######## rect_motion_sched ########
Figure 1. Congestion heat map (rect_motion_sched).
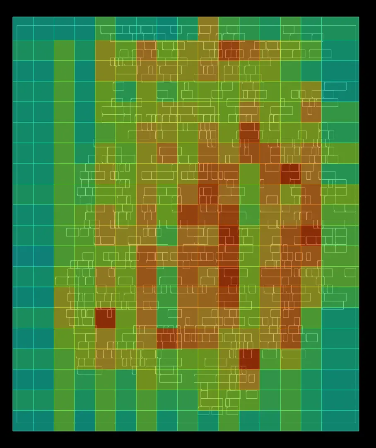

<file path="src/rtl/rect_pkg.sv">
// rect_pkg: shared state encoding and screen/rectangle geometry for the rectangle demo.
package rect_pkg;
    typedef enum logic [1:0] {FOLLOW = 2'd0, FALL = 2'd1, REST = 2'd2} state_t;
    localparam int VISIBLE_WIDTH  = 800;
    localparam int VISIBLE_HEIGHT = 600;
    localparam int RECT_WIDTH     = 48;
    localparam int RECT_HEIGHT    = 64;
endpackage

</file>
<file path="src/rtl/edge_rise.sv">
// edge_rise: rising-edge detector against a registered copy with selectable reset value.
module edge_rise #(
    parameter logic RST_VAL = 1'b0
) (
    input  logic clk,
    input  logic rst,
    input  logic d,
    output logic rise
);
    logic d_q;
    always_ff @(posedge clk) d_q <= rst ? RST_VAL : d;
    assign rise = d & ~d_q;
endmodule

</file>
<file path="src/rtl/rect_motion_sched.sv">
// rect_motion_sched: per-frame FOLLOW/FALL/REST sequencer for the rectangle position.
module rect_motion_sched
    import rect_pkg::*;
#(
    parameter int GRAVITY    = 1,
    parameter int DAMP_SHIFT = 1,
    parameter int MIN_BOUNCE = 2
) (
    input  logic        clk,
    input  logic        rst,
    input  logic        vblank,
    input  logic        mouse_left,
    input  logic [11:0] mouse_x,
    input  logic [11:0] mouse_y,
    output logic [11:0] xpos,
    output logic [11:0] ypos,
    output logic [1:0]  state,
    output logic        bounce,
    output logic        landed
);
    localparam logic [11:0]        FLOOR   = 12'(VISIBLE_HEIGHT - RECT_HEIGHT);
    localparam logic [11:0]        XMAX    = 12'(VISIBLE_WIDTH - RECT_WIDTH);
    localparam logic signed [12:0] FLOOR_S = 13'(VISIBLE_HEIGHT - RECT_HEIGHT);
    localparam logic signed [11:0] GRAV    = 12'(GRAVITY);
    localparam logic signed [11:0] MIN_B   = 12'(MIN_BOUNCE);
    state_t             st, st_n;
    logic signed [11:0] vel, vel_n, r;
    logic signed [12:0] ynew;
    logic [11:0]        xpos_n, ypos_n;
    logic               bounce_n, landed_n, tick, click;
    edge_rise #(.RST_VAL(1'b0)) u_tick  (.clk(clk), .rst(rst), .d(vblank),     .rise(tick));
    // Delay flop resets high so a button held through reset is not a click.
    edge_rise #(.RST_VAL(1'b1)) u_click (.clk(clk), .rst(rst), .d(mouse_left), .rise(click));
    assign ynew  = $signed({1'b0, ypos}) + $signed({vel[11], vel});
    assign r     = vel - (vel >>> DAMP_SHIFT);
    assign state = st;
    always_comb begin
        st_n     = st;
        xpos_n   = xpos;
        ypos_n   = ypos;
        vel_n    = vel;
        bounce_n = 1'b0;
        landed_n = 1'b0;
        case (st)
            FOLLOW: if (click) begin
                st_n  = FALL;
                vel_n = '0;
            end else begin
                xpos_n = mouse_x > XMAX ? XMAX : mouse_x;
                ypos_n = mouse_y > FLOOR ? FLOOR : mouse_y;
            end
            FALL: if (tick) begin
                if (ynew >= FLOOR_S) begin
                    ypos_n = FLOOR;
                    if (r >= MIN_B) begin
                        vel_n    = -r;
                        bounce_n = 1'b1;
                    end else begin
                        vel_n    = '0;
                        st_n     = REST;
                        landed_n = 1'b1;
                    end
                end else if (ynew[12]) begin
                    ypos_n = '0;
                    vel_n  = '0;
                end else begin
                    ypos_n = ynew[11:0];
                    vel_n  = vel + GRAV;
                end
            end
            REST: begin
                vel_n = '0;
                if (click) st_n = FOLLOW;
            end
            default: st_n = FOLLOW;
        endcase
    end
    always_ff @(posedge clk) begin
        if (rst) begin
            st     <= FOLLOW;
            xpos   <= '0;
            ypos   <= '0;
            vel    <= '0;
            bounce <= 1'b0;
            landed <= 1'b0;
        end else begin
            st     <= st_n;
            xpos   <= xpos_n;
            ypos   <= ypos_n;
            vel    <= vel_n;
            bounce <= bounce_n;
            landed <= landed_n;
        end
    end
endmodule

</file>
<file path="config.mk">
export PLATFORM = sky130hd
export DESIGN_NAME = rect_motion_sched
export DESIGN_NICKNAME = d
export VERILOG_FILES = /design/src/rtl/rect_pkg.sv /design/src/rtl/edge_rise.sv /design/src/rtl/rect_motion_sched.sv
export SDC_FILE = /design/constraint.sdc
export NUM_CORES = 1
export LEC_CHECK = 0
export ABC_AREA = 0
export CORE_ASPECT_RATIO = 1.2
export CORE_UTILIZATION = 25
export CTS_CLUSTER_SIZE = 30
export DETAILED_ROUTE_END_ITERATION = 6
export GPL_TIMING_DRIVEN = 0
export PLACE_DENSITY = 0.45
export SYNTH_ARGS = -nofsm -noshare
export SYNTH_HDL_FRONTEND = slang
export SYNTH_SLANG_ARGS = --single-unit
export TNS_END_PERCENT = 50
</file>
<file path="constraint.sdc">
create_clock -name clk -period 8.2 [get_ports clk]
set_input_delay 2.05 -clock clk [delete_from_list [all_inputs] [get_ports clk]]
set_output_delay 2.05 -clock clk [all_outputs]
set_load 0.01 [all_outputs]
</file>
######## pattern_display ########
## src/rtl/pattern_display.sv

```systemverilog
// Memory-game pattern playback: shows a snapshotted sequence of LED indices one at a
// time (one-hot), with a dark gap after each, then raises end_signal until restarted.
module pattern_display #(
    parameter int CNT_W      = 24,
    parameter int ON_CYCLES  = 12_000_000,
    parameter int OFF_CYCLES = 6_000_000
) (
    input  logic       clk,
    input  logic       rst,
    input  logic       start,
    input  logic       abort,
    input  logic [2:0] level,
    input  logic [2:0] pattern_1,
    input  logic [2:0] pattern_2,
    input  logic [2:0] pattern_3,
    input  logic [2:0] pattern_4,
    input  logic [2:0] pattern_5,
    input  logic [2:0] pattern_6,
    input  logic [2:0] pattern_7,
    input  logic [2:0] pattern_8,
    input  logic [2:0] pattern_9,
    input  logic [2:0] pattern_10,
    input  logic [2:0] pattern_11,
    input  logic [2:0] pattern_12,
    input  logic [2:0] pattern_13,
    input  logic [2:0] pattern_14,
    input  logic [2:0] pattern_15,
    input  logic [2:0] pattern_16,
    output logic [7:0] led,
    output logic [3:0] cur_index,
    output logic       busy,
    output logic       end_signal
);

    typedef enum logic [1:0] {S_IDLE, S_ON, S_OFF, S_DONE} state_t;

    localparam logic [CNT_W-1:0] ON_LAST  = CNT_W'(ON_CYCLES - 1);
    localparam logic [CNT_W-1:0] OFF_LAST = CNT_W'(OFF_CYCLES - 1);

    state_t           state_q, state_d;
    logic [3:0]       idx_q, idx_d;
    logic [3:0]       last_q, last_d;
    logic [CNT_W-1:0] cnt_q, cnt_d;
    logic [2:0]       snap_q [16];
    logic [2:0]       snap_d [16];
    logic [2:0]       pat_in [16];
    logic [7:0]       led_q, led_d;
    logic [3:0]       cur_q, cur_d;
    logic             busy_q, busy_d;
    logic             end_q, end_d;

    // Last entry index for a level; out-of-range levels clamp to the nearest valid one.
    function automatic logic [3:0] last_of(input logic [2:0] lv);
        case (lv)
            3'd0, 3'd1: return 4'd7;
            3'd2:       return 4'd11;
            default:    return 4'd15;
        endcase
    endfunction

    assign pat_in = '{pattern_1,  pattern_2,  pattern_3,  pattern_4,
                      pattern_5,  pattern_6,  pattern_7,  pattern_8,
                      pattern_9,  pattern_10, pattern_11, pattern_12,
                      pattern_13, pattern_14, pattern_15, pattern_16};

    always_comb begin
        state_d = state_q;
        idx_d   = idx_q;
        last_d  = last_q;
        cnt_d   = cnt_q;
        snap_d  = snap_q;
        if (abort) begin
            state_d = S_IDLE;
            idx_d   = '0;
            cnt_d   = '0;
        end else begin
            case (state_q)
                S_IDLE, S_DONE: begin
                    if (start) begin
                        state_d = S_ON;
                        idx_d   = '0;
                        cnt_d   = '0;
                        snap_d  = pat_in;
                        last_d  = last_of(level);
                    end
                end
                S_ON: begin
                    if (cnt_q == ON_LAST) begin
                        state_d = S_OFF;
                        cnt_d   = '0;
                    end else begin
                        cnt_d = cnt_q + CNT_W'(1);
                    end
                end
                S_OFF: begin
                    if (cnt_q == OFF_LAST) begin
                        cnt_d = '0;
                        if (idx_q == last_q) begin
                            state_d = S_DONE;
                        end else begin
                            state_d = S_ON;
                            idx_d   = idx_q + 4'd1;
                        end
                    end else begin
                        cnt_d = cnt_q + CNT_W'(1);
                    end
                end
                default: state_d = S_IDLE;
            endcase
        end

        // Outputs are decoded from the next state so they appear registered on the same edge.
        led_d = '0;
        if (state_d == S_ON) led_d[snap_d[idx_d]] = 1'b1;
        busy_d = (state_d == S_ON) || (state_d == S_OFF);
        end_d  = (state_d == S_DONE);
        cur_d  = (state_d == S_IDLE) ? 4'd0 : idx_d;
    end

    always_ff @(posedge clk or negedge rst) begin
        if (!rst) begin
            state_q <= S_IDLE;
            idx_q   <= '0;
            last_q  <= '0;
            cnt_q   <= '0;
            snap_q  <= '{default: '0};
            led_q   <= '0;
            cur_q   <= '0;
            busy_q  <= 1'b0;
            end_q   <= 1'b0;
        end else begin
            state_q <= state_d;
            idx_q   <= idx_d;
            last_q  <= last_d;
            cnt_q   <= cnt_d;
            snap_q  <= snap_d;
            led_q   <= led_d;
            cur_q   <= cur_d;
            busy_q  <= busy_d;
            end_q   <= end_d;
        end
    end

    assign led        = led_q;
    assign cur_index  = cur_q;
    assign busy       = busy_q;
    assign end_signal = end_q;

endmodule

```

## config.mk

```make
export PLATFORM = sky130hd
export DESIGN_NAME = pattern_display
export DESIGN_NICKNAME = d
export VERILOG_FILES = /design/src/rtl/pattern_display.sv
export SDC_FILE = /design/constraint.sdc
export NUM_CORES = 1
export LEC_CHECK = 0
export CORE_MARGIN = 10
export CORE_UTILIZATION = 45
export CTS_BUF_LIST = sky130_fd_sc_hd__clkbuf_4
export DETAILED_ROUTE_END_ITERATION = 10
export DONT_BUFFER_PORTS = 1
export SLEW_MARGIN = 0
export SYNTH_ARGS = -nofsm -noshare
export SYNTH_HDL_FRONTEND = slang
export SYNTH_SLANG_ARGS = --single-unit
```

## constraint.sdc

```tcl
create_clock -name clk -period 2.9 [get_ports clk]
set_input_delay 0.435 -clock clk [delete_from_list [all_inputs] [get_ports clk]]
set_output_delay 0.435 -clock clk [all_outputs]
set_load 0.005 [all_outputs]
```

######## lif_scheduler ########
File: src/rtl/lif_scheduler.sv
// Time-multiplexed leaky integrate-and-fire scheduler: one shared update datapath,
// READ/WRITE per neuron, spike FIFO. Optional refractory flags under LIF_REFRACTORY_EN.
module lif_scheduler #(
    parameter int unsigned N_NEURONS  = 4,
    parameter int unsigned THRESHOLD  = 200,
    parameter int unsigned FIFO_DEPTH = 4
) (
    input  logic                         clk,
    input  logic                         rst,
    input  logic                         step_start,
    input  logic [8*N_NEURONS-1:0]       cur_flat,
    output logic                         busy,
    output logic                         done,
    output logic                         spk_valid,
    output logic [$clog2(N_NEURONS)-1:0] spk_idx,
    input  logic                         spk_ready,
    output logic                         ovf,
    input  logic [$clog2(N_NEURONS)-1:0] rd_idx,
    output logic [7:0]                   rd_state
);

    localparam int unsigned IW = $clog2(N_NEURONS);
    localparam int unsigned PW = (FIFO_DEPTH > 1) ? $clog2(FIFO_DEPTH) : 1;
    localparam int unsigned CW = $clog2(FIFO_DEPTH + 1);

    typedef enum logic [1:0] {
        IDLE  = 2'd0,
        READ  = 2'd1,
        WRITE = 2'd2
    } state_e;

    state_e          fsm_q, fsm_d;
    logic [IW-1:0]   nidx_q, nidx_d;
    logic [7:0]      neur_q [N_NEURONS];
    logic [7:0]      neur_d [N_NEURONS];
    logic [7:0]      pst_q, pst_d;
    logic [7:0]      pcur_q, pcur_d;
    logic            busy_q, busy_d;
    logic            done_q, done_d;
    logic [7:0]      rd_state_q, rd_state_d;

    logic [IW-1:0]   fifo_q [FIFO_DEPTH];
    logic [IW-1:0]   fifo_d [FIFO_DEPTH];
    logic [PW-1:0]   wptr_q, wptr_d;
    logic [PW-1:0]   rptr_q, rptr_d;
    logic [CW-1:0]   cnt_q, cnt_d;
    logic            spk_valid_q, spk_valid_d;
    logic [IW-1:0]   spk_idx_q, spk_idx_d;
    logic            ovf_q, ovf_d;

    logic [7:0]      cur_arr [N_NEURONS];
    logic [8:0]      sum;
    logic            push;
    logic            pop;
    logic            full;
    logic            refr_c;

`ifdef LIF_REFRACTORY_EN
    logic [N_NEURONS-1:0] refr_q, refr_d;
    assign refr_c = refr_q[nidx_q];
`else
    assign refr_c = 1'b0;
`endif

    for (genvar g = 0; g < N_NEURONS; g++) begin : g_cur
        assign cur_arr[g] = cur_flat[8*g +: 8];
    end

    function automatic logic [PW-1:0] ptr_inc(input logic [PW-1:0] p);
        return (p == PW'(FIFO_DEPTH - 1)) ? '0 : p + PW'(1);
    endfunction

    // Sequencer and membrane update: READ latches operands, WRITE commits one neuron.
    always_comb begin
        fsm_d      = fsm_q;
        nidx_d     = nidx_q;
        neur_d     = neur_q;
        pst_d      = pst_q;
        pcur_d     = pcur_q;
        done_d     = 1'b0;
        push       = 1'b0;
        sum        = 9'(pst_q >> 1) + 9'(pcur_q);
`ifdef LIF_REFRACTORY_EN
        refr_d     = refr_q;
`endif
        case (fsm_q)
            IDLE: begin
                if (step_start) begin
                    fsm_d  = READ;
                    nidx_d = '0;
                end
            end
            READ: begin
                pst_d  = neur_q[nidx_q];
                pcur_d = cur_arr[nidx_q];
                fsm_d  = WRITE;
            end
            WRITE: begin
                if (refr_c) begin
                    neur_d[nidx_q] = '0;
                end else if (sum >= 9'(THRESHOLD)) begin
                    neur_d[nidx_q] = '0;
                    push           = 1'b1;
                end else begin
                    neur_d[nidx_q] = sum[7:0];
                end
`ifdef LIF_REFRACTORY_EN
                refr_d[nidx_q] = push;
`endif
                if (nidx_q == IW'(N_NEURONS - 1)) begin
                    fsm_d  = IDLE;
                    done_d = 1'b1;
                end else begin
                    fsm_d  = READ;
                    nidx_d = nidx_q + IW'(1);
                end
            end
            default: fsm_d = IDLE;
        endcase
        busy_d     = (fsm_d != IDLE);
        rd_state_d = neur_q[rd_idx];
    end

    // Spike FIFO; a push into a full FIFO survives only when the head leaves the same cycle.
    always_comb begin
        fifo_d = fifo_q;
        wptr_d = wptr_q;
        rptr_d = rptr_q;
        cnt_d  = cnt_q;
        ovf_d  = ovf_q;
        pop    = spk_valid_q && spk_ready;
        full   = (cnt_q == CW'(FIFO_DEPTH));
        if (pop) begin
            rptr_d = ptr_inc(rptr_q);
            cnt_d  = cnt_d - CW'(1);
        end
        if (push) begin
            if (!full || pop) begin
                fifo_d[wptr_q] = nidx_q;
                wptr_d         = ptr_inc(wptr_q);
                cnt_d          = cnt_d + CW'(1);
            end else begin
                ovf_d = 1'b1;
            end
        end
        spk_valid_d = (cnt_d != '0);
        spk_idx_d   = fifo_d[rptr_d];
    end

    always_ff @(posedge clk) begin
        if (rst) begin
            fsm_q       <= IDLE;
            nidx_q      <= '0;
            neur_q      <= '{default: '0};
            pst_q       <= '0;
            pcur_q      <= '0;
            busy_q      <= 1'b0;
            done_q      <= 1'b0;
            rd_state_q  <= '0;
            fifo_q      <= '{default: '0};
            wptr_q      <= '0;
            rptr_q      <= '0;
            cnt_q       <= '0;
            spk_valid_q <= 1'b0;
            spk_idx_q   <= '0;
            ovf_q       <= 1'b0;
`ifdef LIF_REFRACTORY_EN
            refr_q      <= '0;
`endif
        end else begin
            fsm_q       <= fsm_d;
            nidx_q      <= nidx_d;
            neur_q      <= neur_d;
            pst_q       <= pst_d;
            pcur_q      <= pcur_d;
            busy_q      <= busy_d;
            done_q      <= done_d;
            rd_state_q  <= rd_state_d;
            fifo_q      <= fifo_d;
            wptr_q      <= wptr_d;
            rptr_q      <= rptr_d;
            cnt_q       <= cnt_d;
            spk_valid_q <= spk_valid_d;
            spk_idx_q   <= spk_idx_d;
            ovf_q       <= ovf_d;
`ifdef LIF_REFRACTORY_EN
            refr_q      <= refr_d;
`endif
        end
    end

    assign busy      = busy_q;
    assign done      = done_q;
    assign spk_valid = spk_valid_q;
    assign spk_idx   = spk_idx_q;
    assign ovf       = ovf_q;
    assign rd_state  = rd_state_q;

endmodule
File: config.mk
export PLATFORM = sky130hd
export DESIGN_NAME = lif_scheduler
export DESIGN_NICKNAME = d
export VERILOG_FILES = /design/src/rtl/lif_scheduler.sv
export SDC_FILE = /design/constraint.sdc
export NUM_CORES = 1
export LEC_CHECK = 0
export ABC_AREA = 1
export CORE_MARGIN = 5
export CORE_UTILIZATION = 50
export DETAILED_ROUTE_END_ITERATION = 6
export GPL_TIMING_DRIVEN = 0
export PLACE_DENSITY = 0.81
export SETUP_SLACK_MARGIN = 0.4
export SLEW_MARGIN = 5
export SYNTH_ARGS = -nofsm -noshare
export SYNTH_HDL_FRONTEND = slang
export SYNTH_SLANG_ARGS = --single-unit
export TNS_END_PERCENT = 1
File: constraint.sdc
create_clock -name clk -period 2.6 [get_ports clk]
set_clock_uncertainty 0.15 [all_clocks]
set_input_delay 0.52 -clock clk [delete_from_list [all_inputs] [get_ports clk]]
set_output_delay 0.52 -clock clk [all_outputs]
set_load 0.02 [all_outputs]
######## frame_scheduler ########
`src/rtl/frame_scheduler_pkg.sv`:
```
// Shared types and constants for the per-frame update scheduler.
package frame_sched_pkg;

  typedef enum logic [2:0] {
    S_IDLE,
    S_SELECT,
    S_LAUNCH,
    S_WAIT,
    S_FINISH
  } sched_state_t;

  localparam int unsigned PH_INPUT   = 0;
  localparam int unsigned PH_PLAYER  = 1;
  localparam int unsigned PH_BULLET  = 2;
  localparam int unsigned PH_ALIEN   = 3;
  localparam int unsigned PH_COLLIDE = 4;

  localparam int unsigned DEFAULT_VC      = 1024;
  localparam int unsigned DEFAULT_TIMEOUT = 4096;

endpackage

```
`src/rtl/phase_watchdog.sv`:
```
// Per-phase watchdog: counts clocks while a phase runs, flags the limit.
module phase_watchdog #(
  parameter int unsigned TIMEOUT = 4096
) (
  input  logic clock,
  input  logic reset,
  input  logic clear,
  input  logic enable,
  output logic expired
);

  localparam int unsigned CW = $clog2(TIMEOUT);

  logic [CW-1:0] count;

  always_ff @(posedge clock or negedge reset) begin
    if (!reset) begin
      count <= '0;
    end else if (clear) begin
      count <= '0;
    end else if (enable) begin
      count <= count + 1'b1;
    end
  end

  assign expired = (count == CW'(TIMEOUT - 1));

endmodule

```
`src/rtl/frame_scheduler.sv`:
```
// Launches the per-frame update phases in vertical blanking via start/done handshakes.
//
// state    | meaning
// S_IDLE   | waiting for the end of the active frame
// S_SELECT | pick the lowest enabled phase at or above idx
// S_LAUNCH | one-cycle start pulse for phase idx, watchdog cleared
// S_WAIT   | waiting for done of phase idx or watchdog expiry
// S_FINISH | schedule complete, bump frame_count
import frame_sched_pkg::*;

module frame_scheduler #(
  parameter int unsigned VC        = DEFAULT_VC,
  parameter int unsigned NPH       = 5,
  parameter int unsigned TIMEOUT   = DEFAULT_TIMEOUT,
  parameter int unsigned ALIEN_DIV = 4
) (
  input  logic           clock,
  input  logic           reset,
  input  logic           display,
  input  logic [31:0]    Y,
  input  logic [NPH-1:0] phase_en,
  input  logic [NPH-1:0] phase_done,
  input  logic           clr_flags,
  output logic [NPH-1:0] phase_start,
  output logic [2:0]     cur_phase,
  output logic           busy,
  output logic [15:0]    frame_count,
  output logic           overrun,
  output logic           timeout
);

  sched_state_t   state, state_nxt;
  logic [2:0]     idx, idx_nxt;
  logic [NPH-1:0] mask, run_mask;
  logic           display_d;
  logic           frame_end, frame_begin;
  logic           mask_ld, count_inc, set_ovr, set_to;
  logic           sel_found;
  logic [2:0]     sel_idx;
  logic           wd_expired;

  assign frame_end   = display_d & ~display & (Y == 32'(VC - 1));
  assign frame_begin = ~display_d & display & (Y == 32'd0);

  always_comb begin
    run_mask = phase_en;
    if ((frame_count % 16'(ALIEN_DIV)) != 16'd0) run_mask[PH_ALIEN] = 1'b0;
  end

  // Highest-to-lowest scan so the lowest qualifying bit wins.
  always_comb begin
    sel_found = 1'b0;
    sel_idx   = '0;
    for (int j = NPH - 1; j >= 0; j--) begin
      if (mask[j] && (j >= int'(idx))) begin
        sel_found = 1'b1;
        sel_idx   = 3'(j);
      end
    end
  end

  always_comb begin
    state_nxt = state;
    idx_nxt   = idx;
    mask_ld   = 1'b0;
    count_inc = 1'b0;
    set_ovr   = 1'b0;
    set_to    = 1'b0;
    if (state != S_IDLE && frame_begin) begin
      state_nxt = S_IDLE;
      set_ovr   = 1'b1;
    end else begin
      case (state)
        S_IDLE: begin
          if (frame_end) begin
            state_nxt = S_SELECT;
            idx_nxt   = 3'(PH_INPUT);
            mask_ld   = 1'b1;
          end
        end
        S_SELECT: begin
          if (sel_found) begin
            idx_nxt   = sel_idx;
            state_nxt = S_LAUNCH;
          end else begin
            state_nxt = S_FINISH;
          end
        end
        S_LAUNCH: state_nxt = S_WAIT;
        S_WAIT: begin
          if (phase_done[idx] || wd_expired) begin
            set_to    = ~phase_done[idx];
            idx_nxt   = idx + 3'd1;
            state_nxt = S_SELECT;
          end
        end
        S_FINISH: begin
          count_inc = 1'b1;
          state_nxt = S_IDLE;
        end
        default: state_nxt = S_IDLE;
      endcase
    end
  end

  always_ff @(posedge clock or negedge reset) begin
    if (!reset) begin
      state       <= S_IDLE;
      idx         <= '0;
      mask        <= '0;
      display_d   <= 1'b0;
      frame_count <= '0;
      overrun     <= 1'b0;
      timeout     <= 1'b0;
    end else begin
      state       <= state_nxt;
      idx         <= idx_nxt;
      display_d   <= display;
      if (mask_ld)   mask <= run_mask;
      if (count_inc) frame_count <= frame_count + 16'd1;
      overrun     <= set_ovr | (overrun & ~clr_flags);
      timeout     <= set_to  | (timeout & ~clr_flags);
    end
  end

  phase_watchdog #(.TIMEOUT(TIMEOUT)) u_watchdog (
    .clock   (clock),
    .reset   (reset),
    .clear   (state == S_LAUNCH),
    .enable  (state == S_WAIT),
    .expired (wd_expired)
  );

  assign phase_start = (state == S_LAUNCH) ? (NPH'(1) << idx) : '0;
  assign cur_phase   = (state == S_LAUNCH || state == S_WAIT) ? idx : 3'd0;
  assign busy        = (state != S_IDLE);

endmodule

```
`config.mk`:
```
export PLATFORM = sky130hd
export DESIGN_NAME = frame_scheduler
export DESIGN_NICKNAME = d
export VERILOG_FILES = /design/src/rtl/frame_scheduler_pkg.sv /design/src/rtl/phase_watchdog.sv /design/src/rtl/frame_scheduler.sv
export SDC_FILE = /design/constraint.sdc
export NUM_CORES = 1
export LEC_CHECK = 0
export ABC_CLOCK_PERIOD_IN_PS = 2350
export CORE_UTILIZATION = 30
export DETAILED_ROUTE_END_ITERATION = 10
export PLACE_DENSITY = 0.52
export RECOVER_POWER = 50
export SYNTH_ARGS = -nofsm -noshare
export SYNTH_HDL_FRONTEND = slang
export SYNTH_SLANG_ARGS = --single-unit
export TNS_END_PERCENT = 5
```
`constraint.sdc`:
```
create_clock -name clock -period 2.35 [get_ports clock]
set_input_delay 0.235 -clock clock [delete_from_list [all_inputs] [get_ports clock]]
set_output_delay 0.235 -clock clock [all_outputs]
set_load 0.01 [all_outputs]
```
Figure 2. Cell area per tile (rect_motion_sched).
Scale bar: 20 um. 12 x 14 tiles, from dark blue (low) to red (high), 0 to 100% covered.
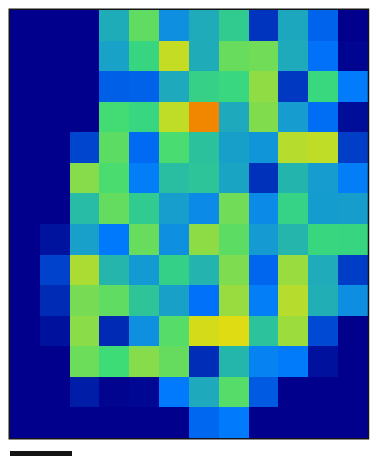
fullest tile: 85%
mean over tiles: 28%
densest ninth of the die: top middle

Notes on Figure 1 above:
met2 Track Usage GR: 0.279
Wirelength per Cell: 17.2 um
Top Usage Layer GRT: met2

==> results.txt, rect_motion_sched <==
Item: results of the latest flow run.

- The run finished with clean final reports.
- The vias after detailed routing is 3727.
- Dividing the detail-routed via count by the number of cells gives 5.15.
- The post-placement worst setup slack is 3.45 ns.
- Hold repair after CTS inserted 0 buffers.
- The number of placement rows is 49.
- STA classifies the critical path endpoint as a flop.
- The area inside the core boundary is 15100 um2.
- The main kind of combinational logic by area is AND-OR/OR-AND gates.
- For the worst min-delay path, the startpoint reported by OpenROAD is xpos[8].
- The slew at the pin with the worst max-slew slack is 0.937 ns.
- The dominant cell by count in the synthesized netlist is sky130_fd_sc_hd__dfxtp_1.
- The final report gives the core utilization as 0.320.
- Counting the warning lines in the Yosys log gives 0.
- The power consumed by sequential cells is 0.226 mW.
- The synthesized area divided by synthesized cell count is 8.52 um2.
- STA lists the endpoint of the worst register-to-register path as vel[1].
- The clock transition at the registers of the reported paths is 0.06 ns.
- According to the cell report, flip-flops and latches in the layout number 42.
- The repair_antennas step left the layout with diodes totalling 0.
- The die span in y is 139 um.
- The instance area at placement is 4700 um2.
- The number of signal-net inverters in the final layout is 26.
- The number of standard cells after synthesis is 458.
- The width of the die is 116 um.
- The number of well-tap cells placed is 204.
- The sequential cell area is 841 um2.
- The post-synthesis sequential element count is 42.
- The library cells used most frequently in the layout, excluding fill and tap cells, are sky130_fd_sc_hd__clkdlybuf4s50_1 (54), sky130_fd_sc_hd__dfxtp_1 (42), sky130_fd_sc_hd__ha_1 (35), sky130_fd_sc_hd__nor2_1 (32), sky130_fd_sc_hd__inv_1 (26).
- The area-dominant cell class after layout is multi-input combinational cells.
- For reference, the critical path cell chain is clkdlybuf4s50_1, o311ai_0, nand2_1, a2111oi_2, nor2b_1, nor3_1, a32o_1.
- The data required time at the worst endpoint is 8.38 ns.
- The total of buffers placed on input and output ports is 54.
- The share of the core area taken by cells at floorplan is 0.258.
- Dividing the final minimum period by the clock period gives 0.540.
- The violation count after the first detailed-route iteration is 198.
rect_motion_sched: tightest hold or removal path, delay by kind of cell (launching register included):
kind	cells	cell delay (ns)
flip-flops	1	0.31
AND/OR/NAND/NOR	1	0.05
AND-OR/OR-AND	1	0.05
rect_motion_sched: layer usage:
metal / GRT usage / vias up / wire [um] / share of wire
li1: - / 1884 / - / -
met1: 0.203 / 1787 / 5680 / 0.46
met2: 0.279 / 44 / 6350 / 0.51
met3: 0.00918 / 12 / 217 / 0.017
met4: 0.0506 / 0 / 220 / 0.018
met5: 0 / - / 0 / 0
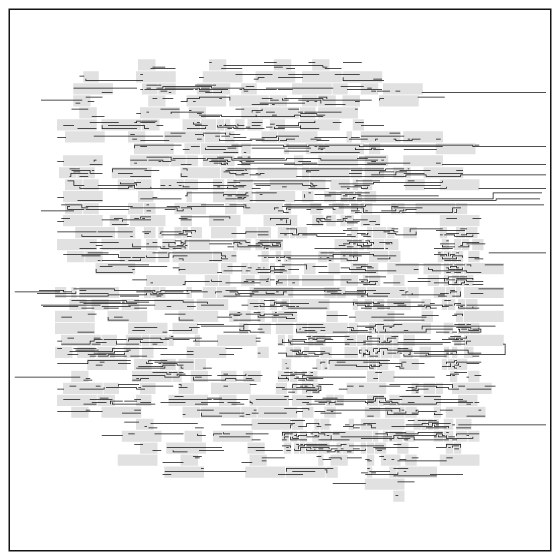
Figure 3: pattern_display, met1 routing.
wire length on this layer: 5080 um
nets with wire on the layer: 504
main direction: horizontal
longest straight run: 45.8 um
Post-Route WL: 11300 um
global-route track usage on met1: 0.197
vias after detailed routing: 3462

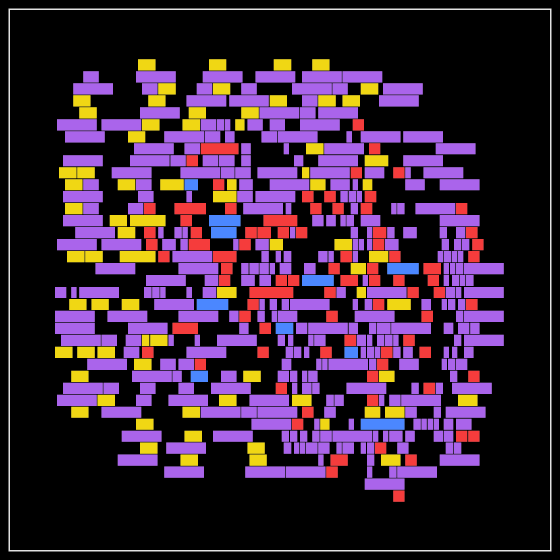
Figure 4: pattern_display, sizing map.
[purple] drive 1 or less | cells: 321 | most used: dfrtp_1
[blue] drive 6 and up | cells: 10 | most used: buf_12
[yellow] drive 2 | cells: 73 | most used: mux2_2
[red] drive 3 to 4 | cells: 83 | most used: buf_4

==> results.txt, pattern_display <==
Item: results of the latest flow run.

- The layout multi-input combinational cell count is 298.
- The post-synthesis sequential element count is 95.
- The final report lists the setup-violating endpoint count as 8.
- The run finished, with violations left.
- The cell total in the yosys stat output is 422.
- Walking the worst path, the cells encountered are ha_2, and3_4, nand4_1, or3_4, buf_6, o41ai_4, mux2i_1, mux2_4, nor2b_4, nor3_4, and4b_1.
- The H-tree was split into 3 levels.
- The final reports fail on setup timing.
- Grouping non-sequential cells by family puts the most area in multiplexers.
- The number of buffers and inverters on the critical path is 1.
- On the final layout, the worst hold slack is 0.0304 ns.
- The slack of the critical path is -0.336 ns.
- The total count of hold-check failures in the final report is 0.
- The ratio of cells with drive above 1 in the final layout is 0.341.
- The total net switching power is 0.760 mW.
[pattern_display: Yosys cell counts (all sizes together), types with 6 or more instances]
library cell,number,area [um2]
a21oi,12,60.1
and3,6,38.8
buf,9,56.3
clkbuf,12,45.0
dfrtp,95,2380
ha,7,87.6
inv,8,42.6
mux2,50,563
mux2i,29,290
nand2,33,124
nand2b,7,43.8
nand3,13,65.1
nor2,29,109
o21ai,34,170
o31ai,9,67.6
[pattern_display: sequential cells by signal, summed over array words and instances (netlist names)]
signal,cells
state_q,2
cur_index,4
idx_q,4
busy,1
cnt_q,24
last_q,3
end_signal,1
led,8
snap_q,48
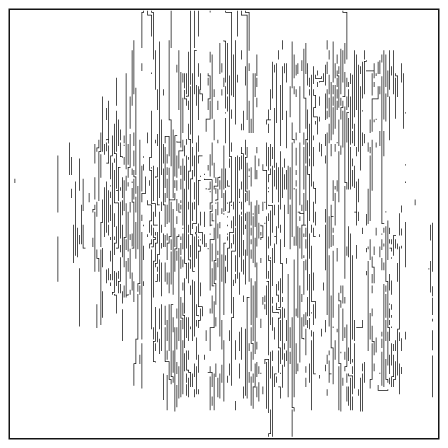
Figure 5: lif_scheduler, signal wires on met2.
wire length on this layer: 5640 um
share of all routed wire: 47%

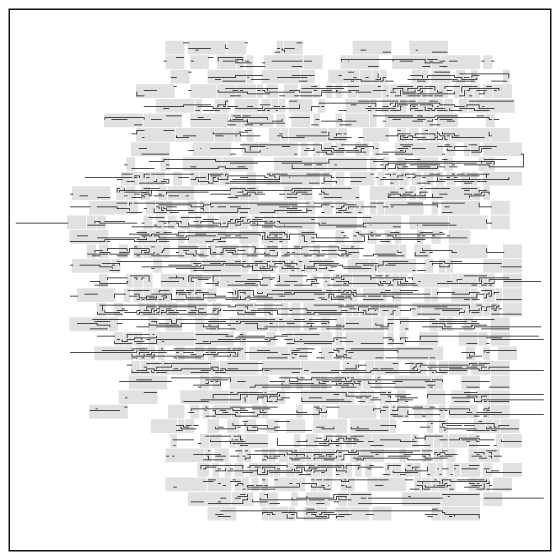
Figure 6: lif_scheduler, met1 routing.
wire length on this layer: 4870 um
nets with wire on the layer: 673
main direction: horizontal
vias after detailed routing: 4310
Post-Route WL: 11900 um
global-route track usage on met1: 0.306

==> results.txt, lif_scheduler <==
Item: results of the latest flow run.

- 52 I/O pins were placed.
- The met1 wire length is 4870 um.
- The width of the die is 101 um.
- The post-synthesis sequential element count is 80.
- The beginning of the critical path is pcur_q[0].
- For this run, the top clock speed supported by timing is 0.401 GHz.
- Counting flops with a built-in enable in the synthesized netlist gives 0.
- In the global route stage, overall resource usage came out at 0.239.
- Excluding fillers, the count of instances in the completed layout stands at 768.
- The violation count after the first detailed-route iteration is 412.
- The flow ran to the end, and the final reports show no timing, DRC or antenna violations.
- The count of nets left with antenna violations after detail routing is 0.
- At the pin with the least slew margin, the transition time is 0.607 ns.
- The worst-path maximum fanout is 6.
- The share of cell area taken by muxes after synthesis is 0.
- The slew check shows that the tightest pin keeps a relative margin of 0.591.
- The launch point of the worst register-to-register path is recorded as pcur_q[0].
- For this run the detailed placement stage logged an HPWL of 8770 um.
- The worst hold margin is 0.342 ns.
- The power report attributes to the sequential group a share of 0.471.
- Across all setup checks in the final design, the least slack found is 0.105 ns.
- The layout multi-input combinational cell count is 407.
- In this run the critical path is formed by ha_4, fa_2, nand2_2, nand2_2, nand3_2, buf_4, nand3b_1, nand2_2, inv_2, nand3_4, nand2_8, buf_6, nand3_1, nand3_1, nand3_1, a21oi_1.
- TritonCTS built the clock tree.
- Looking at the setup timing report, the critical path kind is flop to flop.
- Input and output buffers added on the ports amount to 50.
- The initial antenna violation count is 0.
- The fraction of the cycle the final worst path needs is 0.960.
- The clock transition at the registers of the reported paths is 0.08 ns.
- The worst min-delay path class is flop to flop.
- During tapcell insertion the tool placed 105 well taps.
lif_scheduler: registers in the layout (all words and copies together), names as in the netlist:
register / count
rptr_q: 2
wptr_q: 2
fsm_q: 2
nidx_q: 2
busy: 1
rd_state: 8
done: 1
ovf: 1
cnt_q: 3
spk_idx: 2
pcur_q: 8
fifo_q: 8
neur_q: 32
pst_q: 7
spk_valid: 1
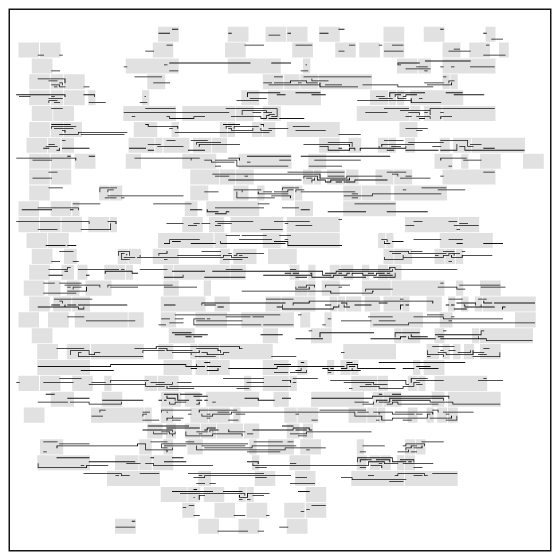
Figure 7: frame_scheduler, met1 routing.
main direction: horizontal
nets with wire on the layer: 335
wire length on this layer: 2730 um
longest straight run: 21.6 um

==> results.txt, frame_scheduler <==
Item: results of the latest flow run.

- The register name with the most flops is frame_count.
- The most common logic cells in the final layout are sky130_fd_sc_hd__clkdlybuf4s50_1 (65), sky130_fd_sc_hd__dfrtp_1 (41), sky130_fd_sc_hd__nand2_1 (22), sky130_fd_sc_hd__nor2_1 (20), sky130_fd_sc_hd__nand3_1 (15).
- The clock skew is 0.0152 ns.
- The number of slew-limit violations in the final report is 0.
- 73 I/O pins were placed.
- The post-synthesis sequential element count is 42.
- The cell accounting for the most synthesized area is sky130_fd_sc_hd__dfrtp_1.
- The initial antenna violation count is 0.
- The biggest slice of the total power is consumed by sequential cells.
- The area inside the core boundary is 7850 um2.
- The cell total in the yosys stat output is 249.
- The power drawn by the clock network is 0.485 mW.
- The cell with the largest stage delay on the worst path is sky130_fd_sc_hd__clkdlybuf4s50_1.
- The count of buffers added by post-CTS timing repair for setup is 0.
- The number of standard cells after synthesis is 249.
- Setup violations remaining at the end of the flow were counted as 0.
- Once the clock tree was built, the resizer swapped 0 gates to a different size.
- The finished layout holds 442 standard cells, fillers aside.
- The instance area at placement is 3390 um2.
- Buffers inserted during clock tree synthesis total 5.
- The first-pass iteration count of the detailed router is 4.
- The internal portion of the total power is 1.17 mW.
- The flow ran to the end, and the final reports show no timing, DRC or antenna violations.
- The summed instance area of the synthesized netlist is 2460 um2.
- The buffers plus inverters on the worst setup path is 3.
- In this run the critical path is formed by inv_4, nand2_1, nor2_1, buf_4, and3_1, clkdlybuf4s50_1.
- Of all the cell area in the finished design, non-clock buffers hold 0.234.
- The DRC violation count after routing is 0.
[frame_scheduler: final timing paths]
kind,startpoint,to,cells past startpoint
min reg2reg,frame_count[15],frame_count[15],1
min in group clock,frame_count[15],frame_count[15],1
max reg2reg,idx[1],idx[0],7
min,reset,frame_count[11],2
max in group asynchronous,reset,state[0],2
max,state[0],phase_start[1],6
[frame_scheduler: cells by family after synthesis]
logic type	Yosys count
multiplexers	15
buffers and inverters	17
AND/OR/NAND/NOR	116
AND-OR/OR-AND	34
adder cells (fa/ha/maj)	8
XOR/XNOR	17
flip-flops	42

## Gallery

Congestion heat map.
panel A
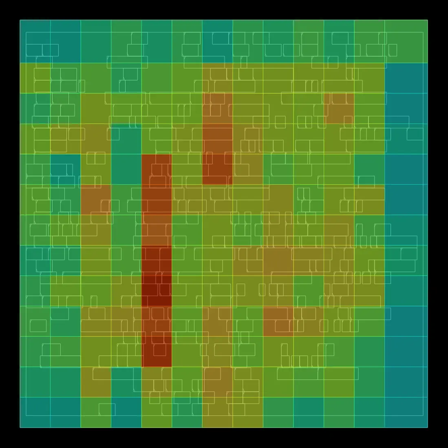
panel B
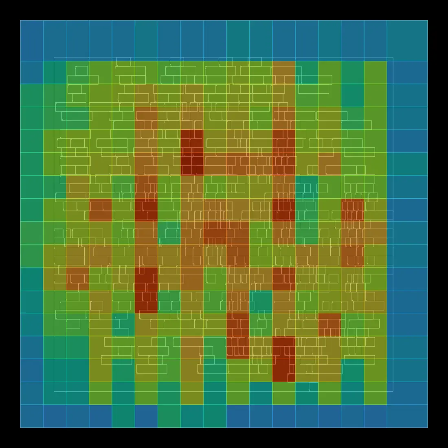
panel C
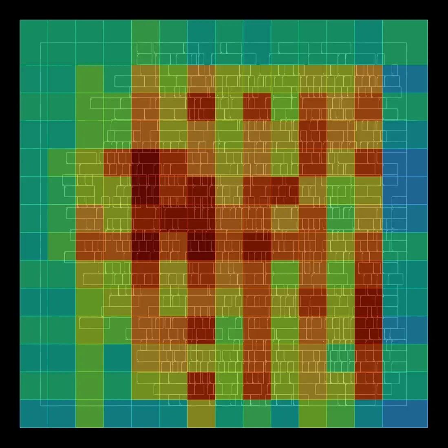
| from | picture |
|---|---|
| lif_scheduler | panel C |
| frame_scheduler | panel A |
| pattern_display | panel B |


######## div_fx_seq ########
$ cat src/rtl/div_fx_step.sv
// One restoring-division step: shift the next dividend bit into the partial
// remainder and subtract the divisor if it fits. Purely combinational.
module div_fx_step #(
  parameter int NUBITS = 32
) (
  input  logic [NUBITS:0]   rem_i,
  input  logic              dvd_bit_i,
  input  logic [NUBITS-1:0] dvs_i,
  output logic [NUBITS:0]   rem_o,
  output logic              q_bit_o
);

  logic [NUBITS+1:0] shifted;
  logic [NUBITS+1:0] diff;

  // NOTE: every output gets a value on every path, so no latch is inferred.
  always_comb begin
    shifted = {rem_i, dvd_bit_i};
    diff    = shifted - {2'b00, dvs_i};
    q_bit_o = ~diff[NUBITS+1];
    rem_o   = q_bit_o ? diff[NUBITS:0] : shifted[NUBITS:0];
  end

endmodule

$ cat src/rtl/div_fx_seq.sv
// Sequential signed divider: NUBITS restoring steps on magnitudes, then a
// sign-fix cycle that produces the quotient or remainder.
module div_fx_seq #(
  parameter int NUBITS = 32
) (
  input  logic              clk,
  input  logic              rst,
  input  logic              start,
  input  logic              op_mod,
  input  logic [NUBITS-1:0] in1,
  input  logic [NUBITS-1:0] in2,
  output logic              busy,
  output logic              done,
  output logic [NUBITS-1:0] out,
  output logic              is_zero,
  output logic              dbz
);

  localparam int CW = $clog2(NUBITS) + 1;
  localparam logic [CW-1:0] LAST_STEP = CW'(NUBITS - 1);

  typedef enum logic [1:0] {
    IDLE = 2'd0,
    CALC = 2'd1,
    FIX  = 2'd2
  } state_e;

  state_e            state_q, state_d;
  logic [NUBITS:0]   rem_q, rem_d, step_rem;
  logic [NUBITS-1:0] quo_q, quo_d;
  logic [NUBITS-1:0] dvs_q, dvs_d;
  logic [NUBITS-1:0] out_q, out_d;
  logic [CW-1:0]     cnt_q, cnt_d;
  logic              mod_q, mod_d;
  logic              neg1_q, neg1_d;
  logic              neg2_q, neg2_d;
  logic              zdiv_q, zdiv_d;
  logic              dbz_q, dbz_d;
  logic              done_q, done_d;
  logic              step_q_bit;
  logic [NUBITS-1:0] quo_signed, rem_signed;

  div_fx_step #(.NUBITS(NUBITS)) u_step (
    .rem_i     (rem_q),
    .dvd_bit_i (quo_q[NUBITS-1]),
    .dvs_i     (dvs_q),
    .rem_o     (step_rem),
    .q_bit_o   (step_q_bit)
  );

  // With a zero divisor the dividend magnitude is still unshifted in quo_q.
  always_comb begin
    quo_signed = zdiv_q ? '0 : ((neg1_q ^ neg2_q) ? -quo_q : quo_q);
    rem_signed = zdiv_q ? (neg1_q ? -quo_q : quo_q)
                        : (neg1_q ? -rem_q[NUBITS-1:0] : rem_q[NUBITS-1:0]);
  end

  always_comb begin
    state_d = state_q;
    rem_d   = rem_q;
    quo_d   = quo_q;
    dvs_d   = dvs_q;
    cnt_d   = cnt_q;
    mod_d   = mod_q;
    neg1_d  = neg1_q;
    neg2_d  = neg2_q;
    zdiv_d  = zdiv_q;
    out_d   = out_q;
    dbz_d   = dbz_q;
    done_d  = 1'b0;
    case (state_q)
      IDLE: begin
        if (start) begin
          mod_d   = op_mod;
          neg1_d  = in1[NUBITS-1];
          neg2_d  = in2[NUBITS-1];
          quo_d   = in1[NUBITS-1] ? -in1 : in1;
          dvs_d   = in2[NUBITS-1] ? -in2 : in2;
          rem_d   = '0;
          cnt_d   = '0;
          zdiv_d  = (in2 == '0);
          state_d = (in2 == '0) ? FIX : CALC;
        end
      end
      CALC: begin
        rem_d = step_rem;
        quo_d = {quo_q[NUBITS-2:0], step_q_bit};
        cnt_d = cnt_q + 1'b1;
        if (cnt_q == LAST_STEP) state_d = FIX;
      end
      FIX: begin
        out_d   = mod_q ? rem_signed : quo_signed;
        dbz_d   = zdiv_q;
        done_d  = 1'b1;
        state_d = IDLE;
      end
      default: state_d = IDLE;
    endcase
  end

  // NOTE: sequential state uses non-blocking assignments so every flop samples
  // the pre-edge values regardless of statement order.
  always_ff @(posedge clk) begin
    if (rst) begin
      state_q <= IDLE;
      out_q   <= '0;
      dbz_q   <= 1'b0;
      done_q  <= 1'b0;
    end else begin
      state_q <= state_d;
      out_q   <= out_d;
      dbz_q   <= dbz_d;
      done_q  <= done_d;
    end
  end

  // NOTE: working registers are deliberately not reset; they are always
  // reloaded on start before anything reads them.
  always_ff @(posedge clk) begin
    rem_q  <= rem_d;
    quo_q  <= quo_d;
    dvs_q  <= dvs_d;
    cnt_q  <= cnt_d;
    mod_q  <= mod_d;
    neg1_q <= neg1_d;
    neg2_q <= neg2_d;
    zdiv_q <= zdiv_d;
  end

  assign busy    = (state_q != IDLE);
  assign done    = done_q;
  assign out     = out_q;
  assign dbz     = dbz_q;
  assign is_zero = (out_q == '0);

endmodule

$ cat config.mk
export PLATFORM = sky130hd
export DESIGN_NAME = div_fx_seq
export DESIGN_NICKNAME = d
export VERILOG_FILES = /design/src/rtl/div_fx_step.sv /design/src/rtl/div_fx_seq.sv
export SDC_FILE = /design/constraint.sdc
export NUM_CORES = 1
export LEC_CHECK = 0
export CAP_MARGIN = 20
export CORE_MARGIN = 2
export CORE_UTILIZATION = 60
export CTS_BUF_LIST = sky130_fd_sc_hd__clkbuf_8
export CTS_CLUSTER_DIAMETER = 150
export DETAILED_ROUTE_END_ITERATION = 10
export PLACE_DENSITY = 0.83
export SETUP_SLACK_MARGIN = 0.4
export SYNTH_ARGS = -nofsm -noshare
export SYNTH_HDL_FRONTEND = slang
export SYNTH_SLANG_ARGS = --single-unit
$ cat constraint.sdc
create_clock -name clk -period 5.45 [get_ports clk]
set_input_delay 0.545 -clock clk [delete_from_list [all_inputs] [get_ports clk]]
set_output_delay 0.545 -clock clk [all_outputs]
set_load 0.01 [all_outputs]
######## dmem_arbiter ########
`src/rtl/dmem_arbiter_pkg.sv`:
```
// Shared definitions for the data-memory arbiter.
//   arb_state_t : FSM state encoding (IDLE, OWN0, OWN1)
//   M0 / M1     : port index constants (core path / secondary master)
package dmem_arbiter_pkg;

  typedef logic [1:0] arb_state_t;

  localparam arb_state_t IDLE = 2'd0;
  localparam arb_state_t OWN0 = 2'd1;
  localparam arb_state_t OWN1 = 2'd2;

  localparam logic M0 = 1'b0;
  localparam logic M1 = 1'b1;

endpackage

```
`src/rtl/dmem_arb_pick.sv`:
```
// Two-way request selector used when the arbiter is idle.
//   req0_i, req1_i : requests from port 0 / port 1
//   last_i         : port granted most recently
//   yield_i        : previous owner was forcibly released; favour the other port
//   gnt0_o, gnt1_o : one-hot (or zero) selection
// Build option: DMEM_ARB_RR_EN selects round-robin; otherwise port 0 wins ties.
module dmem_arb_pick
  import dmem_arbiter_pkg::*;
(
  input  logic req0_i,
  input  logic req1_i,
  input  logic last_i,
  input  logic yield_i,
  output logic gnt0_o,
  output logic gnt1_o
);

  logic prefer1;

`ifdef DMEM_ARB_RR_EN
  // The yield target is always the port that was not granted last, which is
  // exactly what round-robin already prefers.
  logic unused_yield;
  assign unused_yield = yield_i;
  assign prefer1      = (last_i == M0);
`else
  assign prefer1 = yield_i && (last_i == M0);
`endif

  always_comb begin
    gnt0_o = 1'b0;
    gnt1_o = 1'b0;
    if (req0_i && req1_i) begin
      gnt0_o = !prefer1;
      gnt1_o = prefer1;
    end else begin
      gnt0_o = req0_i;
      gnt1_o = req1_i;
    end
  end

endmodule

```
`src/rtl/dmem_arbiter.sv`:
```
// Two-port arbiter in front of a single-port data memory.
//   clk_i, rst_i            : clock, asynchronous active-high reset
//   mN_req/we/addr/wdata/lock_i : master N request channel (N = 0 core, 1 secondary)
//   mN_gnt_o                : combinational accept for this cycle
//   mN_rvalid_o, mN_rdata_o : registered read response, one cycle after a granted read
//   mem_addr/wdata/we_o     : memory request (zero when nothing is granted)
//   mem_rdata_i             : combinational memory read data
// Build option: DMEM_ARB_RR_EN enables round-robin idle arbitration.
module dmem_arbiter
  import dmem_arbiter_pkg::*;
#(
  parameter int unsigned DATA_WIDTH = 32,
  parameter int unsigned MAX_BURST  = 8
) (
  input  logic                  clk_i,
  input  logic                  rst_i,
  input  logic                  m0_req_i,
  input  logic                  m0_we_i,
  input  logic [DATA_WIDTH-1:0] m0_addr_i,
  input  logic [DATA_WIDTH-1:0] m0_wdata_i,
  input  logic                  m0_lock_i,
  output logic                  m0_gnt_o,
  output logic                  m0_rvalid_o,
  output logic [DATA_WIDTH-1:0] m0_rdata_o,
  input  logic                  m1_req_i,
  input  logic                  m1_we_i,
  input  logic [DATA_WIDTH-1:0] m1_addr_i,
  input  logic [DATA_WIDTH-1:0] m1_wdata_i,
  input  logic                  m1_lock_i,
  output logic                  m1_gnt_o,
  output logic                  m1_rvalid_o,
  output logic [DATA_WIDTH-1:0] m1_rdata_o,
  output logic [DATA_WIDTH-1:0] mem_addr_o,
  output logic [DATA_WIDTH-1:0] mem_wdata_o,
  output logic                  mem_we_o,
  input  logic [DATA_WIDTH-1:0] mem_rdata_i
);

  // Count holds beats already taken in the current ownership, at most MAX_BURST-1.
  localparam int unsigned CntW = (MAX_BURST > 1) ? $clog2(MAX_BURST) : 1;

  arb_state_t      state_q, state_d;
  logic [CntW-1:0] count_q, count_d;
  logic            yield_q, yield_d;
  logic            last_q, last_d;

  logic            pick_gnt0, pick_gnt1;
  logic            gnt0, gnt1;
  logic            beat, beat_port, beat_lock, can_extend;
  logic [31:0]     count_next;

  logic                  m0_rvalid_q, m1_rvalid_q;
  logic [DATA_WIDTH-1:0] m0_rdata_q, m1_rdata_q;

  dmem_arb_pick u_pick (
    .req0_i  (m0_req_i),
    .req1_i  (m1_req_i),
    .last_i  (last_q),
    .yield_i (yield_q),
    .gnt0_o  (pick_gnt0),
    .gnt1_o  (pick_gnt1)
  );

  always_comb begin
    gnt0 = 1'b0;
    gnt1 = 1'b0;
    case (state_q)
      OWN0:    gnt0 = m0_req_i;
      OWN1:    gnt1 = m1_req_i;
      default: begin
        gnt0 = pick_gnt0;
        gnt1 = pick_gnt1;
      end
    endcase
    // Nothing reaches memory while reset is held.
    if (rst_i) begin
      gnt0 = 1'b0;
      gnt1 = 1'b0;
    end
  end

  assign beat       = gnt0 || gnt1;
  assign beat_port  = gnt1 ? M1 : M0;
  assign beat_lock  = gnt1 ? m1_lock_i : m0_lock_i;
  assign count_next = 32'(count_q) + 32'd1;
  assign can_extend = count_next < MAX_BURST;

  always_comb begin
    state_d = state_q;
    count_d = count_q;
    yield_d = yield_q;
    last_d  = last_q;
    if (beat) begin
      last_d = beat_port;
      if (state_q == IDLE) yield_d = 1'b0;
      if (beat_lock && can_extend) begin
        state_d = (beat_port == M1) ? OWN1 : OWN0;
        count_d = count_q + CntW'(1);
      end else begin
        state_d = IDLE;
        count_d = '0;
        // Burst limit hit while owning: let the other port in next.
        if (beat_lock && (state_q != IDLE)) yield_d = 1'b1;
      end
    end else if (state_q != IDLE) begin
      // Owner withdrew its request.
      state_d = IDLE;
      count_d = '0;
    end
  end

  always_comb begin
    mem_addr_o  = '0;
    mem_wdata_o = '0;
    mem_we_o    = 1'b0;
    if (gnt0) begin
      mem_addr_o  = m0_addr_i;
      mem_wdata_o = m0_wdata_i;
      mem_we_o    = m0_we_i;
    end else if (gnt1) begin
      mem_addr_o  = m1_addr_i;
      mem_wdata_o = m1_wdata_i;
      mem_we_o    = m1_we_i;
    end
  end

  always_ff @(posedge clk_i or posedge rst_i) begin
    if (rst_i) begin
      state_q <= IDLE;
      count_q <= '0;
      yield_q <= 1'b0;
      last_q  <= M1;  // round-robin starts out favouring port 0
    end else begin
      state_q <= state_d;
      count_q <= count_d;
      yield_q <= yield_d;
      last_q  <= last_d;
    end
  end

  always_ff @(posedge clk_i or posedge rst_i) begin
    if (rst_i) begin
      m0_rvalid_q <= 1'b0;
      m1_rvalid_q <= 1'b0;
      m0_rdata_q  <= '0;
      m1_rdata_q  <= '0;
    end else begin
      m0_rvalid_q <= gnt0 && !m0_we_i;
      m1_rvalid_q <= gnt1 && !m1_we_i;
      if (gnt0 && !m0_we_i) m0_rdata_q <= mem_rdata_i;
      if (gnt1 && !m1_we_i) m1_rdata_q <= mem_rdata_i;
    end
  end

  assign m0_gnt_o    = gnt0;
  assign m1_gnt_o    = gnt1;
  assign m0_rvalid_o = m0_rvalid_q;
  assign m1_rvalid_o = m1_rvalid_q;
  assign m0_rdata_o  = m0_rdata_q;
  assign m1_rdata_o  = m1_rdata_q;

endmodule

```
`config.mk`:
```
export PLATFORM = sky130hd
export DESIGN_NAME = dmem_arbiter
export DESIGN_NICKNAME = d
export VERILOG_FILES = /design/src/rtl/dmem_arbiter_pkg.sv /design/src/rtl/dmem_arb_pick.sv /design/src/rtl/dmem_arbiter.sv
export SDC_FILE = /design/constraint.sdc
export NUM_CORES = 1
export LEC_CHECK = 0
export CAP_MARGIN = 25
export CORE_AREA = 4 4 115 117
export CTS_BUF_LIST = sky130_fd_sc_hd__clkbuf_4
export DETAILED_ROUTE_END_ITERATION = 10
export DIE_AREA = 0 0 119 121
export HOLD_SLACK_MARGIN = 0.08
export PLACE_DENSITY = 0.77
export SETUP_SLACK_MARGIN = 0.05
export SYNTH_ARGS = -nofsm -noshare
export SYNTH_HDL_FRONTEND = slang
export SYNTH_SLANG_ARGS = --single-unit
export TNS_END_PERCENT = 30
```
`constraint.sdc`:
```
create_clock -name clk_i -period 4.45 [get_ports clk_i]
set_input_delay 0.6675 -clock clk_i [delete_from_list [all_inputs] [get_ports clk_i]]
set_output_delay 0.6675 -clock clk_i [all_outputs]
set_load 0.01 [all_outputs]
```
######## z_core_decode_stage ########
**src/rtl/z_core_pkg.sv**
```systemverilog
// Shared Z-Core decode definitions: opcode values, funct7 constants and the
// immediate-format encoding used by the decode stage and immediate generator.
package z_core_pkg;

  localparam logic [6:0] OP_LUI    = 7'b0110111;
  localparam logic [6:0] OP_AUIPC  = 7'b0010111;
  localparam logic [6:0] OP_JAL    = 7'b1101111;
  localparam logic [6:0] OP_JALR   = 7'b1100111;
  localparam logic [6:0] OP_BRANCH = 7'b1100011;
  localparam logic [6:0] OP_LOAD   = 7'b0000011;
  localparam logic [6:0] OP_STORE  = 7'b0100011;
  localparam logic [6:0] OP_IMM    = 7'b0010011;
  localparam logic [6:0] OP_OP     = 7'b0110011;
  localparam logic [6:0] OP_FENCE  = 7'b0001111;
  localparam logic [6:0] OP_SYSTEM = 7'b1110011;

  localparam logic [6:0] F7_BASE   = 7'b0000000;
  localparam logic [6:0] F7_ALT    = 7'b0100000;
  localparam logic [6:0] F7_MULDIV = 7'b0000001;

  typedef enum logic [2:0] {
    IMM_NONE = 3'd0,
    IMM_I    = 3'd1,
    IMM_S    = 3'd2,
    IMM_B    = 3'd3,
    IMM_U    = 3'd4,
    IMM_J    = 3'd5
  } imm_fmt_e;

endpackage

```
**src/rtl/z_core_imm_gen.sv**
```systemverilog
// Combinational immediate generator.
// Ports:
//   inst     in  32    raw instruction word
//   imm_fmt  out 3     immediate format selected by opcode
//   imm      out XLEN  assembled immediate, sign-extended from inst[31]
module z_core_imm_gen
  import z_core_pkg::*;
#(
  parameter int unsigned XLEN = 32
) (
  input  logic [31:0]     inst,
  output imm_fmt_e        imm_fmt,
  output logic [XLEN-1:0] imm
);

  logic w_sign;
  assign w_sign = inst[31];

  always_comb begin
    imm_fmt = IMM_NONE;
    imm     = '0;
    case (inst[6:0])
      OP_IMM, OP_LOAD, OP_JALR, OP_SYSTEM: begin
        imm_fmt = IMM_I;
        imm     = {{(XLEN-11){w_sign}}, inst[30:20]};
      end
      OP_STORE: begin
        imm_fmt = IMM_S;
        imm     = {{(XLEN-11){w_sign}}, inst[30:25], inst[11:7]};
      end
      OP_BRANCH: begin
        imm_fmt = IMM_B;
        imm     = {{(XLEN-12){w_sign}}, inst[7], inst[30:25], inst[11:8], 1'b0};
      end
      OP_LUI, OP_AUIPC: begin
        imm_fmt = IMM_U;
        imm     = {{(XLEN-31){w_sign}}, inst[30:12], 12'b0};
      end
      OP_JAL: begin
        imm_fmt = IMM_J;
        imm     = {{(XLEN-20){w_sign}}, inst[19:12], inst[20], inst[30:21], 1'b0};
      end
      default: begin
        imm_fmt = IMM_NONE;
        imm     = '0;
      end
    endcase
  end

endmodule

```
**src/rtl/z_core_decode_stage.sv**
```systemverilog
// Z-Core instruction decode stage: decodes fetched instructions on the push
// path and buffers decoded bundles in a DEPTH-entry FIFO with valid/ready
// handshakes on both sides. Flush and reset empty the FIFO.
// Optional feature macro: Z_CORE_M_EXT_EN (OP with funct7=0000001 is legal).
// Ports:
//   clk, rst (sync, active-high), flush
//   in_valid/in_ready/in_inst/in_pc        fetch side
//   out_valid/out_ready + decoded fields   consumer side
//   out_count                              occupied entries
module z_core_decode_stage
  import z_core_pkg::*;
#(
  parameter int unsigned XLEN  = 32,
  parameter int unsigned DEPTH = 2
) (
  input  logic                     clk,
  input  logic                     rst,
  input  logic                     flush,
  input  logic                     in_valid,
  output logic                     in_ready,
  input  logic [31:0]              in_inst,
  input  logic [XLEN-1:0]          in_pc,
  output logic                     out_valid,
  input  logic                     out_ready,
  output logic [6:0]               out_op,
  output logic [4:0]               out_rd,
  output logic [4:0]               out_rs1,
  output logic [4:0]               out_rs2,
  output logic [2:0]               out_funct3,
  output logic [6:0]               out_funct7,
  output logic [XLEN-1:0]          out_imm,
  output logic [2:0]               out_imm_fmt,
  output logic                     out_illegal,
  output logic [XLEN-1:0]          out_pc,
  output logic [$clog2(DEPTH):0]   out_count
);

  localparam int unsigned PW = $clog2(DEPTH);
  localparam int unsigned CW = PW + 1;

  typedef struct packed {
    logic [6:0]      op;
    logic [4:0]      rd;
    logic [4:0]      rs1;
    logic [4:0]      rs2;
    logic [2:0]      funct3;
    logic [6:0]      funct7;
    logic [XLEN-1:0] imm;
    logic [2:0]      imm_fmt;
    logic            illegal;
    logic [XLEN-1:0] pc;
  } bundle_t;

  bundle_t         r_mem [DEPTH];
  logic [PW-1:0]   r_wr_ptr;
  logic [PW-1:0]   r_rd_ptr;
  logic [CW-1:0]   r_count;

  imm_fmt_e        w_imm_fmt;
  logic [XLEN-1:0] w_imm;
  logic            w_illegal;
  bundle_t         w_dec;
  bundle_t         w_head;
  logic            w_full;
  logic            w_empty;
  logic            w_push;
  logic            w_pop;

  z_core_imm_gen #(.XLEN(XLEN)) u_imm_gen (
    .inst    (in_inst),
    .imm_fmt (w_imm_fmt),
    .imm     (w_imm)
  );

  always_comb begin
    w_illegal = 1'b0;
    case (in_inst[6:0])
      OP_LUI, OP_AUIPC, OP_JAL, OP_JALR, OP_LOAD, OP_STORE,
      OP_IMM, OP_FENCE, OP_SYSTEM: w_illegal = 1'b0;
      OP_BRANCH: w_illegal = (in_inst[14:12] == 3'b010) || (in_inst[14:12] == 3'b011);
      OP_OP: begin
        case (in_inst[31:25])
          F7_BASE:   w_illegal = 1'b0;
          F7_ALT:    w_illegal = !((in_inst[14:12] == 3'b000) || (in_inst[14:12] == 3'b101));
`ifdef Z_CORE_M_EXT_EN
          F7_MULDIV: w_illegal = 1'b0;
`else
          F7_MULDIV: w_illegal = 1'b1;
`endif
          default:   w_illegal = 1'b1;
        endcase
      end
      default: w_illegal = 1'b1;
    endcase
  end

  always_comb begin
    w_dec         = '0;
    w_dec.op      = in_inst[6:0];
    w_dec.rd      = in_inst[11:7];
    w_dec.rs1     = in_inst[19:15];
    w_dec.rs2     = in_inst[24:20];
    w_dec.funct3  = in_inst[14:12];
    w_dec.funct7  = in_inst[31:25];
    w_dec.imm     = w_imm;
    w_dec.imm_fmt = w_imm_fmt;
    w_dec.illegal = w_illegal;
    w_dec.pc      = in_pc;
  end

  // Handshake flags depend only on the registered count; a pop in the full
  // cycle does not open in_ready.
  assign w_full    = (r_count == CW'(DEPTH));
  assign w_empty   = (r_count == '0);
  assign in_ready  = !w_full;
  assign out_valid = !w_empty;
  assign out_count = r_count;
  assign w_push    = in_valid && in_ready && !flush && !rst;
  assign w_pop     = out_valid && out_ready && !flush && !rst;

  always_ff @(posedge clk) begin
    if (w_push) begin
      r_mem[r_wr_ptr] <= w_dec;
    end
  end

  always_ff @(posedge clk) begin
    if (rst || flush) begin
      r_wr_ptr <= '0;
      r_rd_ptr <= '0;
      r_count  <= '0;
    end else begin
      if (w_push) r_wr_ptr <= r_wr_ptr + 1'b1;
      if (w_pop)  r_rd_ptr <= r_rd_ptr + 1'b1;
      case ({w_push, w_pop})
        2'b10:   r_count <= r_count + 1'b1;
        2'b01:   r_count <= r_count - 1'b1;
        default: r_count <= r_count;
      endcase
    end
  end

  // Storage is not reset; zeroing the head while empty gives all-zero
  // outputs after reset or flush.
  assign w_head = w_empty ? '0 : r_mem[r_rd_ptr];

  assign out_op      = w_head.op;
  assign out_rd      = w_head.rd;
  assign out_rs1     = w_head.rs1;
  assign out_rs2     = w_head.rs2;
  assign out_funct3  = w_head.funct3;
  assign out_funct7  = w_head.funct7;
  assign out_imm     = w_head.imm;
  assign out_imm_fmt = w_head.imm_fmt;
  assign out_illegal = w_head.illegal;
  assign out_pc      = w_head.pc;

endmodule

```
**config.mk**
```make
export PLATFORM = sky130hd
export DESIGN_NAME = z_core_decode_stage
export DESIGN_NICKNAME = d
export VERILOG_FILES = /design/src/rtl/z_core_pkg.sv /design/src/rtl/z_core_imm_gen.sv /design/src/rtl/z_core_decode_stage.sv
export SDC_FILE = /design/constraint.sdc
export NUM_CORES = 1
export LEC_CHECK = 0
export CAP_MARGIN = 20
export CORE_UTILIZATION = 50
export DETAILED_ROUTE_END_ITERATION = 12
export PLACE_DENSITY = 0.75
export SLEW_MARGIN = 20
export SYNTH_ARGS = -nofsm -noshare
export SYNTH_HDL_FRONTEND = slang
export SYNTH_SLANG_ARGS = --single-unit
```
**constraint.sdc**
```tcl
create_clock -name clk -period 10.9 [get_ports clk]
set_input_delay 1.635 -clock clk [delete_from_list [all_inputs] [get_ports clk]]
set_output_delay 1.635 -clock clk [all_outputs]
set_load 0.02 [all_outputs]
```
######## input_io_ctrl ########
--- src/rtl/input_io_ctrl.sv ---
// Purpose : memory-mapped switch/button input block with debounce, edge capture and level IRQ.
// Latency : 2-cycle input synchronizer, DB_CYCLES debounce window, 1-cycle registered read.
// Backpress: none; register slave accepts a write every cycle and returns read data every cycle.
module input_io_ctrl #(
    parameter int          SW_W      = 32,
    parameter int          BTN_W     = 4,
    parameter int          DB_CYCLES = 16,
    parameter logic [15:0] BASE_ADDR = 16'h7800
) (
    input  logic             i_clk,
    input  logic             i_rst,
    input  logic [SW_W-1:0]  i_io_sw,
    input  logic [BTN_W-1:0] i_io_btn,
    input  logic [15:0]      i_ip_addr,
    input  logic             i_wren,
    input  logic [31:0]      i_wdata,
    output logic [31:0]      o_ip_data,
    output logic             o_irq
);

    // Counter only has to reach DB_CYCLES-1, so clog2 bits suffice (DB_CYCLES >= 2).
    localparam int CNT_W = $clog2(DB_CYCLES);
    localparam logic [CNT_W-1:0] CNT_LAST = CNT_W'(DB_CYCLES - 1);

    // Register byte addresses; decode compares word addresses only.
    localparam logic [15:0] SW_ADDR   = BASE_ADDR + 16'h0000;
    localparam logic [15:0] BTN_ADDR  = BASE_ADDR + 16'h0010;
    localparam logic [15:0] EDGE_ADDR = BASE_ADDR + 16'h0014;
    localparam logic [15:0] MASK_ADDR = BASE_ADDR + 16'h0018;

    // ------------------------------------------------------------------
    // Synchronizers
    // ------------------------------------------------------------------
    logic [SW_W-1:0]  sw_meta;
    logic [SW_W-1:0]  sw_sync;
    logic [BTN_W-1:0] btn_meta;
    logic [BTN_W-1:0] btn_sync;

    // Two-flop synchronizers bring the raw levels into the i_clk domain.
    always_ff @(posedge i_clk or negedge i_rst) begin
        if (!i_rst) begin
            sw_meta  <= '0;
            sw_sync  <= '0;
            btn_meta <= '0;
            btn_sync <= '0;
        end else begin
            sw_meta  <= i_io_sw;
            sw_sync  <= sw_meta;
            btn_meta <= i_io_btn;
            btn_sync <= btn_meta;
        end
    end

    // ------------------------------------------------------------------
    // Per-button debounce
    // ------------------------------------------------------------------
    logic [BTN_W-1:0] stable;
    logic [BTN_W-1:0] stable_nxt;

    genvar gi;
    generate
        for (gi = 0; gi < BTN_W; gi++) begin : g_db
            logic [CNT_W-1:0] cnt;
            logic [CNT_W-1:0] cnt_nxt;
            logic             stb_nxt;

            // Count consecutive mismatch cycles; any agreement restarts the window.
            always_comb begin
                cnt_nxt = '0;
                stb_nxt = stable[gi];
                if (btn_sync[gi] != stable[gi]) begin
                    if (cnt == CNT_LAST) begin
                        stb_nxt = btn_sync[gi];
                        cnt_nxt = '0;
                    end else begin
                        cnt_nxt = cnt + 1'b1;
                    end
                end
            end

            // Debounce counter state; reset abandons any window in progress.
            always_ff @(posedge i_clk or negedge i_rst) begin
                if (!i_rst) begin
                    cnt <= '0;
                end else begin
                    cnt <= cnt_nxt;
                end
            end

            assign stable_nxt[gi] = stb_nxt;
        end
    endgenerate

    // Stable (debounced) button levels.
    always_ff @(posedge i_clk or negedge i_rst) begin
        if (!i_rst) begin
            stable <= '0;
        end else begin
            stable <= stable_nxt;
        end
    end

    // ------------------------------------------------------------------
    // Address decode
    // ------------------------------------------------------------------
    logic hit_sw;
    logic hit_btn;
    logic hit_edge;
    logic hit_mask;

    assign hit_sw   = (i_ip_addr[15:2] == SW_ADDR[15:2]);
    assign hit_btn  = (i_ip_addr[15:2] == BTN_ADDR[15:2]);
    assign hit_edge = (i_ip_addr[15:2] == EDGE_ADDR[15:2]);
    assign hit_mask = (i_ip_addr[15:2] == MASK_ADDR[15:2]);

    // ------------------------------------------------------------------
    // EDGE and MASK registers
    // ------------------------------------------------------------------
    logic [BTN_W-1:0] edge_flags;
    logic [BTN_W-1:0] edge_nxt;
    logic [BTN_W-1:0] edge_clr;
    logic [BTN_W-1:0] rise;
    logic [BTN_W-1:0] mask_reg;

    // Rising edge is taken from the stable bit as it is updated, so EDGE sets on the same edge.
    // Clear is applied before set so a coincident rise survives a write-1-to-clear.
    always_comb begin
        rise     = stable_nxt & ~stable;
        edge_clr = '0;
        if (i_wren && hit_edge) begin
            edge_clr = i_wdata[BTN_W-1:0];
        end
        edge_nxt = (edge_flags & ~edge_clr) | rise;
    end

    // EDGE flags update every cycle from captured rises and software clears.
    always_ff @(posedge i_clk or negedge i_rst) begin
        if (!i_rst) begin
            edge_flags <= '0;
        end else begin
            edge_flags <= edge_nxt;
        end
    end

    // MASK is a plain software register; bits above BTN_W do not exist.
    always_ff @(posedge i_clk or negedge i_rst) begin
        if (!i_rst) begin
            mask_reg <= '0;
        end else if (i_wren && hit_mask) begin
            mask_reg <= i_wdata[BTN_W-1:0];
        end
    end

    // ------------------------------------------------------------------
    // Read path
    // ------------------------------------------------------------------
    logic [31:0] rd_data;

    // Read mux uses pre-write register values; unmapped words return zero.
    always_comb begin
        rd_data = '0;
        if (hit_sw) begin
            rd_data[SW_W-1:0] = sw_sync;
        end else if (hit_btn) begin
            rd_data[BTN_W-1:0] = stable;
        end else if (hit_edge) begin
            rd_data[BTN_W-1:0] = edge_flags;
        end else if (hit_mask) begin
            rd_data[BTN_W-1:0] = mask_reg;
        end
    end

    // Read data is registered every cycle, independent of the write strobe.
    always_ff @(posedge i_clk or negedge i_rst) begin
        if (!i_rst) begin
            o_ip_data <= '0;
        end else begin
            o_ip_data <= rd_data;
        end
    end

    // Interrupt is a pure function of registered state, so it is zero in reset.
    assign o_irq = |(edge_flags & mask_reg);

    // Byte-lane address bits and unused write-data bits are intentionally ignored.
    logic unused_bits;
    assign unused_bits = ^{i_ip_addr[1:0], i_wdata};

endmodule

--- config.mk ---
export PLATFORM = sky130hd
export DESIGN_NAME = input_io_ctrl
export DESIGN_NICKNAME = d
export VERILOG_FILES = /design/src/rtl/input_io_ctrl.sv
export SDC_FILE = /design/constraint.sdc
export NUM_CORES = 1
export LEC_CHECK = 0
export ABC_AREA = 1
export ABC_CLOCK_PERIOD_IN_PS = 2700
export CORE_AREA = 2 2 97 99
export DETAILED_ROUTE_END_ITERATION = 8
export DIE_AREA = 0 0 99 101
export HOLD_SLACK_MARGIN = 0.03
export PLACE_DENSITY_LB_ADDON = 0.1
export SYNTH_ARGS = -nofsm -noshare
export SYNTH_HDL_FRONTEND = slang
export SYNTH_SLANG_ARGS = --single-unit
--- constraint.sdc ---
create_clock -name i_clk -period 2.7 [get_ports i_clk]
set_input_delay 0.54 -clock i_clk [delete_from_list [all_inputs] [get_ports i_clk]]
set_output_delay 0.54 -clock i_clk [all_outputs]
set_load 0.02 [all_outputs]
Figure 8. The metal 4 layer (dmem_arbiter).
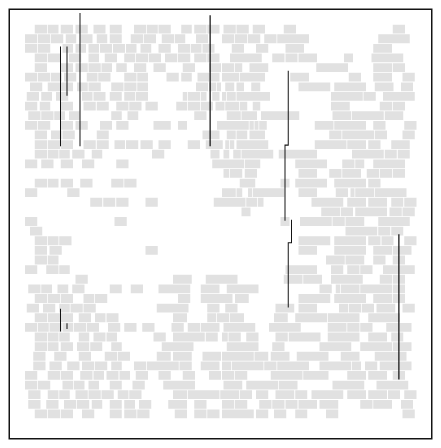
main direction: vertical
share of all routed wire: 1.6%
wire length on this layer: 232 um
longest straight run: 40.8 um
Post-Route WL: 14900 um
vias after detailed routing: 3535

==> results.txt, dmem_arbiter <==
Item: results of the latest flow run.

- The post-synth tally of flip-flops with integrated enable is 0.
- The critical path contains buffers and inverters numbering 3 combined.
- The setup path with the least slack is of type flop to output pin.
- The element type at the critical path end is an output pin.
- Per the synthesis report, the AND-OR/OR-AND share of the synthesized area is 0.162.
- The maximum number of pins on one net before global-route repair is 74.
- The sequential cell area is 1830 um2.
- The share of the Yosys chip area taken by registers is 0.480.
- The cell at the root of the clock tree is sky130_fd_sc_hd__clkbuf_4.
- Note that the worst hold path type here is flop to flop.
- The total net switching power is 1.20 mW.
- Clock tree synthesis found a total of 73 sinks.
- After global routing, the most crowded layer is met2.
- The leakage power is 2.90 nW.
- The launching element type of the critical path is a flop.
- The completed layout was analyzed and its total power is 3.82 mW.
- The beginning of the critical path is state_q[0].
- The die span in y is 121 um.
- The setup TNS is 0 ns.
- The report counts max-capacitance violations totalling 0.
- The fraction of power consumed by sequential logic is 0.305.
- By count the netlist is led by sky130_fd_sc_hd__dfrtp_1 (72), sky130_fd_sc_hd__a22o_1 (64), sky130_fd_sc_hd__mux2_4 (57), sky130_fd_sc_hd__buf_6 (10), sky130_fd_sc_hd__buf_2 (8).
- The width of the die is 119 um.
- The final antenna diode tally reported by the flow is 0.
- The routed length per placed instance is 20.4 um.
- Per the detail_route report, vias per standard cell equal 4.82.
- The synthesized design contains 73 register bits.
- The count of nets left with antenna violations after detail routing is 0.
- The post-cts repair resize count is 0.
- The clock latency at the later pin of the worst-skew pair is 0.41 ns.
- The critical path goes through inv_1, ha_1, nand4bb_1, and3_2, buf_4, a22o_1, clkdlybuf4s50_1.
- The total count of hold-check failures in the final report is 0.
- The run finished with clean final reports.
dmem_arbiter: flip-flops by register name, summed over array words and instances, names as in the netlist:
| name | cells |
|---|---|
| last_q | 1 |
| yield_q | 1 |
| m1_rvalid_o | 1 |
| count_q | 3 |
| m0_rdata_o | 32 |
| m0_rvalid_o | 1 |
| m1_rdata_o | 32 |
| state_q | 2 |
dmem_arbiter: cell type report:
cell class | instances | area share
well taps | 172 | 0.0305
clock buffers | 9 | 0.00957
inverters | 4 | 0.00213
multi-input cells | 165 | 0.255
clock inverters | 5 | 0.0103
repair buffers | 305 | 0.434
flip-flops and latches | 73 | 0.259
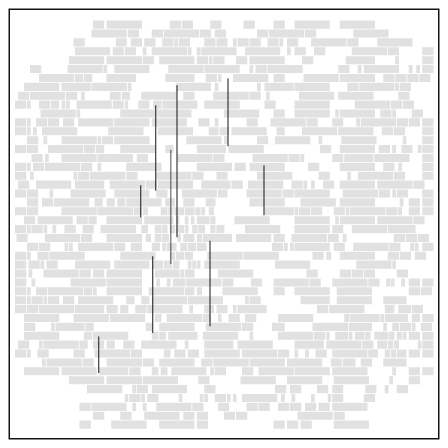
Figure 9: z_core_decode_stage, the metal 4 layer.
main direction: vertical
nets with wire on the layer: 7
longest straight run: 46.2 um
wire length on this layer: 212 um
share of all routed wire: 1.2%
Post-Route WL: 17200 um
vias after detailed routing: 5014

==> results.txt, z_core_decode_stage <==
Item: results of the latest flow run.

- The violation count after the first detailed-route iteration is 322.
- met2 is the most crowded layer.
- The arrival time at the worst endpoint is 3.28 ns.
- The run finished with clean final reports.
- The sequential cell area is 6110 um2.
- The routed wire length on met3 is 1330 um.
- The total count of hold-check failures in the final report is 0.
- The launch instance of the worst register-to-register path is out_count[0].
- The non-clock buffer total of the final layout is 177.
- The DRC violation count after routing is 0.
- In the synthesized netlist the dominant register cell turns out to be sky130_fd_sc_hd__edfxtp_1.
- The power drawn by the clock network is 0.621 mW.
- The register with the most flip-flops in the layout has 200 of them.
- For this floorplan the total number of well-tap instances is 216.
- The deepest level of the CTS H-tree is 1.
- The first-pass iteration count of the detailed router is 5.
- The max capacitance violation total is 0.
- The post-CTS hold buffer count recorded in the log is 0.
- In this run the static leakage power is 3.48 nW.
- In the finished design the tool counted flip-flops and latches totalling 205.
- Once the clock tree was built, the resizer swapped 0 gates to a different size.
- The critical path's slowest stage uses the library cell sky130_fd_sc_hd__buf_4.
- The global routing report lists combined usage of all routing layers as 0.203.
- The synthesized-area fraction occupied by and/or/nand/nor cells is 0.0786.
- Per the post-route antenna check, the number of violating nets is 0.
- CTS placed an instance of sky130_fd_sc_hd__clkbuf_16 at the clock tree root.
- Before any placement, the netlist area is recorded as 8310 um2.
- The power consumed by sequential cells is 0.878 mW.
- The path with the worst hold slack has its endpoint at r_rd_ptr.
- The clock-cell share of area is 0.0545.
- After layout, the setup clock skew is reported as 0.0216 ns.
- The highest attainable clock frequency is 0.204 GHz.
- Of the cells placed in the final design, the portion with a size suffix greater than 1 is 0.0567.
- The pin closest to its max-slew limit shows a slew of 1.04 ns.
- After its last routability iteration, the placer logged a weighted congestion of 0.805.
- The clock latency at the later pin of the worst-skew pair is 0.49 ns.
- In the final layout, the clock buffer count is 24.
- Yosys reported that registers with async set or reset make up 0.
- The post-synth tally of flip-flops with integrated enable is 200.
- The portion of total power attributed to combinational logic is 0.054.
- The share of power burned in the clock network is 0.392.
- For reference, the final report shows the max-slew violation count at 0.
- The power dissipated in combinational cells is 0.0858 mW.
- The smallest clock period supported by the final layout is computed as 4.91 ns.
- Of all power groups, the one with the highest power is sequential cells.
- The relative slew slack is 0.306.
-- z_core_decode_stage: through the flow --
stage | hold slack, ns | instances | setup slack (ns) | util | instance area [um2]
after floorplan | 0.520 | 541 | 4.27 | - | 8310
after global routing | 0.597 | 939 | 5.76 | 0.674 | 10800
final | 0.560 | 939 | 5.99 | 0.674 | 10800
after CTS | 0.567 | 939 | 5.95 | 0.674 | 10800
after global placement | 0.554 | 904 | 6.43 | 0.637 | 10200
after detailed placement | 0.550 | 904 | 6.37 | 0.637 | 10200
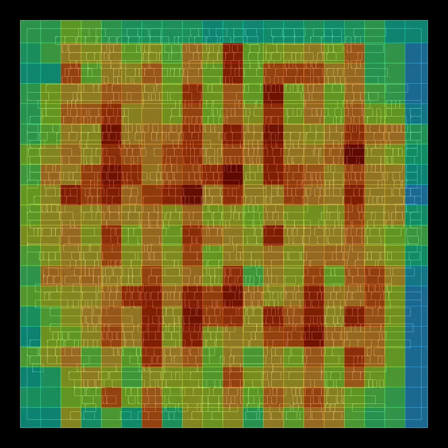
Figure 10: div_fx_seq, congestion heat map.
met2 Track Usage GR: 0.476
global-route track usage on met1: 0.383

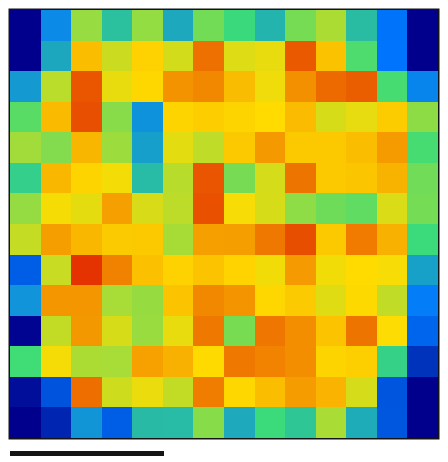
Figure 11: div_fx_seq, cell area per tile.
Scale bar: 50 um. 14 x 14 tiles, from dark blue (low) to red (high), 0 to 100% covered.
tiles over 75% full: 43%
nearly empty tiles: 4.1%
mean over tiles: 63%
fullest tile: 94%
standard cell core area: 17900 um2
Final Util: 0.698
FP Util: 0.609

==> results.txt, div_fx_seq <==
Item: results of the latest flow run.

- According to the timing report, the critical path is captured at rem_q[5].
- The flow reports an fmax of 0.244 GHz.
- The width of the die is 139 um.
- The dominant register cell is sky130_fd_sc_hd__edfxtp_1.
- The number of antenna diodes in the final layout is 0.
- After synthesis the cells add up to 10900 um2.
- The analysis attributes to cell leakage a power of 4.69 nW.
- The summed standard-cell area reported by yosys is 10900 um2.
- No sink is reached through more buffers than the 2 on the longest clock path.
- The initial antenna violation count is 0.
- Per the synthesis report, the simple-gate share of the synthesized area is 0.202.
- For this run, the final setup violation count is recorded as 0.
- After clock tree synthesis, the repair step resized 0 gates.
- The final HPWL from detailed placement is 20500 um.
- The cell family with the largest share of critical-path delay is AND-OR/OR-AND gates.
- The most common cell after layout, fill and taps aside is sky130_fd_sc_hd__nand2_1.
- After technology mapping, the gate count stands at 1277.
- Before antenna repair, the detailed router went through 6 iterations.
- Max fanout on the critical path was recorded as 40.
- The total net switching power is 1.39 mW.
- The worst hold path begins at dbz.
- The wire length of the first global-routing pass is 45600 um.
- The critical path class is flop to flop.
- The overall fraction of global-route tracks in use is 0.288.
- Counting stages on the worst path, the most repeated cell is sky130_fd_sc_hd__a21oi_1.
- Per the run report, area growth between synthesis and finish was 14.6%.
- After global routing the overflow that remains totals 0.
- The run finished with clean final reports.
- The layout report lists the multi-input gate area as 6490 um2.
- Per report_power, the Sequential row totals 1.53 mW.
- Subtracting the final worst setup slack from the clock period gives 4.10 ns.
- For this sky-water flow run, the detailed-routed wirelength per cell is reported as 17.9 um.
- The biggest slice of the total power is consumed by sequential cells.
- In this run the remaining antenna-violating nets after routing total 0.
- The global placement routability congestion is 0.951.
- The flip-flop count of the largest register after layout is 33.
- The setup TNS is 0 ns.
- The total power draw is 3.88 mW.
- The violation count after the first detailed-route iteration is 1045.
- Data on the critical path is required at its endpoint by 5.65 ns.
- Of the available clock period, the critical path in the final layout requires 0.752.
- The clock latency at the later pin of the worst-skew pair is 0.46 ns.
- Per the placement report, the placed cell count is 1544.
- The slack of the critical path is 1.35 ns.
div_fx_seq: final cells by class:
type	count	share of cell area
Multi-Input combinational cell	1008	0.520
Clock buffer	17	0.0187
Clock inverter	15	0.0160
Tap cell	229	0.0229
Sequential cell	143	0.315
Inverter	51	0.0153
Timing Repair Buffer	115	0.0924
div_fx_seq: routing by layer:
| layer | routed length, um | up-vias | GRT usage |
|---|---|---|---|
| met5 | 0 | - | 0 |
| met4 | 966 | 0 | 0.110 |
| met3 | 2020 | 83 | 0.0477 |
| met2 | 13500 | 447 | 0.476 |
| met1 | 11800 | 4709 | 0.383 |
| li1 | - | 4768 | - |
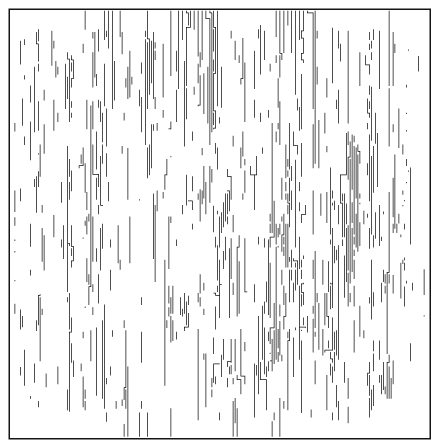
Figure 12: input_io_ctrl, signal wires on met2.
nets with wire on the layer: 452
main direction: vertical

==> results.txt, input_io_ctrl <==
Item: results of the latest flow run.

- The combinational gate area is 895 um2.
- The floorplan step defined a die boundary enclosing 10000 um2.
- The arrival time at the worst endpoint is 1.69 ns.
- The biggest power consumer among the groups is the clock network.
- In the final layout, excluding clock inverters the inverter count is 64.
- The library cell used most frequently in the layout, excluding fill and tap cells, is sky130_fd_sc_hd__dfrtp_1.
- The vias after detailed routing is 2751.
- The largest vdd supply drop is 0.470 mV.
- The deepest level of the CTS H-tree is 4.
- The sequential cell area is 3300 um2.
- The fraction of the cycle the final worst path needs is 0.826.
- The cell-mix breakdown from Yosys lists the XOR/XNOR area share as 0.0157.
- STA puts the critical path data required time at 2.16 ns.
- In this design, the stage delay of the slowest critical-path cell is 0.63 ns.
- Yosys reports a chip area of 4460 um2.
- The relative slew slack is 0.530.
- The cell sitting at the root of the clock tree is a sky130_fd_sc_hd__clkbuf_8.
- STA on the placed design reports a worst setup slack of 0.496 ns.
- Row generation in the floorplan step produced 35 rows.
- Hold timing on the final database bottoms out at a slack of 0.0810 ns.
- Per the post-synthesis stats, the area per cell is 11.8 um2.
- Entering global routing, the biggest net connects 56 pins.
- The flow ran to the end, and the final reports show no timing, DRC or antenna violations.
- The area share of the leading cell type in the synthesized netlist is 0.741.
- Of the total synthesized cell area, the portion taken by AND-OR and OR-AND cells is 0.0224.
[input_io_ctrl: through the flow]
step / cells / power, mW / util
2_1_floorplan: 377 / 2.15 / -
3_3_place_gp: 577 / 2.29 / 0.614
3_5_place_dp: 577 / 2.30 / 0.614
4_1_cts: 609 / 4.75 / 0.686
5_1_grt: 609 / 4.88 / 0.686
6_report: 609 / 4.70 / 0.686
[input_io_ctrl: metal layers]
metal / track usage / routed length (um)
met5: 0 / 0
met4: 0.0832 / 128
met3: 0.0444 / 413
met2: 0.266 / 3800
met1: 0.200 / 3150

######## exc_seq_flat ########
Figure 13. Cell area per tile (exc_seq_flat).
Scale bar: 20 um. 12 x 9 tiles, from dark blue (low) to red (high), 0 to 100% covered.
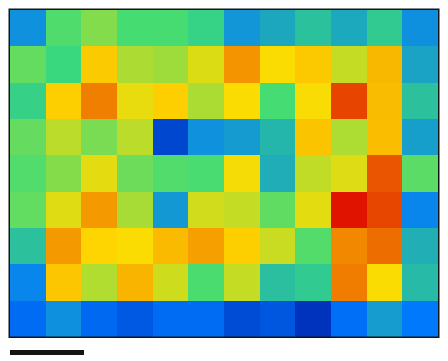

## src/rtl/exc_seq_if.sv

```systemverilog
// exc_seq_if: signal bundle between the M-stage/CP0 side and the exception
// sequencer.
//   master : pipeline/CP0 side. Drives m_valid, m_exccode, m_pc, m_bd, m_eret,
//            irq, exl, epc and stall_in. Receives the CP0 update strobes, flush
//            and redirect controls, busy, exc_count and state_dbg.
//   slave  : exc_seq. Samples the inputs and drives the registered outputs.
// Handshake: there is no valid/ready pair on this bundle. m_valid qualifies
// the M-stage fields at each rising edge, and only in IDLE with stall_in=0.
// cp0_exc_we and cp0_exl_clr are single-cycle strobes that need no
// acknowledge. pc_redirect stays high until an edge samples stall_in=0.
interface exc_seq_if #(
  parameter int CNT_W = 16
);
  logic             m_valid;
  logic [4:0]       m_exccode;
  logic [29:0]      m_pc;
  logic             m_bd;
  logic             m_eret;
  logic             irq;
  logic             exl;
  logic [29:0]      epc;
  logic             stall_in;
  logic             cp0_exc_we;
  logic [4:0]       cp0_exccode;
  logic [29:0]      cp0_pc;
  logic             cp0_bd;
  logic             cp0_exl_clr;
  logic             flush;
  logic             pc_redirect;
  logic [29:0]      redirect_pc;
  logic             busy;
  logic [CNT_W-1:0] exc_count;
  logic [2:0]       state_dbg;

  modport master (
    output m_valid, m_exccode, m_pc, m_bd, m_eret, irq, exl, epc, stall_in,
    input  cp0_exc_we, cp0_exccode, cp0_pc, cp0_bd, cp0_exl_clr, flush,
           pc_redirect, redirect_pc, busy, exc_count, state_dbg
  );

  modport slave (
    input  m_valid, m_exccode, m_pc, m_bd, m_eret, irq, exl, epc, stall_in,
    output cp0_exc_we, cp0_exccode, cp0_pc, cp0_bd, cp0_exl_clr, flush,
           pc_redirect, redirect_pc, busy, exc_count, state_dbg
  );
endinterface

```

## src/rtl/exc_seq.sv

```systemverilog
// exc_seq: exception/interrupt/ERET sequencer for the M stage.
// When an event is committed, the block pulses the CP0 update strobe
// (cp0_exc_we or cp0_exl_clr) and flush. It then drives pc_redirect, which
// stretches while stall_in is high. Finally it holds off new entries for
// HOLD_CYCLES cycles before it returns to IDLE.
// Ports:
//   clk   : rising-edge clock
//   reset : asynchronous, active-high
//   bus   : exc_seq_if.slave (M-stage inputs, CP0 strobes, redirect controls,
//           busy, saturating exc_count, state_dbg = encoded FSM state)
// All outputs are registered. They are computed from the next state, so each
// output is a flop that changes with the state register.
module exc_seq #(
  parameter logic [31:0] HANDLER_ADDR = 32'h0000_4180,
  parameter int          HOLD_CYCLES  = 2,
  parameter int          CNT_W        = 16
) (
  input  logic       clk,
  input  logic       reset,
  exc_seq_if.slave   bus
);

  typedef enum logic [2:0] {
    S_IDLE  = 3'd0,
    S_ENTER = 3'd1,
    S_LEAVE = 3'd2,
    S_REDIR = 3'd3,
    S_HOLD  = 3'd4
  } state_t;

  localparam logic [3:0]       HOLD_LOAD = 4'(HOLD_CYCLES - 1);
  localparam logic [CNT_W-1:0] CNT_MAX   = '1;

  state_t     state, state_nx;
  logic [3:0] hold_cnt;
  logic       take_irq, take_exc, take_eret;
  logic       exc_ok;

  // Request decode: bubbles and stalls block everything. An interrupt beats
  // a synchronous exception, which beats ERET. Exceptions raised while EXL
  // is set are dropped, so handlers never nest.
  always_comb begin
    take_irq  = 1'b0;
    take_exc  = 1'b0;
    take_eret = 1'b0;
    exc_ok    = (bus.m_exccode != 5'd0) && !bus.exl;
    if (state == S_IDLE && !bus.stall_in && bus.m_valid) begin
      take_irq  = bus.irq;
      take_exc  = !bus.irq && exc_ok;
      take_eret = !bus.irq && !exc_ok && bus.m_eret;
    end
  end

  always_comb begin
    state_nx = state;
    case (state)
      S_IDLE: begin
        if (take_irq || take_exc) state_nx = S_ENTER;
        else if (take_eret)       state_nx = S_LEAVE;
      end
      S_ENTER: state_nx = S_REDIR;
      S_LEAVE: state_nx = S_REDIR;
      S_REDIR: if (!bus.stall_in) state_nx = S_HOLD;
      S_HOLD:  if (hold_cnt == 4'd0) state_nx = S_IDLE;
      default: state_nx = S_IDLE;
    endcase
  end

  always_ff @(posedge clk or posedge reset) begin
    if (reset) state <= S_IDLE;
    else       state <= state_nx;
  end

  always_ff @(posedge clk or posedge reset) begin
    if (reset) begin
      hold_cnt        <= 4'd0;
      bus.cp0_exc_we  <= 1'b0;
      bus.cp0_exl_clr <= 1'b0;
      bus.flush       <= 1'b0;
      bus.pc_redirect <= 1'b0;
      bus.busy        <= 1'b0;
      bus.cp0_exccode <= 5'd0;
      bus.cp0_pc      <= 30'd0;
      bus.cp0_bd      <= 1'b0;
      bus.redirect_pc <= 30'd0;
      bus.exc_count   <= '0;
      bus.state_dbg   <= 3'd0;
    end else begin
      bus.cp0_exc_we  <= (state_nx == S_ENTER);
      bus.cp0_exl_clr <= (state_nx == S_LEAVE);
      bus.flush       <= (state_nx == S_ENTER) || (state_nx == S_LEAVE);
      bus.pc_redirect <= (state_nx == S_REDIR);
      bus.busy        <= (state_nx != S_IDLE);
      bus.state_dbg   <= state_nx;

      // Hold counter: load on REDIR exit, count down to 0 inside HOLD.
      if (state == S_REDIR && state_nx == S_HOLD) hold_cnt <= HOLD_LOAD;
      else if (state == S_HOLD && hold_cnt != 4'd0) hold_cnt <= hold_cnt - 4'd1;

      // The CP0 payload and the redirect target are captured with the
      // request. They then stay stable until the next accepted event.
      if (take_irq || take_exc) begin
        bus.cp0_exccode <= take_irq ? 5'd0 : bus.m_exccode;
        bus.cp0_pc      <= bus.m_pc;
        bus.cp0_bd      <= bus.m_bd;
        bus.redirect_pc <= HANDLER_ADDR[31:2];
        if (bus.exc_count != CNT_MAX) bus.exc_count <= bus.exc_count + 1'b1;
      end else if (take_eret) begin
        bus.redirect_pc <= bus.epc;
      end
    end
  end

endmodule

```

## src/flat_wrapper.sv

```systemverilog
// flat-port wrapper written by rule: the top's interface ports become plain ports
module exc_seq_flat 
#(
  parameter logic [31:0] HANDLER_ADDR = 32'h0000_4180,
  parameter int          HOLD_CYCLES  = 2,
  parameter int          CNT_W        = 16
)
  (clk, reset, bus_m_valid, bus_m_exccode, bus_m_pc, bus_m_bd, bus_m_eret, bus_irq, bus_exl, bus_epc, bus_stall_in, bus_cp0_exc_we, bus_cp0_exccode, bus_cp0_pc, bus_cp0_bd, bus_cp0_exl_clr, bus_flush, bus_pc_redirect, bus_redirect_pc, bus_busy, bus_exc_count, bus_state_dbg);
  exc_seq_if #(.CNT_W(CNT_W)) bus_i ();
  input  logic clk;
  input  logic reset;
  input wire logic [$bits(bus_i.m_valid)-1:0] bus_m_valid;
  input wire logic [$bits(bus_i.m_exccode)-1:0] bus_m_exccode;
  input wire logic [$bits(bus_i.m_pc)-1:0] bus_m_pc;
  input wire logic [$bits(bus_i.m_bd)-1:0] bus_m_bd;
  input wire logic [$bits(bus_i.m_eret)-1:0] bus_m_eret;
  input wire logic [$bits(bus_i.irq)-1:0] bus_irq;
  input wire logic [$bits(bus_i.exl)-1:0] bus_exl;
  input wire logic [$bits(bus_i.epc)-1:0] bus_epc;
  input wire logic [$bits(bus_i.stall_in)-1:0] bus_stall_in;
  output wire logic [$bits(bus_i.cp0_exc_we)-1:0] bus_cp0_exc_we;
  output wire logic [$bits(bus_i.cp0_exccode)-1:0] bus_cp0_exccode;
  output wire logic [$bits(bus_i.cp0_pc)-1:0] bus_cp0_pc;
  output wire logic [$bits(bus_i.cp0_bd)-1:0] bus_cp0_bd;
  output wire logic [$bits(bus_i.cp0_exl_clr)-1:0] bus_cp0_exl_clr;
  output wire logic [$bits(bus_i.flush)-1:0] bus_flush;
  output wire logic [$bits(bus_i.pc_redirect)-1:0] bus_pc_redirect;
  output wire logic [$bits(bus_i.redirect_pc)-1:0] bus_redirect_pc;
  output wire logic [$bits(bus_i.busy)-1:0] bus_busy;
  output wire logic [$bits(bus_i.exc_count)-1:0] bus_exc_count;
  output wire logic [$bits(bus_i.state_dbg)-1:0] bus_state_dbg;
  assign bus_i.m_valid = bus_m_valid;
  assign bus_i.m_exccode = bus_m_exccode;
  assign bus_i.m_pc = bus_m_pc;
  assign bus_i.m_bd = bus_m_bd;
  assign bus_i.m_eret = bus_m_eret;
  assign bus_i.irq = bus_irq;
  assign bus_i.exl = bus_exl;
  assign bus_i.epc = bus_epc;
  assign bus_i.stall_in = bus_stall_in;
  assign bus_cp0_exc_we = bus_i.cp0_exc_we;
  assign bus_cp0_exccode = bus_i.cp0_exccode;
  assign bus_cp0_pc = bus_i.cp0_pc;
  assign bus_cp0_bd = bus_i.cp0_bd;
  assign bus_cp0_exl_clr = bus_i.cp0_exl_clr;
  assign bus_flush = bus_i.flush;
  assign bus_pc_redirect = bus_i.pc_redirect;
  assign bus_redirect_pc = bus_i.redirect_pc;
  assign bus_busy = bus_i.busy;
  assign bus_exc_count = bus_i.exc_count;
  assign bus_state_dbg = bus_i.state_dbg;
  exc_seq #(.HANDLER_ADDR(HANDLER_ADDR), .HOLD_CYCLES(HOLD_CYCLES), .CNT_W(CNT_W)) u_core (.clk(clk), .reset(reset), .bus(bus_i));
endmodule
```

## config.mk

```make
export PLATFORM = sky130hd
export DESIGN_NAME = exc_seq_flat
export DESIGN_NICKNAME = d
export VERILOG_FILES = /design/src/rtl/exc_seq_if.sv /design/src/rtl/exc_seq.sv /design/src/flat_wrapper.sv
export SDC_FILE = /design/constraint.sdc
export NUM_CORES = 1
export LEC_CHECK = 0
export ABC_CLOCK_PERIOD_IN_PS = 3200
export CORE_ASPECT_RATIO = 0.75
export CORE_MARGIN = 3
export CORE_UTILIZATION = 43
export CTS_CLUSTER_DIAMETER = 120
export CTS_CLUSTER_SIZE = 12
export DETAILED_ROUTE_END_ITERATION = 7
export HOLD_SLACK_MARGIN = 0.05
export PLACE_DENSITY_LB_ADDON = 0.15
export SYNTH_ARGS = -nofsm -noshare
export SYNTH_HDL_FRONTEND = slang
export SYNTH_SLANG_ARGS = --single-unit
```

## constraint.sdc

```tcl
create_clock -name clk -period 3.2 [get_ports clk]
set_clock_uncertainty 0.05 [all_clocks]
set_input_delay 0.32 -clock clk [delete_from_list [all_inputs] [get_ports clk]]
set_output_delay 0.32 -clock clk [all_outputs]
set_load 0.03 [all_outputs]
```

######## opb_fwd_sel ########
==> src/rtl/rv_pipe_pkg.sv <==
// Shared definitions for the RV32I pipeline operand path: datapath defaults,
// forwarding-source encoding and the enums used by the ID/EX operand stage.
package rv_pipe_pkg;

  localparam int WIDTH_DEF = 32;
  localparam int AW_DEF    = 5;

  // fwd_src value meaning "operand came from the register file"
  localparam int FWD_RF = 0;

  typedef enum logic {
    OPB_RS2 = 1'b0,
    OPB_IMM = 1'b1
  } opb_sel_e;

  typedef enum logic {
    ST_EMPTY = 1'b0,
    ST_FULL  = 1'b1
  } stage_state_e;

endpackage

==> src/rtl/opb_fwd_sel_resolve.sv <==
// Combinational rs2 forwarding resolver: the lowest-index matching slot wins,
// x0 always reads as zero, and the slot-0 hit is exported for hazard detection.
module fwd_resolve
  import rv_pipe_pkg::*;
#(
  parameter int WIDTH   = WIDTH_DEF,
  parameter int AW      = AW_DEF,
  parameter int NUM_FWD = 2,
  parameter int SW      = $clog2(NUM_FWD + 1)
) (
  input  logic [AW-1:0]            rs2_addr,
  input  logic [WIDTH-1:0]         rf_data,
  input  logic [NUM_FWD-1:0]       fwd_valid,
  input  logic [NUM_FWD-1:0]       fwd_wen,
  input  logic [NUM_FWD*AW-1:0]    fwd_addr,
  input  logic [NUM_FWD*WIDTH-1:0] fwd_data,
  output logic [WIDTH-1:0]         resolved,
  output logic [SW-1:0]            src,
  output logic                     slot0_hit
);

  logic [NUM_FWD-1:0] match;

  always_comb begin
    match = '0;
    for (int i = 0; i < NUM_FWD; i++) begin
      match[i] = fwd_valid[i] & fwd_wen[i] &
                 (fwd_addr[i*AW +: AW] == rs2_addr) & (rs2_addr != '0);
    end
  end

  // Walk oldest to newest so the newest matching slot overwrites the rest
  always_comb begin
    resolved  = rf_data;
    src       = SW'(FWD_RF);
    slot0_hit = match[0];
    for (int i = NUM_FWD - 1; i >= 0; i--) begin
      if (match[i]) begin
        resolved = fwd_data[i*WIDTH +: WIDTH];
        src      = SW'(i + 1);
      end
    end
    if (rs2_addr == '0) begin
      resolved = '0;
    end
  end

endmodule

==> src/rtl/opb_fwd_sel.sv <==
// ID/EX operand-B stage: forwarding resolution, load-use stall detection,
// a single valid/ready pipeline register with flush, and a stall counter.
module opb_fwd_sel
  import rv_pipe_pkg::*;
#(
  parameter int WIDTH   = WIDTH_DEF,
  parameter int AW      = AW_DEF,
  parameter int NUM_FWD = 2,
  parameter int CNT_W   = 16
) (
  input  logic                           clk,
  input  logic                           rst,
  input  logic                           in_valid,
  output logic                           in_ready,
  input  logic [AW-1:0]                  rs2_addr,
  input  logic                           rs2_used,
  input  logic [WIDTH-1:0]               rf_data,
  input  logic [WIDTH-1:0]               imm,
  input  logic                           bsel,
  input  logic [NUM_FWD-1:0]             fwd_valid,
  input  logic [NUM_FWD-1:0]             fwd_wen,
  input  logic [NUM_FWD*AW-1:0]          fwd_addr,
  input  logic [NUM_FWD*WIDTH-1:0]       fwd_data,
  input  logic                           fwd_is_load,
  input  logic                           flush,
  output logic                           out_valid,
  input  logic                           out_ready,
  output logic [WIDTH-1:0]               op_b,
  output logic [WIDTH-1:0]               store_data,
  output logic [$clog2(NUM_FWD+1)-1:0]   fwd_src,
  output logic [CNT_W-1:0]               stall_cnt
);

  localparam int SW = $clog2(NUM_FWD + 1);

  logic [WIDTH-1:0] resolved_p0;
  logic [WIDTH-1:0] op_b_p0;
  logic [SW-1:0]    src_p0;
  logic             slot0_hit_p0;
  logic             hazard_p0;
  logic             xfer_p0;
  opb_sel_e         sel_p0;

  stage_state_e     state_p1;
  logic [WIDTH-1:0] op_b_p1;
  logic [WIDTH-1:0] store_data_p1;
  logic [SW-1:0]    src_p1;
  logic [CNT_W-1:0] stall_cnt_p1;

  fwd_resolve #(
    .WIDTH   (WIDTH),
    .AW      (AW),
    .NUM_FWD (NUM_FWD),
    .SW      (SW)
  ) u_resolve (
    .rs2_addr  (rs2_addr),
    .rf_data   (rf_data),
    .fwd_valid (fwd_valid),
    .fwd_wen   (fwd_wen),
    .fwd_addr  (fwd_addr),
    .fwd_data  (fwd_data),
    .resolved  (resolved_p0),
    .src       (src_p0),
    .slot0_hit (slot0_hit_p0)
  );

  // Stage p0: decode-side selection and handshake
  // Hazard ignores bsel: a store with an immediate offset still needs rs2.
  assign sel_p0    = opb_sel_e'(bsel);
  assign op_b_p0   = (sel_p0 == OPB_IMM) ? imm : resolved_p0;
  assign hazard_p0 = in_valid & rs2_used & slot0_hit_p0 & fwd_is_load;
  assign in_ready  = ((state_p1 == ST_EMPTY) | out_ready) & ~hazard_p0;
  assign xfer_p0   = in_valid & in_ready;

  // Stage p1: ID/EX register
  always_ff @(posedge clk or posedge rst) begin
    if (rst) begin
      state_p1      <= ST_EMPTY;
      op_b_p1       <= '0;
      store_data_p1 <= '0;
      src_p1        <= '0;
      stall_cnt_p1  <= '0;
    end else begin
      if (hazard_p0 && (stall_cnt_p1 != {CNT_W{1'b1}})) begin
        stall_cnt_p1 <= stall_cnt_p1 + 1'b1;
      end
      if (flush) begin
        state_p1 <= ST_EMPTY;
      end else if (xfer_p0) begin
        state_p1      <= ST_FULL;
        op_b_p1       <= op_b_p0;
        store_data_p1 <= resolved_p0;
        src_p1        <= src_p0;
      end else if (out_ready) begin
        state_p1 <= ST_EMPTY;
      end
    end
  end

  assign out_valid  = (state_p1 == ST_FULL);
  assign op_b       = op_b_p1;
  assign store_data = store_data_p1;
  assign fwd_src    = src_p1;
  assign stall_cnt  = stall_cnt_p1;

endmodule

==> config.mk <==
export PLATFORM = sky130hd
export DESIGN_NAME = opb_fwd_sel
export DESIGN_NICKNAME = d
export VERILOG_FILES = /design/src/rtl/rv_pipe_pkg.sv /design/src/rtl/opb_fwd_sel_resolve.sv /design/src/rtl/opb_fwd_sel.sv
export SDC_FILE = /design/constraint.sdc
export NUM_CORES = 1
export LEC_CHECK = 0
export CAP_MARGIN = 5
export CORE_ASPECT_RATIO = 1.5
export CORE_MARGIN = 5
export CORE_UTILIZATION = 47
export CTS_CLUSTER_DIAMETER = 100
export DETAILED_ROUTE_END_ITERATION = 8
export GPL_TIMING_DRIVEN = 0
export HOLD_SLACK_MARGIN = 0.08
export PLACE_DENSITY = 0.85
export REMOVE_ABC_BUFFERS = 1
export SKIP_CTS_REPAIR_TIMING = 1
export SLEW_MARGIN = 20
export SYNTH_ARGS = -nofsm -noshare
export SYNTH_HDL_FRONTEND = slang
export SYNTH_SLANG_ARGS = --single-unit
export TNS_END_PERCENT = 10
==> constraint.sdc <==
create_clock -name clk -period 4.1 [get_ports clk]
set_input_delay 0.82 -clock clk [delete_from_list [all_inputs] [get_ports clk]]
set_output_delay 0.82 -clock clk [all_outputs]
set_load 0.02 [all_outputs]
######## wb_load_commit_unit ########
**src/rtl/wb_load_commit_unit.sv**
```systemverilog
// wb_load_commit_unit
// -------------------
// Registered write-back stage for the pipelined MIPS core. It picks the
// W-stage result from one of four sources: the ALU output, aligned and
// extended load data, PC+4, or zero. It registers that result and commits it
// to the register file one cycle later.
//
// A load whose data memory response has not arrived stalls the pipeline. The
// load is then tracked in a small IDLE/WAIT FSM until the response arrives or
// a watchdog abandons it.
//
// Optional feature macro: WB_ALIGN_CHECK_EN
//   defined   : misaligned loads still wait for their response (or timeout),
//               then commit with o_RegWriteW=0 and pulse o_AlignErrW.
//   undefined : o_AlignErrW is tied low; misaligned lanes are extracted by
//               plain right shift with zero fill.
//
// Ports
//   i_clk, i_rst      clock, synchronous active-high reset
//   i_ValidW          instruction present in W
//   i_ALUOutW         ALU result / load effective address
//   i_PCPlus4W        link value
//   i_MemtoRegW       00 ALU, 01 memory, 10 PC+4, 11 zero
//   i_MemDataSelW     load format (full/half/byte/word, signed/unsigned)
//   i_RegWriteW       register write enable
//   i_WriteRegW       destination register
//   i_MemRspValid     load data valid this cycle
//   i_MemRspData      full aligned memory word
//   o_StallW          combinational stall of W and earlier stages
//   o_WbValidW        commit strobe
//   o_RegWriteW       register-file write enable
//   o_WriteRegW       destination register
//   o_ResultW         write data
//   o_MemTimeoutW     one-cycle pulse when a load is abandoned
//   o_AlignErrW       one-cycle pulse on a misaligned load commit

module wb_load_commit_unit #(
  parameter int DATA_WIDTH     = 32,
  parameter int ADDRESS_WIDTH  = 32,
  parameter int REG_ADDR_WIDTH = 5,
  parameter int TIMEOUT_CYCLES = 255
) (
  input  logic                      i_clk,
  input  logic                      i_rst,
  input  logic                      i_ValidW,
  input  logic [DATA_WIDTH-1:0]     i_ALUOutW,
  input  logic [ADDRESS_WIDTH-1:0]  i_PCPlus4W,
  input  logic [1:0]                i_MemtoRegW,
  input  logic [2:0]                i_MemDataSelW,
  input  logic                      i_RegWriteW,
  input  logic [REG_ADDR_WIDTH-1:0] i_WriteRegW,
  input  logic                      i_MemRspValid,
  input  logic [DATA_WIDTH-1:0]     i_MemRspData,
  output logic                      o_StallW,
  output logic                      o_WbValidW,
  output logic                      o_RegWriteW,
  output logic [REG_ADDR_WIDTH-1:0] o_WriteRegW,
  output logic [DATA_WIDTH-1:0]     o_ResultW,
  output logic                      o_MemTimeoutW,
  output logic                      o_AlignErrW
);

  localparam int OFFW = $clog2(DATA_WIDTH / 8);
  localparam logic [15:0] TIMEOUT_LAST = 16'(TIMEOUT_CYCLES - 1);

  typedef enum logic {
    S_IDLE,
    S_WAIT
  } state_t;

  state_t                    state_q, state_d;
  logic [15:0]               cnt_q, cnt_d;
  logic [OFFW-1:0]           off_cap_q, off_cap_d;
  logic [2:0]                sel_cap_q, sel_cap_d;
  logic                      rw_cap_q, rw_cap_d;
  logic [REG_ADDR_WIDTH-1:0] wreg_cap_q, wreg_cap_d;

  logic                      wb_valid_q, wb_valid_d;
  logic                      reg_write_q, reg_write_d;
  logic [REG_ADDR_WIDTH-1:0] write_reg_q, write_reg_d;
  logic [DATA_WIDTH-1:0]     result_q, result_d;
  logic                      timeout_q, timeout_d;
  logic                      align_err_q, align_err_d;

  logic                      stall;
  logic                      is_load;
  logic [OFFW-1:0]           off_live;
  logic [DATA_WIDTH-1:0]     pc_ext;
  logic                      mis_live;
  logic                      mis_cap;

  // Byte offset of the load inside the memory word.
  assign off_live = i_ALUOutW[OFFW-1:0];
  assign is_load  = i_ValidW & (i_MemtoRegW == 2'b01);

  // The link value is either zero-extended or truncated to the datapath.
  generate
    if (ADDRESS_WIDTH >= DATA_WIDTH) begin : g_pc_trunc
      assign pc_ext = i_PCPlus4W[DATA_WIDTH-1:0];
    end else begin : g_pc_zext
      assign pc_ext = {{(DATA_WIDTH - ADDRESS_WIDTH){1'b0}}, i_PCPlus4W};
    end
  endgenerate

  // The memory word is always shifted right by the byte offset first. The
  // selected lane is then taken from the low bits and extended. Because the
  // shift fills with zeros, misaligned lanes pick up zeros from above the
  // word.
  function automatic logic [DATA_WIDTH-1:0] extract_load(
    input logic [DATA_WIDTH-1:0] data,
    input logic [OFFW-1:0]       off,
    input logic [2:0]            sel
  );
    logic [DATA_WIDTH-1:0] shifted;
    logic [DATA_WIDTH-1:0] ext;
    shifted = data >> {off, 3'b000};
    ext     = '0;
    case (sel)
      3'b000: ext = shifted;
      3'b001: ext = DATA_WIDTH'($signed(shifted[15:0]));
      3'b010: ext = DATA_WIDTH'(shifted[15:0]);
      3'b011: ext = DATA_WIDTH'($signed(shifted[7:0]));
      3'b100: ext = DATA_WIDTH'(shifted[7:0]);
      3'b101: ext = (DATA_WIDTH == 64) ? DATA_WIDTH'($signed(shifted[31:0])) : '0;
      3'b110: ext = (DATA_WIDTH == 64) ? DATA_WIDTH'(shifted[31:0]) : '0;
      default: ext = '0;
    endcase
    return ext;
  endfunction

`ifdef WB_ALIGN_CHECK_EN
  // A half access needs an even offset. A word access (64-bit only) needs a
  // 4-byte-aligned offset. A full-width access needs offset zero.
  function automatic logic is_misaligned(
    input logic [OFFW-1:0] off,
    input logic [2:0]      sel
  );
    logic mis;
    mis = 1'b0;
    case (sel)
      3'b000:         mis = (off != '0);
      3'b001, 3'b010: mis = off[0];
      3'b101, 3'b110: mis = (DATA_WIDTH == 64) && (off[1:0] != 2'b00);
      default:        mis = 1'b0;
    endcase
    return mis;
  endfunction

  assign mis_live = is_misaligned(off_live, i_MemDataSelW);
  assign mis_cap  = is_misaligned(off_cap_q, sel_cap_q);
`else
  assign mis_live = 1'b0;
  assign mis_cap  = 1'b0;
`endif

  // Next-state and commit logic. Output flops default to "no commit": the
  // strobes are cleared, while data and destination hold their last values.
  // A timeout counts as a commit: it carries zero data, does not write the
  // register file, and pulses the timeout flag. A response that arrives in
  // the last watchdog cycle beats the timeout.
  always_comb begin
    state_d     = state_q;
    cnt_d       = cnt_q;
    off_cap_d   = off_cap_q;
    sel_cap_d   = sel_cap_q;
    rw_cap_d    = rw_cap_q;
    wreg_cap_d  = wreg_cap_q;
    wb_valid_d  = 1'b0;
    reg_write_d = 1'b0;
    write_reg_d = write_reg_q;
    result_d    = result_q;
    timeout_d   = 1'b0;
    align_err_d = 1'b0;
    stall       = 1'b0;

    case (state_q)
      S_IDLE: begin
        if (i_ValidW) begin
          if (!is_load) begin
            wb_valid_d  = 1'b1;
            reg_write_d = i_RegWriteW;
            write_reg_d = i_WriteRegW;
            case (i_MemtoRegW)
              2'b00:   result_d = i_ALUOutW;
              2'b10:   result_d = pc_ext;
              default: result_d = '0;
            endcase
          end else if (i_MemRspValid) begin
            wb_valid_d  = 1'b1;
            reg_write_d = i_RegWriteW & ~mis_live;
            write_reg_d = i_WriteRegW;
            result_d    = extract_load(i_MemRspData, off_live, i_MemDataSelW);
            align_err_d = mis_live;
          end else begin
            stall      = 1'b1;
            off_cap_d  = off_live;
            sel_cap_d  = i_MemDataSelW;
            rw_cap_d   = i_RegWriteW;
            wreg_cap_d = i_WriteRegW;
            cnt_d      = '0;
            state_d    = S_WAIT;
          end
        end
      end

      S_WAIT: begin
        if (i_MemRspValid) begin
          wb_valid_d  = 1'b1;
          reg_write_d = rw_cap_q & ~mis_cap;
          write_reg_d = wreg_cap_q;
          result_d    = extract_load(i_MemRspData, off_cap_q, sel_cap_q);
          align_err_d = mis_cap;
          state_d     = S_IDLE;
        end else if (cnt_q == TIMEOUT_LAST) begin
          wb_valid_d  = 1'b1;
          reg_write_d = 1'b0;
          write_reg_d = wreg_cap_q;
          result_d    = '0;
          timeout_d   = 1'b1;
          align_err_d = mis_cap;
          state_d     = S_IDLE;
        end else begin
          stall = 1'b1;
          cnt_d = cnt_q + 16'd1;
        end
      end

      default: state_d = S_IDLE;
    endcase
  end

  // Reset masks the stall so that upstream is never frozen while the stage
  // is being cleared.
  assign o_StallW = stall & ~i_rst;

  // All state lives in this block. Reset drops any pending load and commits
  // nothing.
  always_ff @(posedge i_clk) begin
    if (i_rst) begin
      state_q     <= S_IDLE;
      cnt_q       <= '0;
      off_cap_q   <= '0;
      sel_cap_q   <= '0;
      rw_cap_q    <= 1'b0;
      wreg_cap_q  <= '0;
      wb_valid_q  <= 1'b0;
      reg_write_q <= 1'b0;
      write_reg_q <= '0;
      result_q    <= '0;
      timeout_q   <= 1'b0;
      align_err_q <= 1'b0;
    end else begin
      state_q     <= state_d;
      cnt_q       <= cnt_d;
      off_cap_q   <= off_cap_d;
      sel_cap_q   <= sel_cap_d;
      rw_cap_q    <= rw_cap_d;
      wreg_cap_q  <= wreg_cap_d;
      wb_valid_q  <= wb_valid_d;
      reg_write_q <= reg_write_d;
      write_reg_q <= write_reg_d;
      result_q    <= result_d;
      timeout_q   <= timeout_d;
      align_err_q <= align_err_d;
    end
  end

  assign o_WbValidW    = wb_valid_q;
  assign o_RegWriteW   = reg_write_q;
  assign o_WriteRegW   = write_reg_q;
  assign o_ResultW     = result_q;
  assign o_MemTimeoutW = timeout_q;
  assign o_AlignErrW   = align_err_q;

endmodule

```
**config.mk**
```make
export PLATFORM = sky130hd
export DESIGN_NAME = wb_load_commit_unit
export DESIGN_NICKNAME = d
export VERILOG_FILES = /design/src/rtl/wb_load_commit_unit.sv
export SDC_FILE = /design/constraint.sdc
export NUM_CORES = 1
export LEC_CHECK = 0
export ABC_CLOCK_PERIOD_IN_PS = 2650
export CAP_MARGIN = 20
export CORE_MARGIN = 1.5
export CORE_UTILIZATION = 30
export DETAILED_ROUTE_END_ITERATION = 6
export PLACE_DENSITY_LB_ADDON = 0.15
export SLEW_MARGIN = 20
export SYNTH_ARGS = -nofsm -noshare
export SYNTH_HDL_FRONTEND = slang
export SYNTH_SLANG_ARGS = --single-unit
```
**constraint.sdc**
```tcl
create_clock -name i_clk -period 2.65 [get_ports i_clk]
set_input_delay 0.265 -clock i_clk [delete_from_list [all_inputs] [get_ports i_clk]]
set_output_delay 0.265 -clock i_clk [all_outputs]
set_load 0.05 [all_outputs]
```
Figure 14. The metal 4 layer (wb_load_commit_unit).
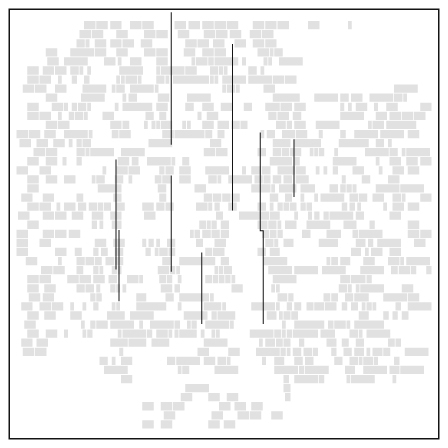
wire length on this layer: 268 um
nets with wire on the layer: 8
longest straight run: 49.6 um
main direction: vertical
share of all routed wire: 1.7%

==> results.txt, wb_load_commit_unit <==
Item: results of the latest flow run.

- The count of flip-flops and latches is 68.
- Per the detail_route log, met3 wirelength is 858 um.
- The run finished with clean final reports.
- Per the synthesis report, the simple-gate share of the synthesized area is 0.221.
- The relative slew slack is 0.491.
- The effective utilization at floorplan is 0.309.
- Setup repair after global routing left no endpoint under its margin.
- The highest attainable clock frequency is 0.417 GHz.
- Counting pins that exceed their max-slew limit in the final report gives 0.
- The final HPWL from detailed placement is 12100 um.
- The total of buffers placed on input and output ports is 151.
- Looking at the global route congestion table, the highest-usage layer is met2.
- The buffers plus inverters on the worst setup path is 2.
- The worst min-delay path class is primary input to flop.
- The element type at the critical path end is an output pin.
- The share of cell area taken by muxes after synthesis is 0.184.
- In the final report, the number of hold violations comes to 0.
- The clock tree from TritonCTS is built.
- The synthesized instance count is 577.
- The DRC violation count after routing is 0.
- The slack of the critical path is 0.252 ns.
- The cell type that accounts for the most area after synthesis is sky130_fd_sc_hd__dfxtp_1.
- The clock buffers instantiated in the layout total 12.
- CTS saw 68 sinks.
- The clock skew is 0.00502 ns.
- The die span in y is 128 um.
- In this run the cell area of the synthesized design comes to 4710 um2.
- The routed length per placed instance is 17.2 um.
- The cell total in the yosys stat output is 577.
- The global routing report lists combined usage of all routing layers as 0.194.
- The internal cell power is 2.29 mW.
- For met3 alone, demand over resource in global routing was 0.0538.
- The worst path needs 2.40 ns of the cycle, external delays included.
[wb_load_commit_unit: sequential cells by signal (all words and copies together) (netlist names), 2 cells and up]
| name | flops |
|---|---|
| cnt_q | 16 |
| o_ResultW | 32 |
| o_WriteRegW | 5 |
| off_cap_q | 2 |
| sel_cap_q | 3 |
| wreg_cap_q | 5 |
[wb_load_commit_unit: metrics by stage]
stage / total power, mW / std cells
final: 3.30 / 926
after global routing: 3.43 / 926
after CTS: 3.33 / 926
after detailed placement: 2.02 / 910
after global placement: 2.02 / 910
after floorplan: 1.64 / 577
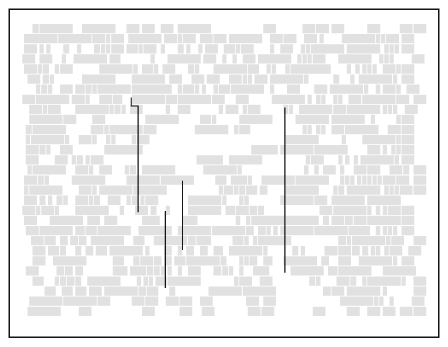
Figure 15: exc_seq_flat, the metal 4 layer.
share of all routed wire: 1.2%
nets with wire on the layer: 3
wire length on this layer: 115 um

About Figure 13:
fullest tile: 98%
mean over tiles: 57%
tiles over 75% full: 23%

==> results.txt, exc_seq_flat <==
Item: results of the latest flow run.

- Note, the detailed placer reported a final HPWL of 7100 um.
- The arrival time at the worst endpoint is 2.65 ns.
- The TritonCTS buffer count is 9.
- The dominant power group in this design is combinational logic.
- After its last routability iteration, the placer logged a weighted congestion of 0.796.
- The terminus of the critical flop-to-flop path is u_core.bus.exc_count[15].
- The flow ran to the end, and the final reports show no timing, DRC or antenna violations.
- The final timing report derives a shortest allowable period of 2.48 ns.
- The total power draw is 5.71 mW.
- Entering global routing, the biggest net connects 52 pins.
- The number of global-route vias before repair is 3174.
- The floorplan step set the die height to 88.0 um.
- The largest registers in the layout are u_core.bus.cp0_pc: 30 flops, u_core.bus.redirect_pc: 30 flops, u_core.bus.exc_count: 16 flops.
- The first-pass iteration count of the detailed router is 4.
- The script logs the mean routed wire length per placed instance as 14.8 um.
## exc_seq_flat: cell type report
cell class	count	area [um2]
clock inverters	6	85.1
inverters	9	35.0
fillers	681	2700
multi-input cells	278	1360
repair buffers	168	1690
flip-flops and latches	94	2350
clock buffers	10	239
well taps	108	135
## exc_seq_flat: metal layers
layer,wire (um),part of all wire,track usage,vias up
met2,4330,0.43,0.298,149
met1,4320,0.43,0.270,1551
met3,1210,0.12,0.0925,12
met4,115,0.012,0.0544,0
met5,0,0,0,-
li1,-,-,-,1601
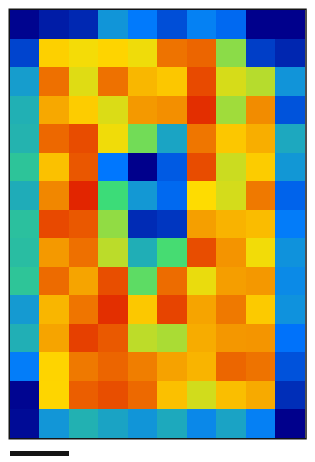
Figure 16: opb_fwd_sel, cell area per tile.
Scale bar: 20 um. 10 x 15 tiles, from dark blue (low) to red (high), 0 to 100% covered.
mean over tiles: 59%
fullest tile: 96%
nearly empty tiles: 4.0%
tiles over 75% full: 47%
FP Util: 0.478
standard cell core area: 12000 um2

==> results.txt, opb_fwd_sel <==
Item: results of the latest flow run.

- The cell count after placement is 997.
- The number of standard cells after synthesis is 643.
- The most used routing layer is met2.
- The met2 usage in global routing is 0.535.
- Final hold analysis gives a worst-case slack of 0.501 ns.
- The TritonCTS buffer count is 9.
- Summing all non-filler instances in the final layout gives an area of 8790 um2.
- The power per cell area is 325 nW/um2.
- The number of top-level pins is 239.
- The largest vdd supply drop is 0.242 mV.
- For reference, the critical path cell chain is clkdlybuf4s50_1, xor2_1, nor4_4, buf_2, and2_4, a21oi_1, clkdlybuf4s50_1.
- The top routing layer in use is met4.
- Counting flops with a built-in enable in the synthesized netlist gives 0.
- The flow ran to the end, and the final reports show no timing, DRC or antenna violations.
- The DRC violation count after routing is 0.
- The total of buffers placed on input and output ports is 238.
- The area share of the leading cell type in the synthesized netlist is 0.363.
- The final layout report lists a clock buffer count of 10.
- The slack of the critical path is 0.148 ns.
- The count of nets left with antenna violations after detail routing is 0.
-- opb_fwd_sel: stage by stage --
| stage | TNS, ns | power, mW |
|---|---|---|
| after global routing | 0 | 2.95 |
| after CTS | -0.512 | 2.84 |
| final | 0 | 2.86 |
| after global placement | -686.78 | 1.89 |
| after detailed placement | -9.75 | 1.96 |
| after floorplan | -239.05 | 1.41 |
-- opb_fwd_sel: state kept, by name, indices dropped and copies added (netlist names) --
signal and cells:
store_data 32, op_b 32, fwd_src 2, stall_cnt 16, out_valid 1


==> gallery <==
Signal wires on met2.
Plate I
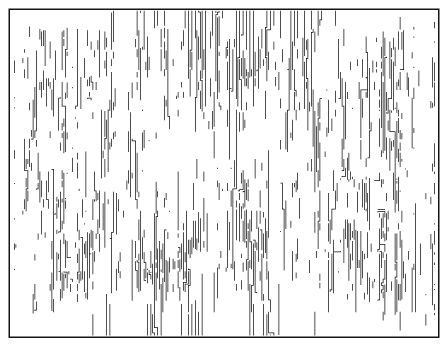
Plate II
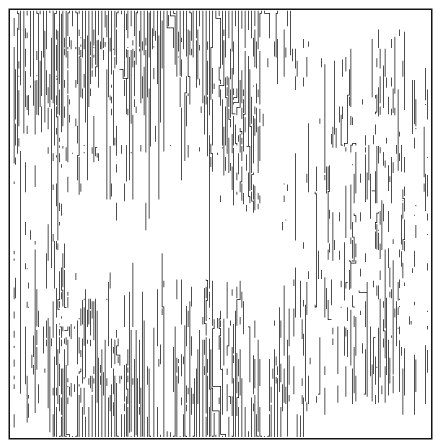
Plate III
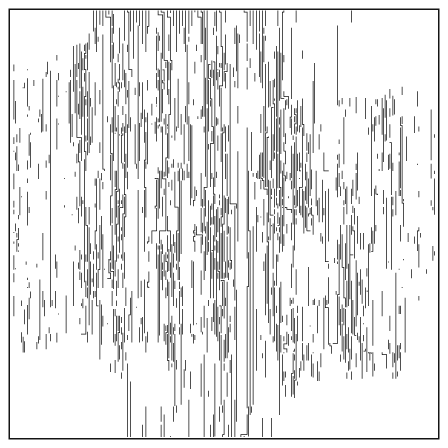
Plate IV
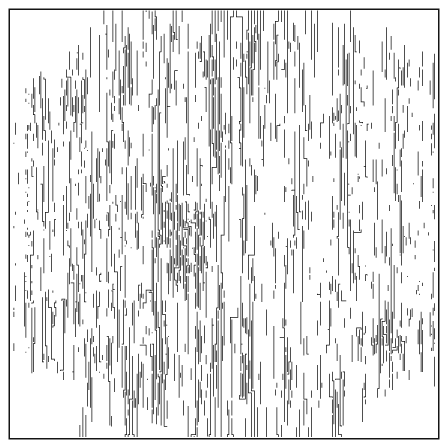
Plate V
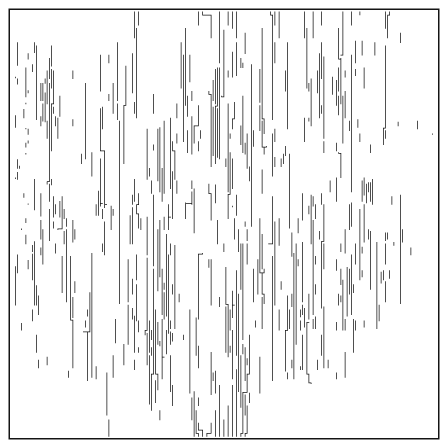
Plate VI
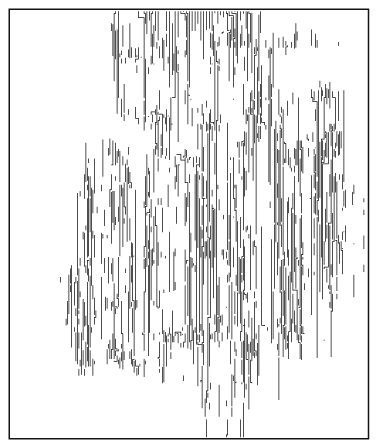
| picture | from |
|---|---|
| Plate I | exc_seq_flat |
| Plate II | dmem_arbiter |
| Plate VI | rect_motion_sched |
| Plate V | frame_scheduler |
| Plate III | wb_load_commit_unit |
| Plate IV | z_core_decode_stage |


==> layout pictures side by side <==
Cell area per tile.
shot_01.png
Scale bar: 20 um. 10 x 10 tiles, from dark blue (low) to red (high), 0 to 100% covered.
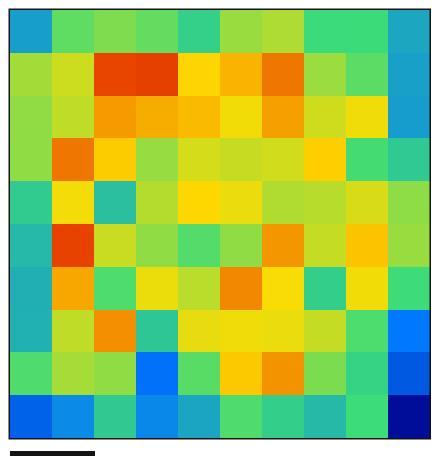
shot_02.png
Scale bar: 20 um. 12 x 12 tiles, from dark blue (low) to red (high), 0 to 100% covered.
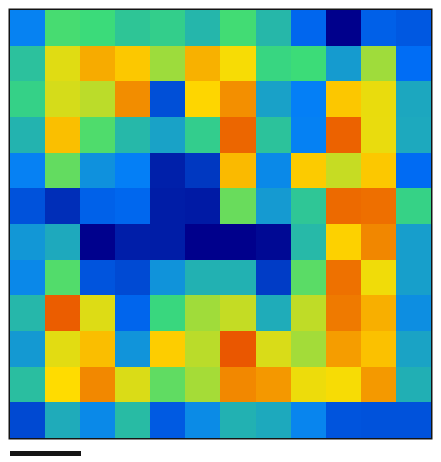
shot_03.png
Scale bar: 20 um. 9 x 9 tiles, from dark blue (low) to red (high), 0 to 100% covered.
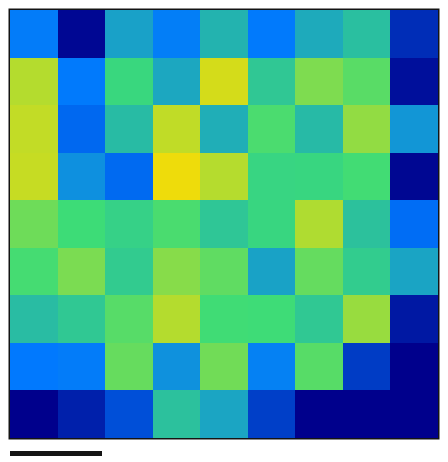
shot_04.png
Scale bar: 20 um. 10 x 10 tiles, from dark blue (low) to red (high), 0 to 100% covered.
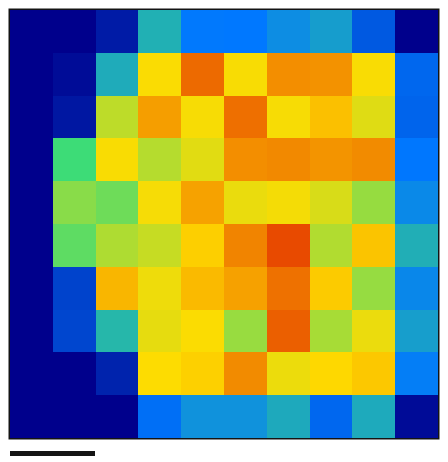
shot_05.png
Scale bar: 50 um. 13 x 13 tiles, from dark blue (low) to red (high), 0 to 100% covered.
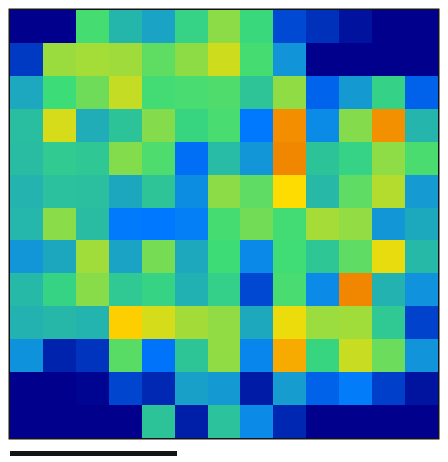
shot_06.png
Scale bar: 20 um. 12 x 12 tiles, from dark blue (low) to red (high), 0 to 100% covered.
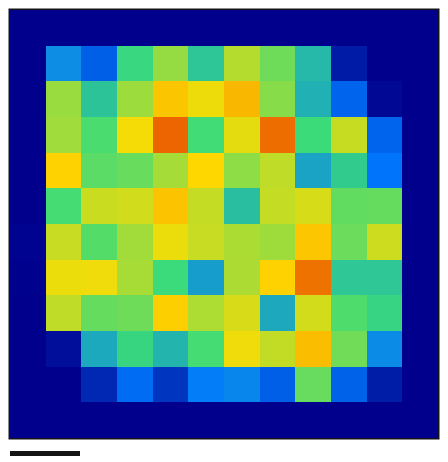
- shot_06.png = pattern_display
- shot_02.png = dmem_arbiter
- shot_04.png = lif_scheduler
- shot_05.png = wb_load_commit_unit
- shot_03.png = frame_scheduler
- shot_01.png = input_io_ctrl
The one with the smallest die is shot_03.png.

Power and IR drop assume default switching activity.
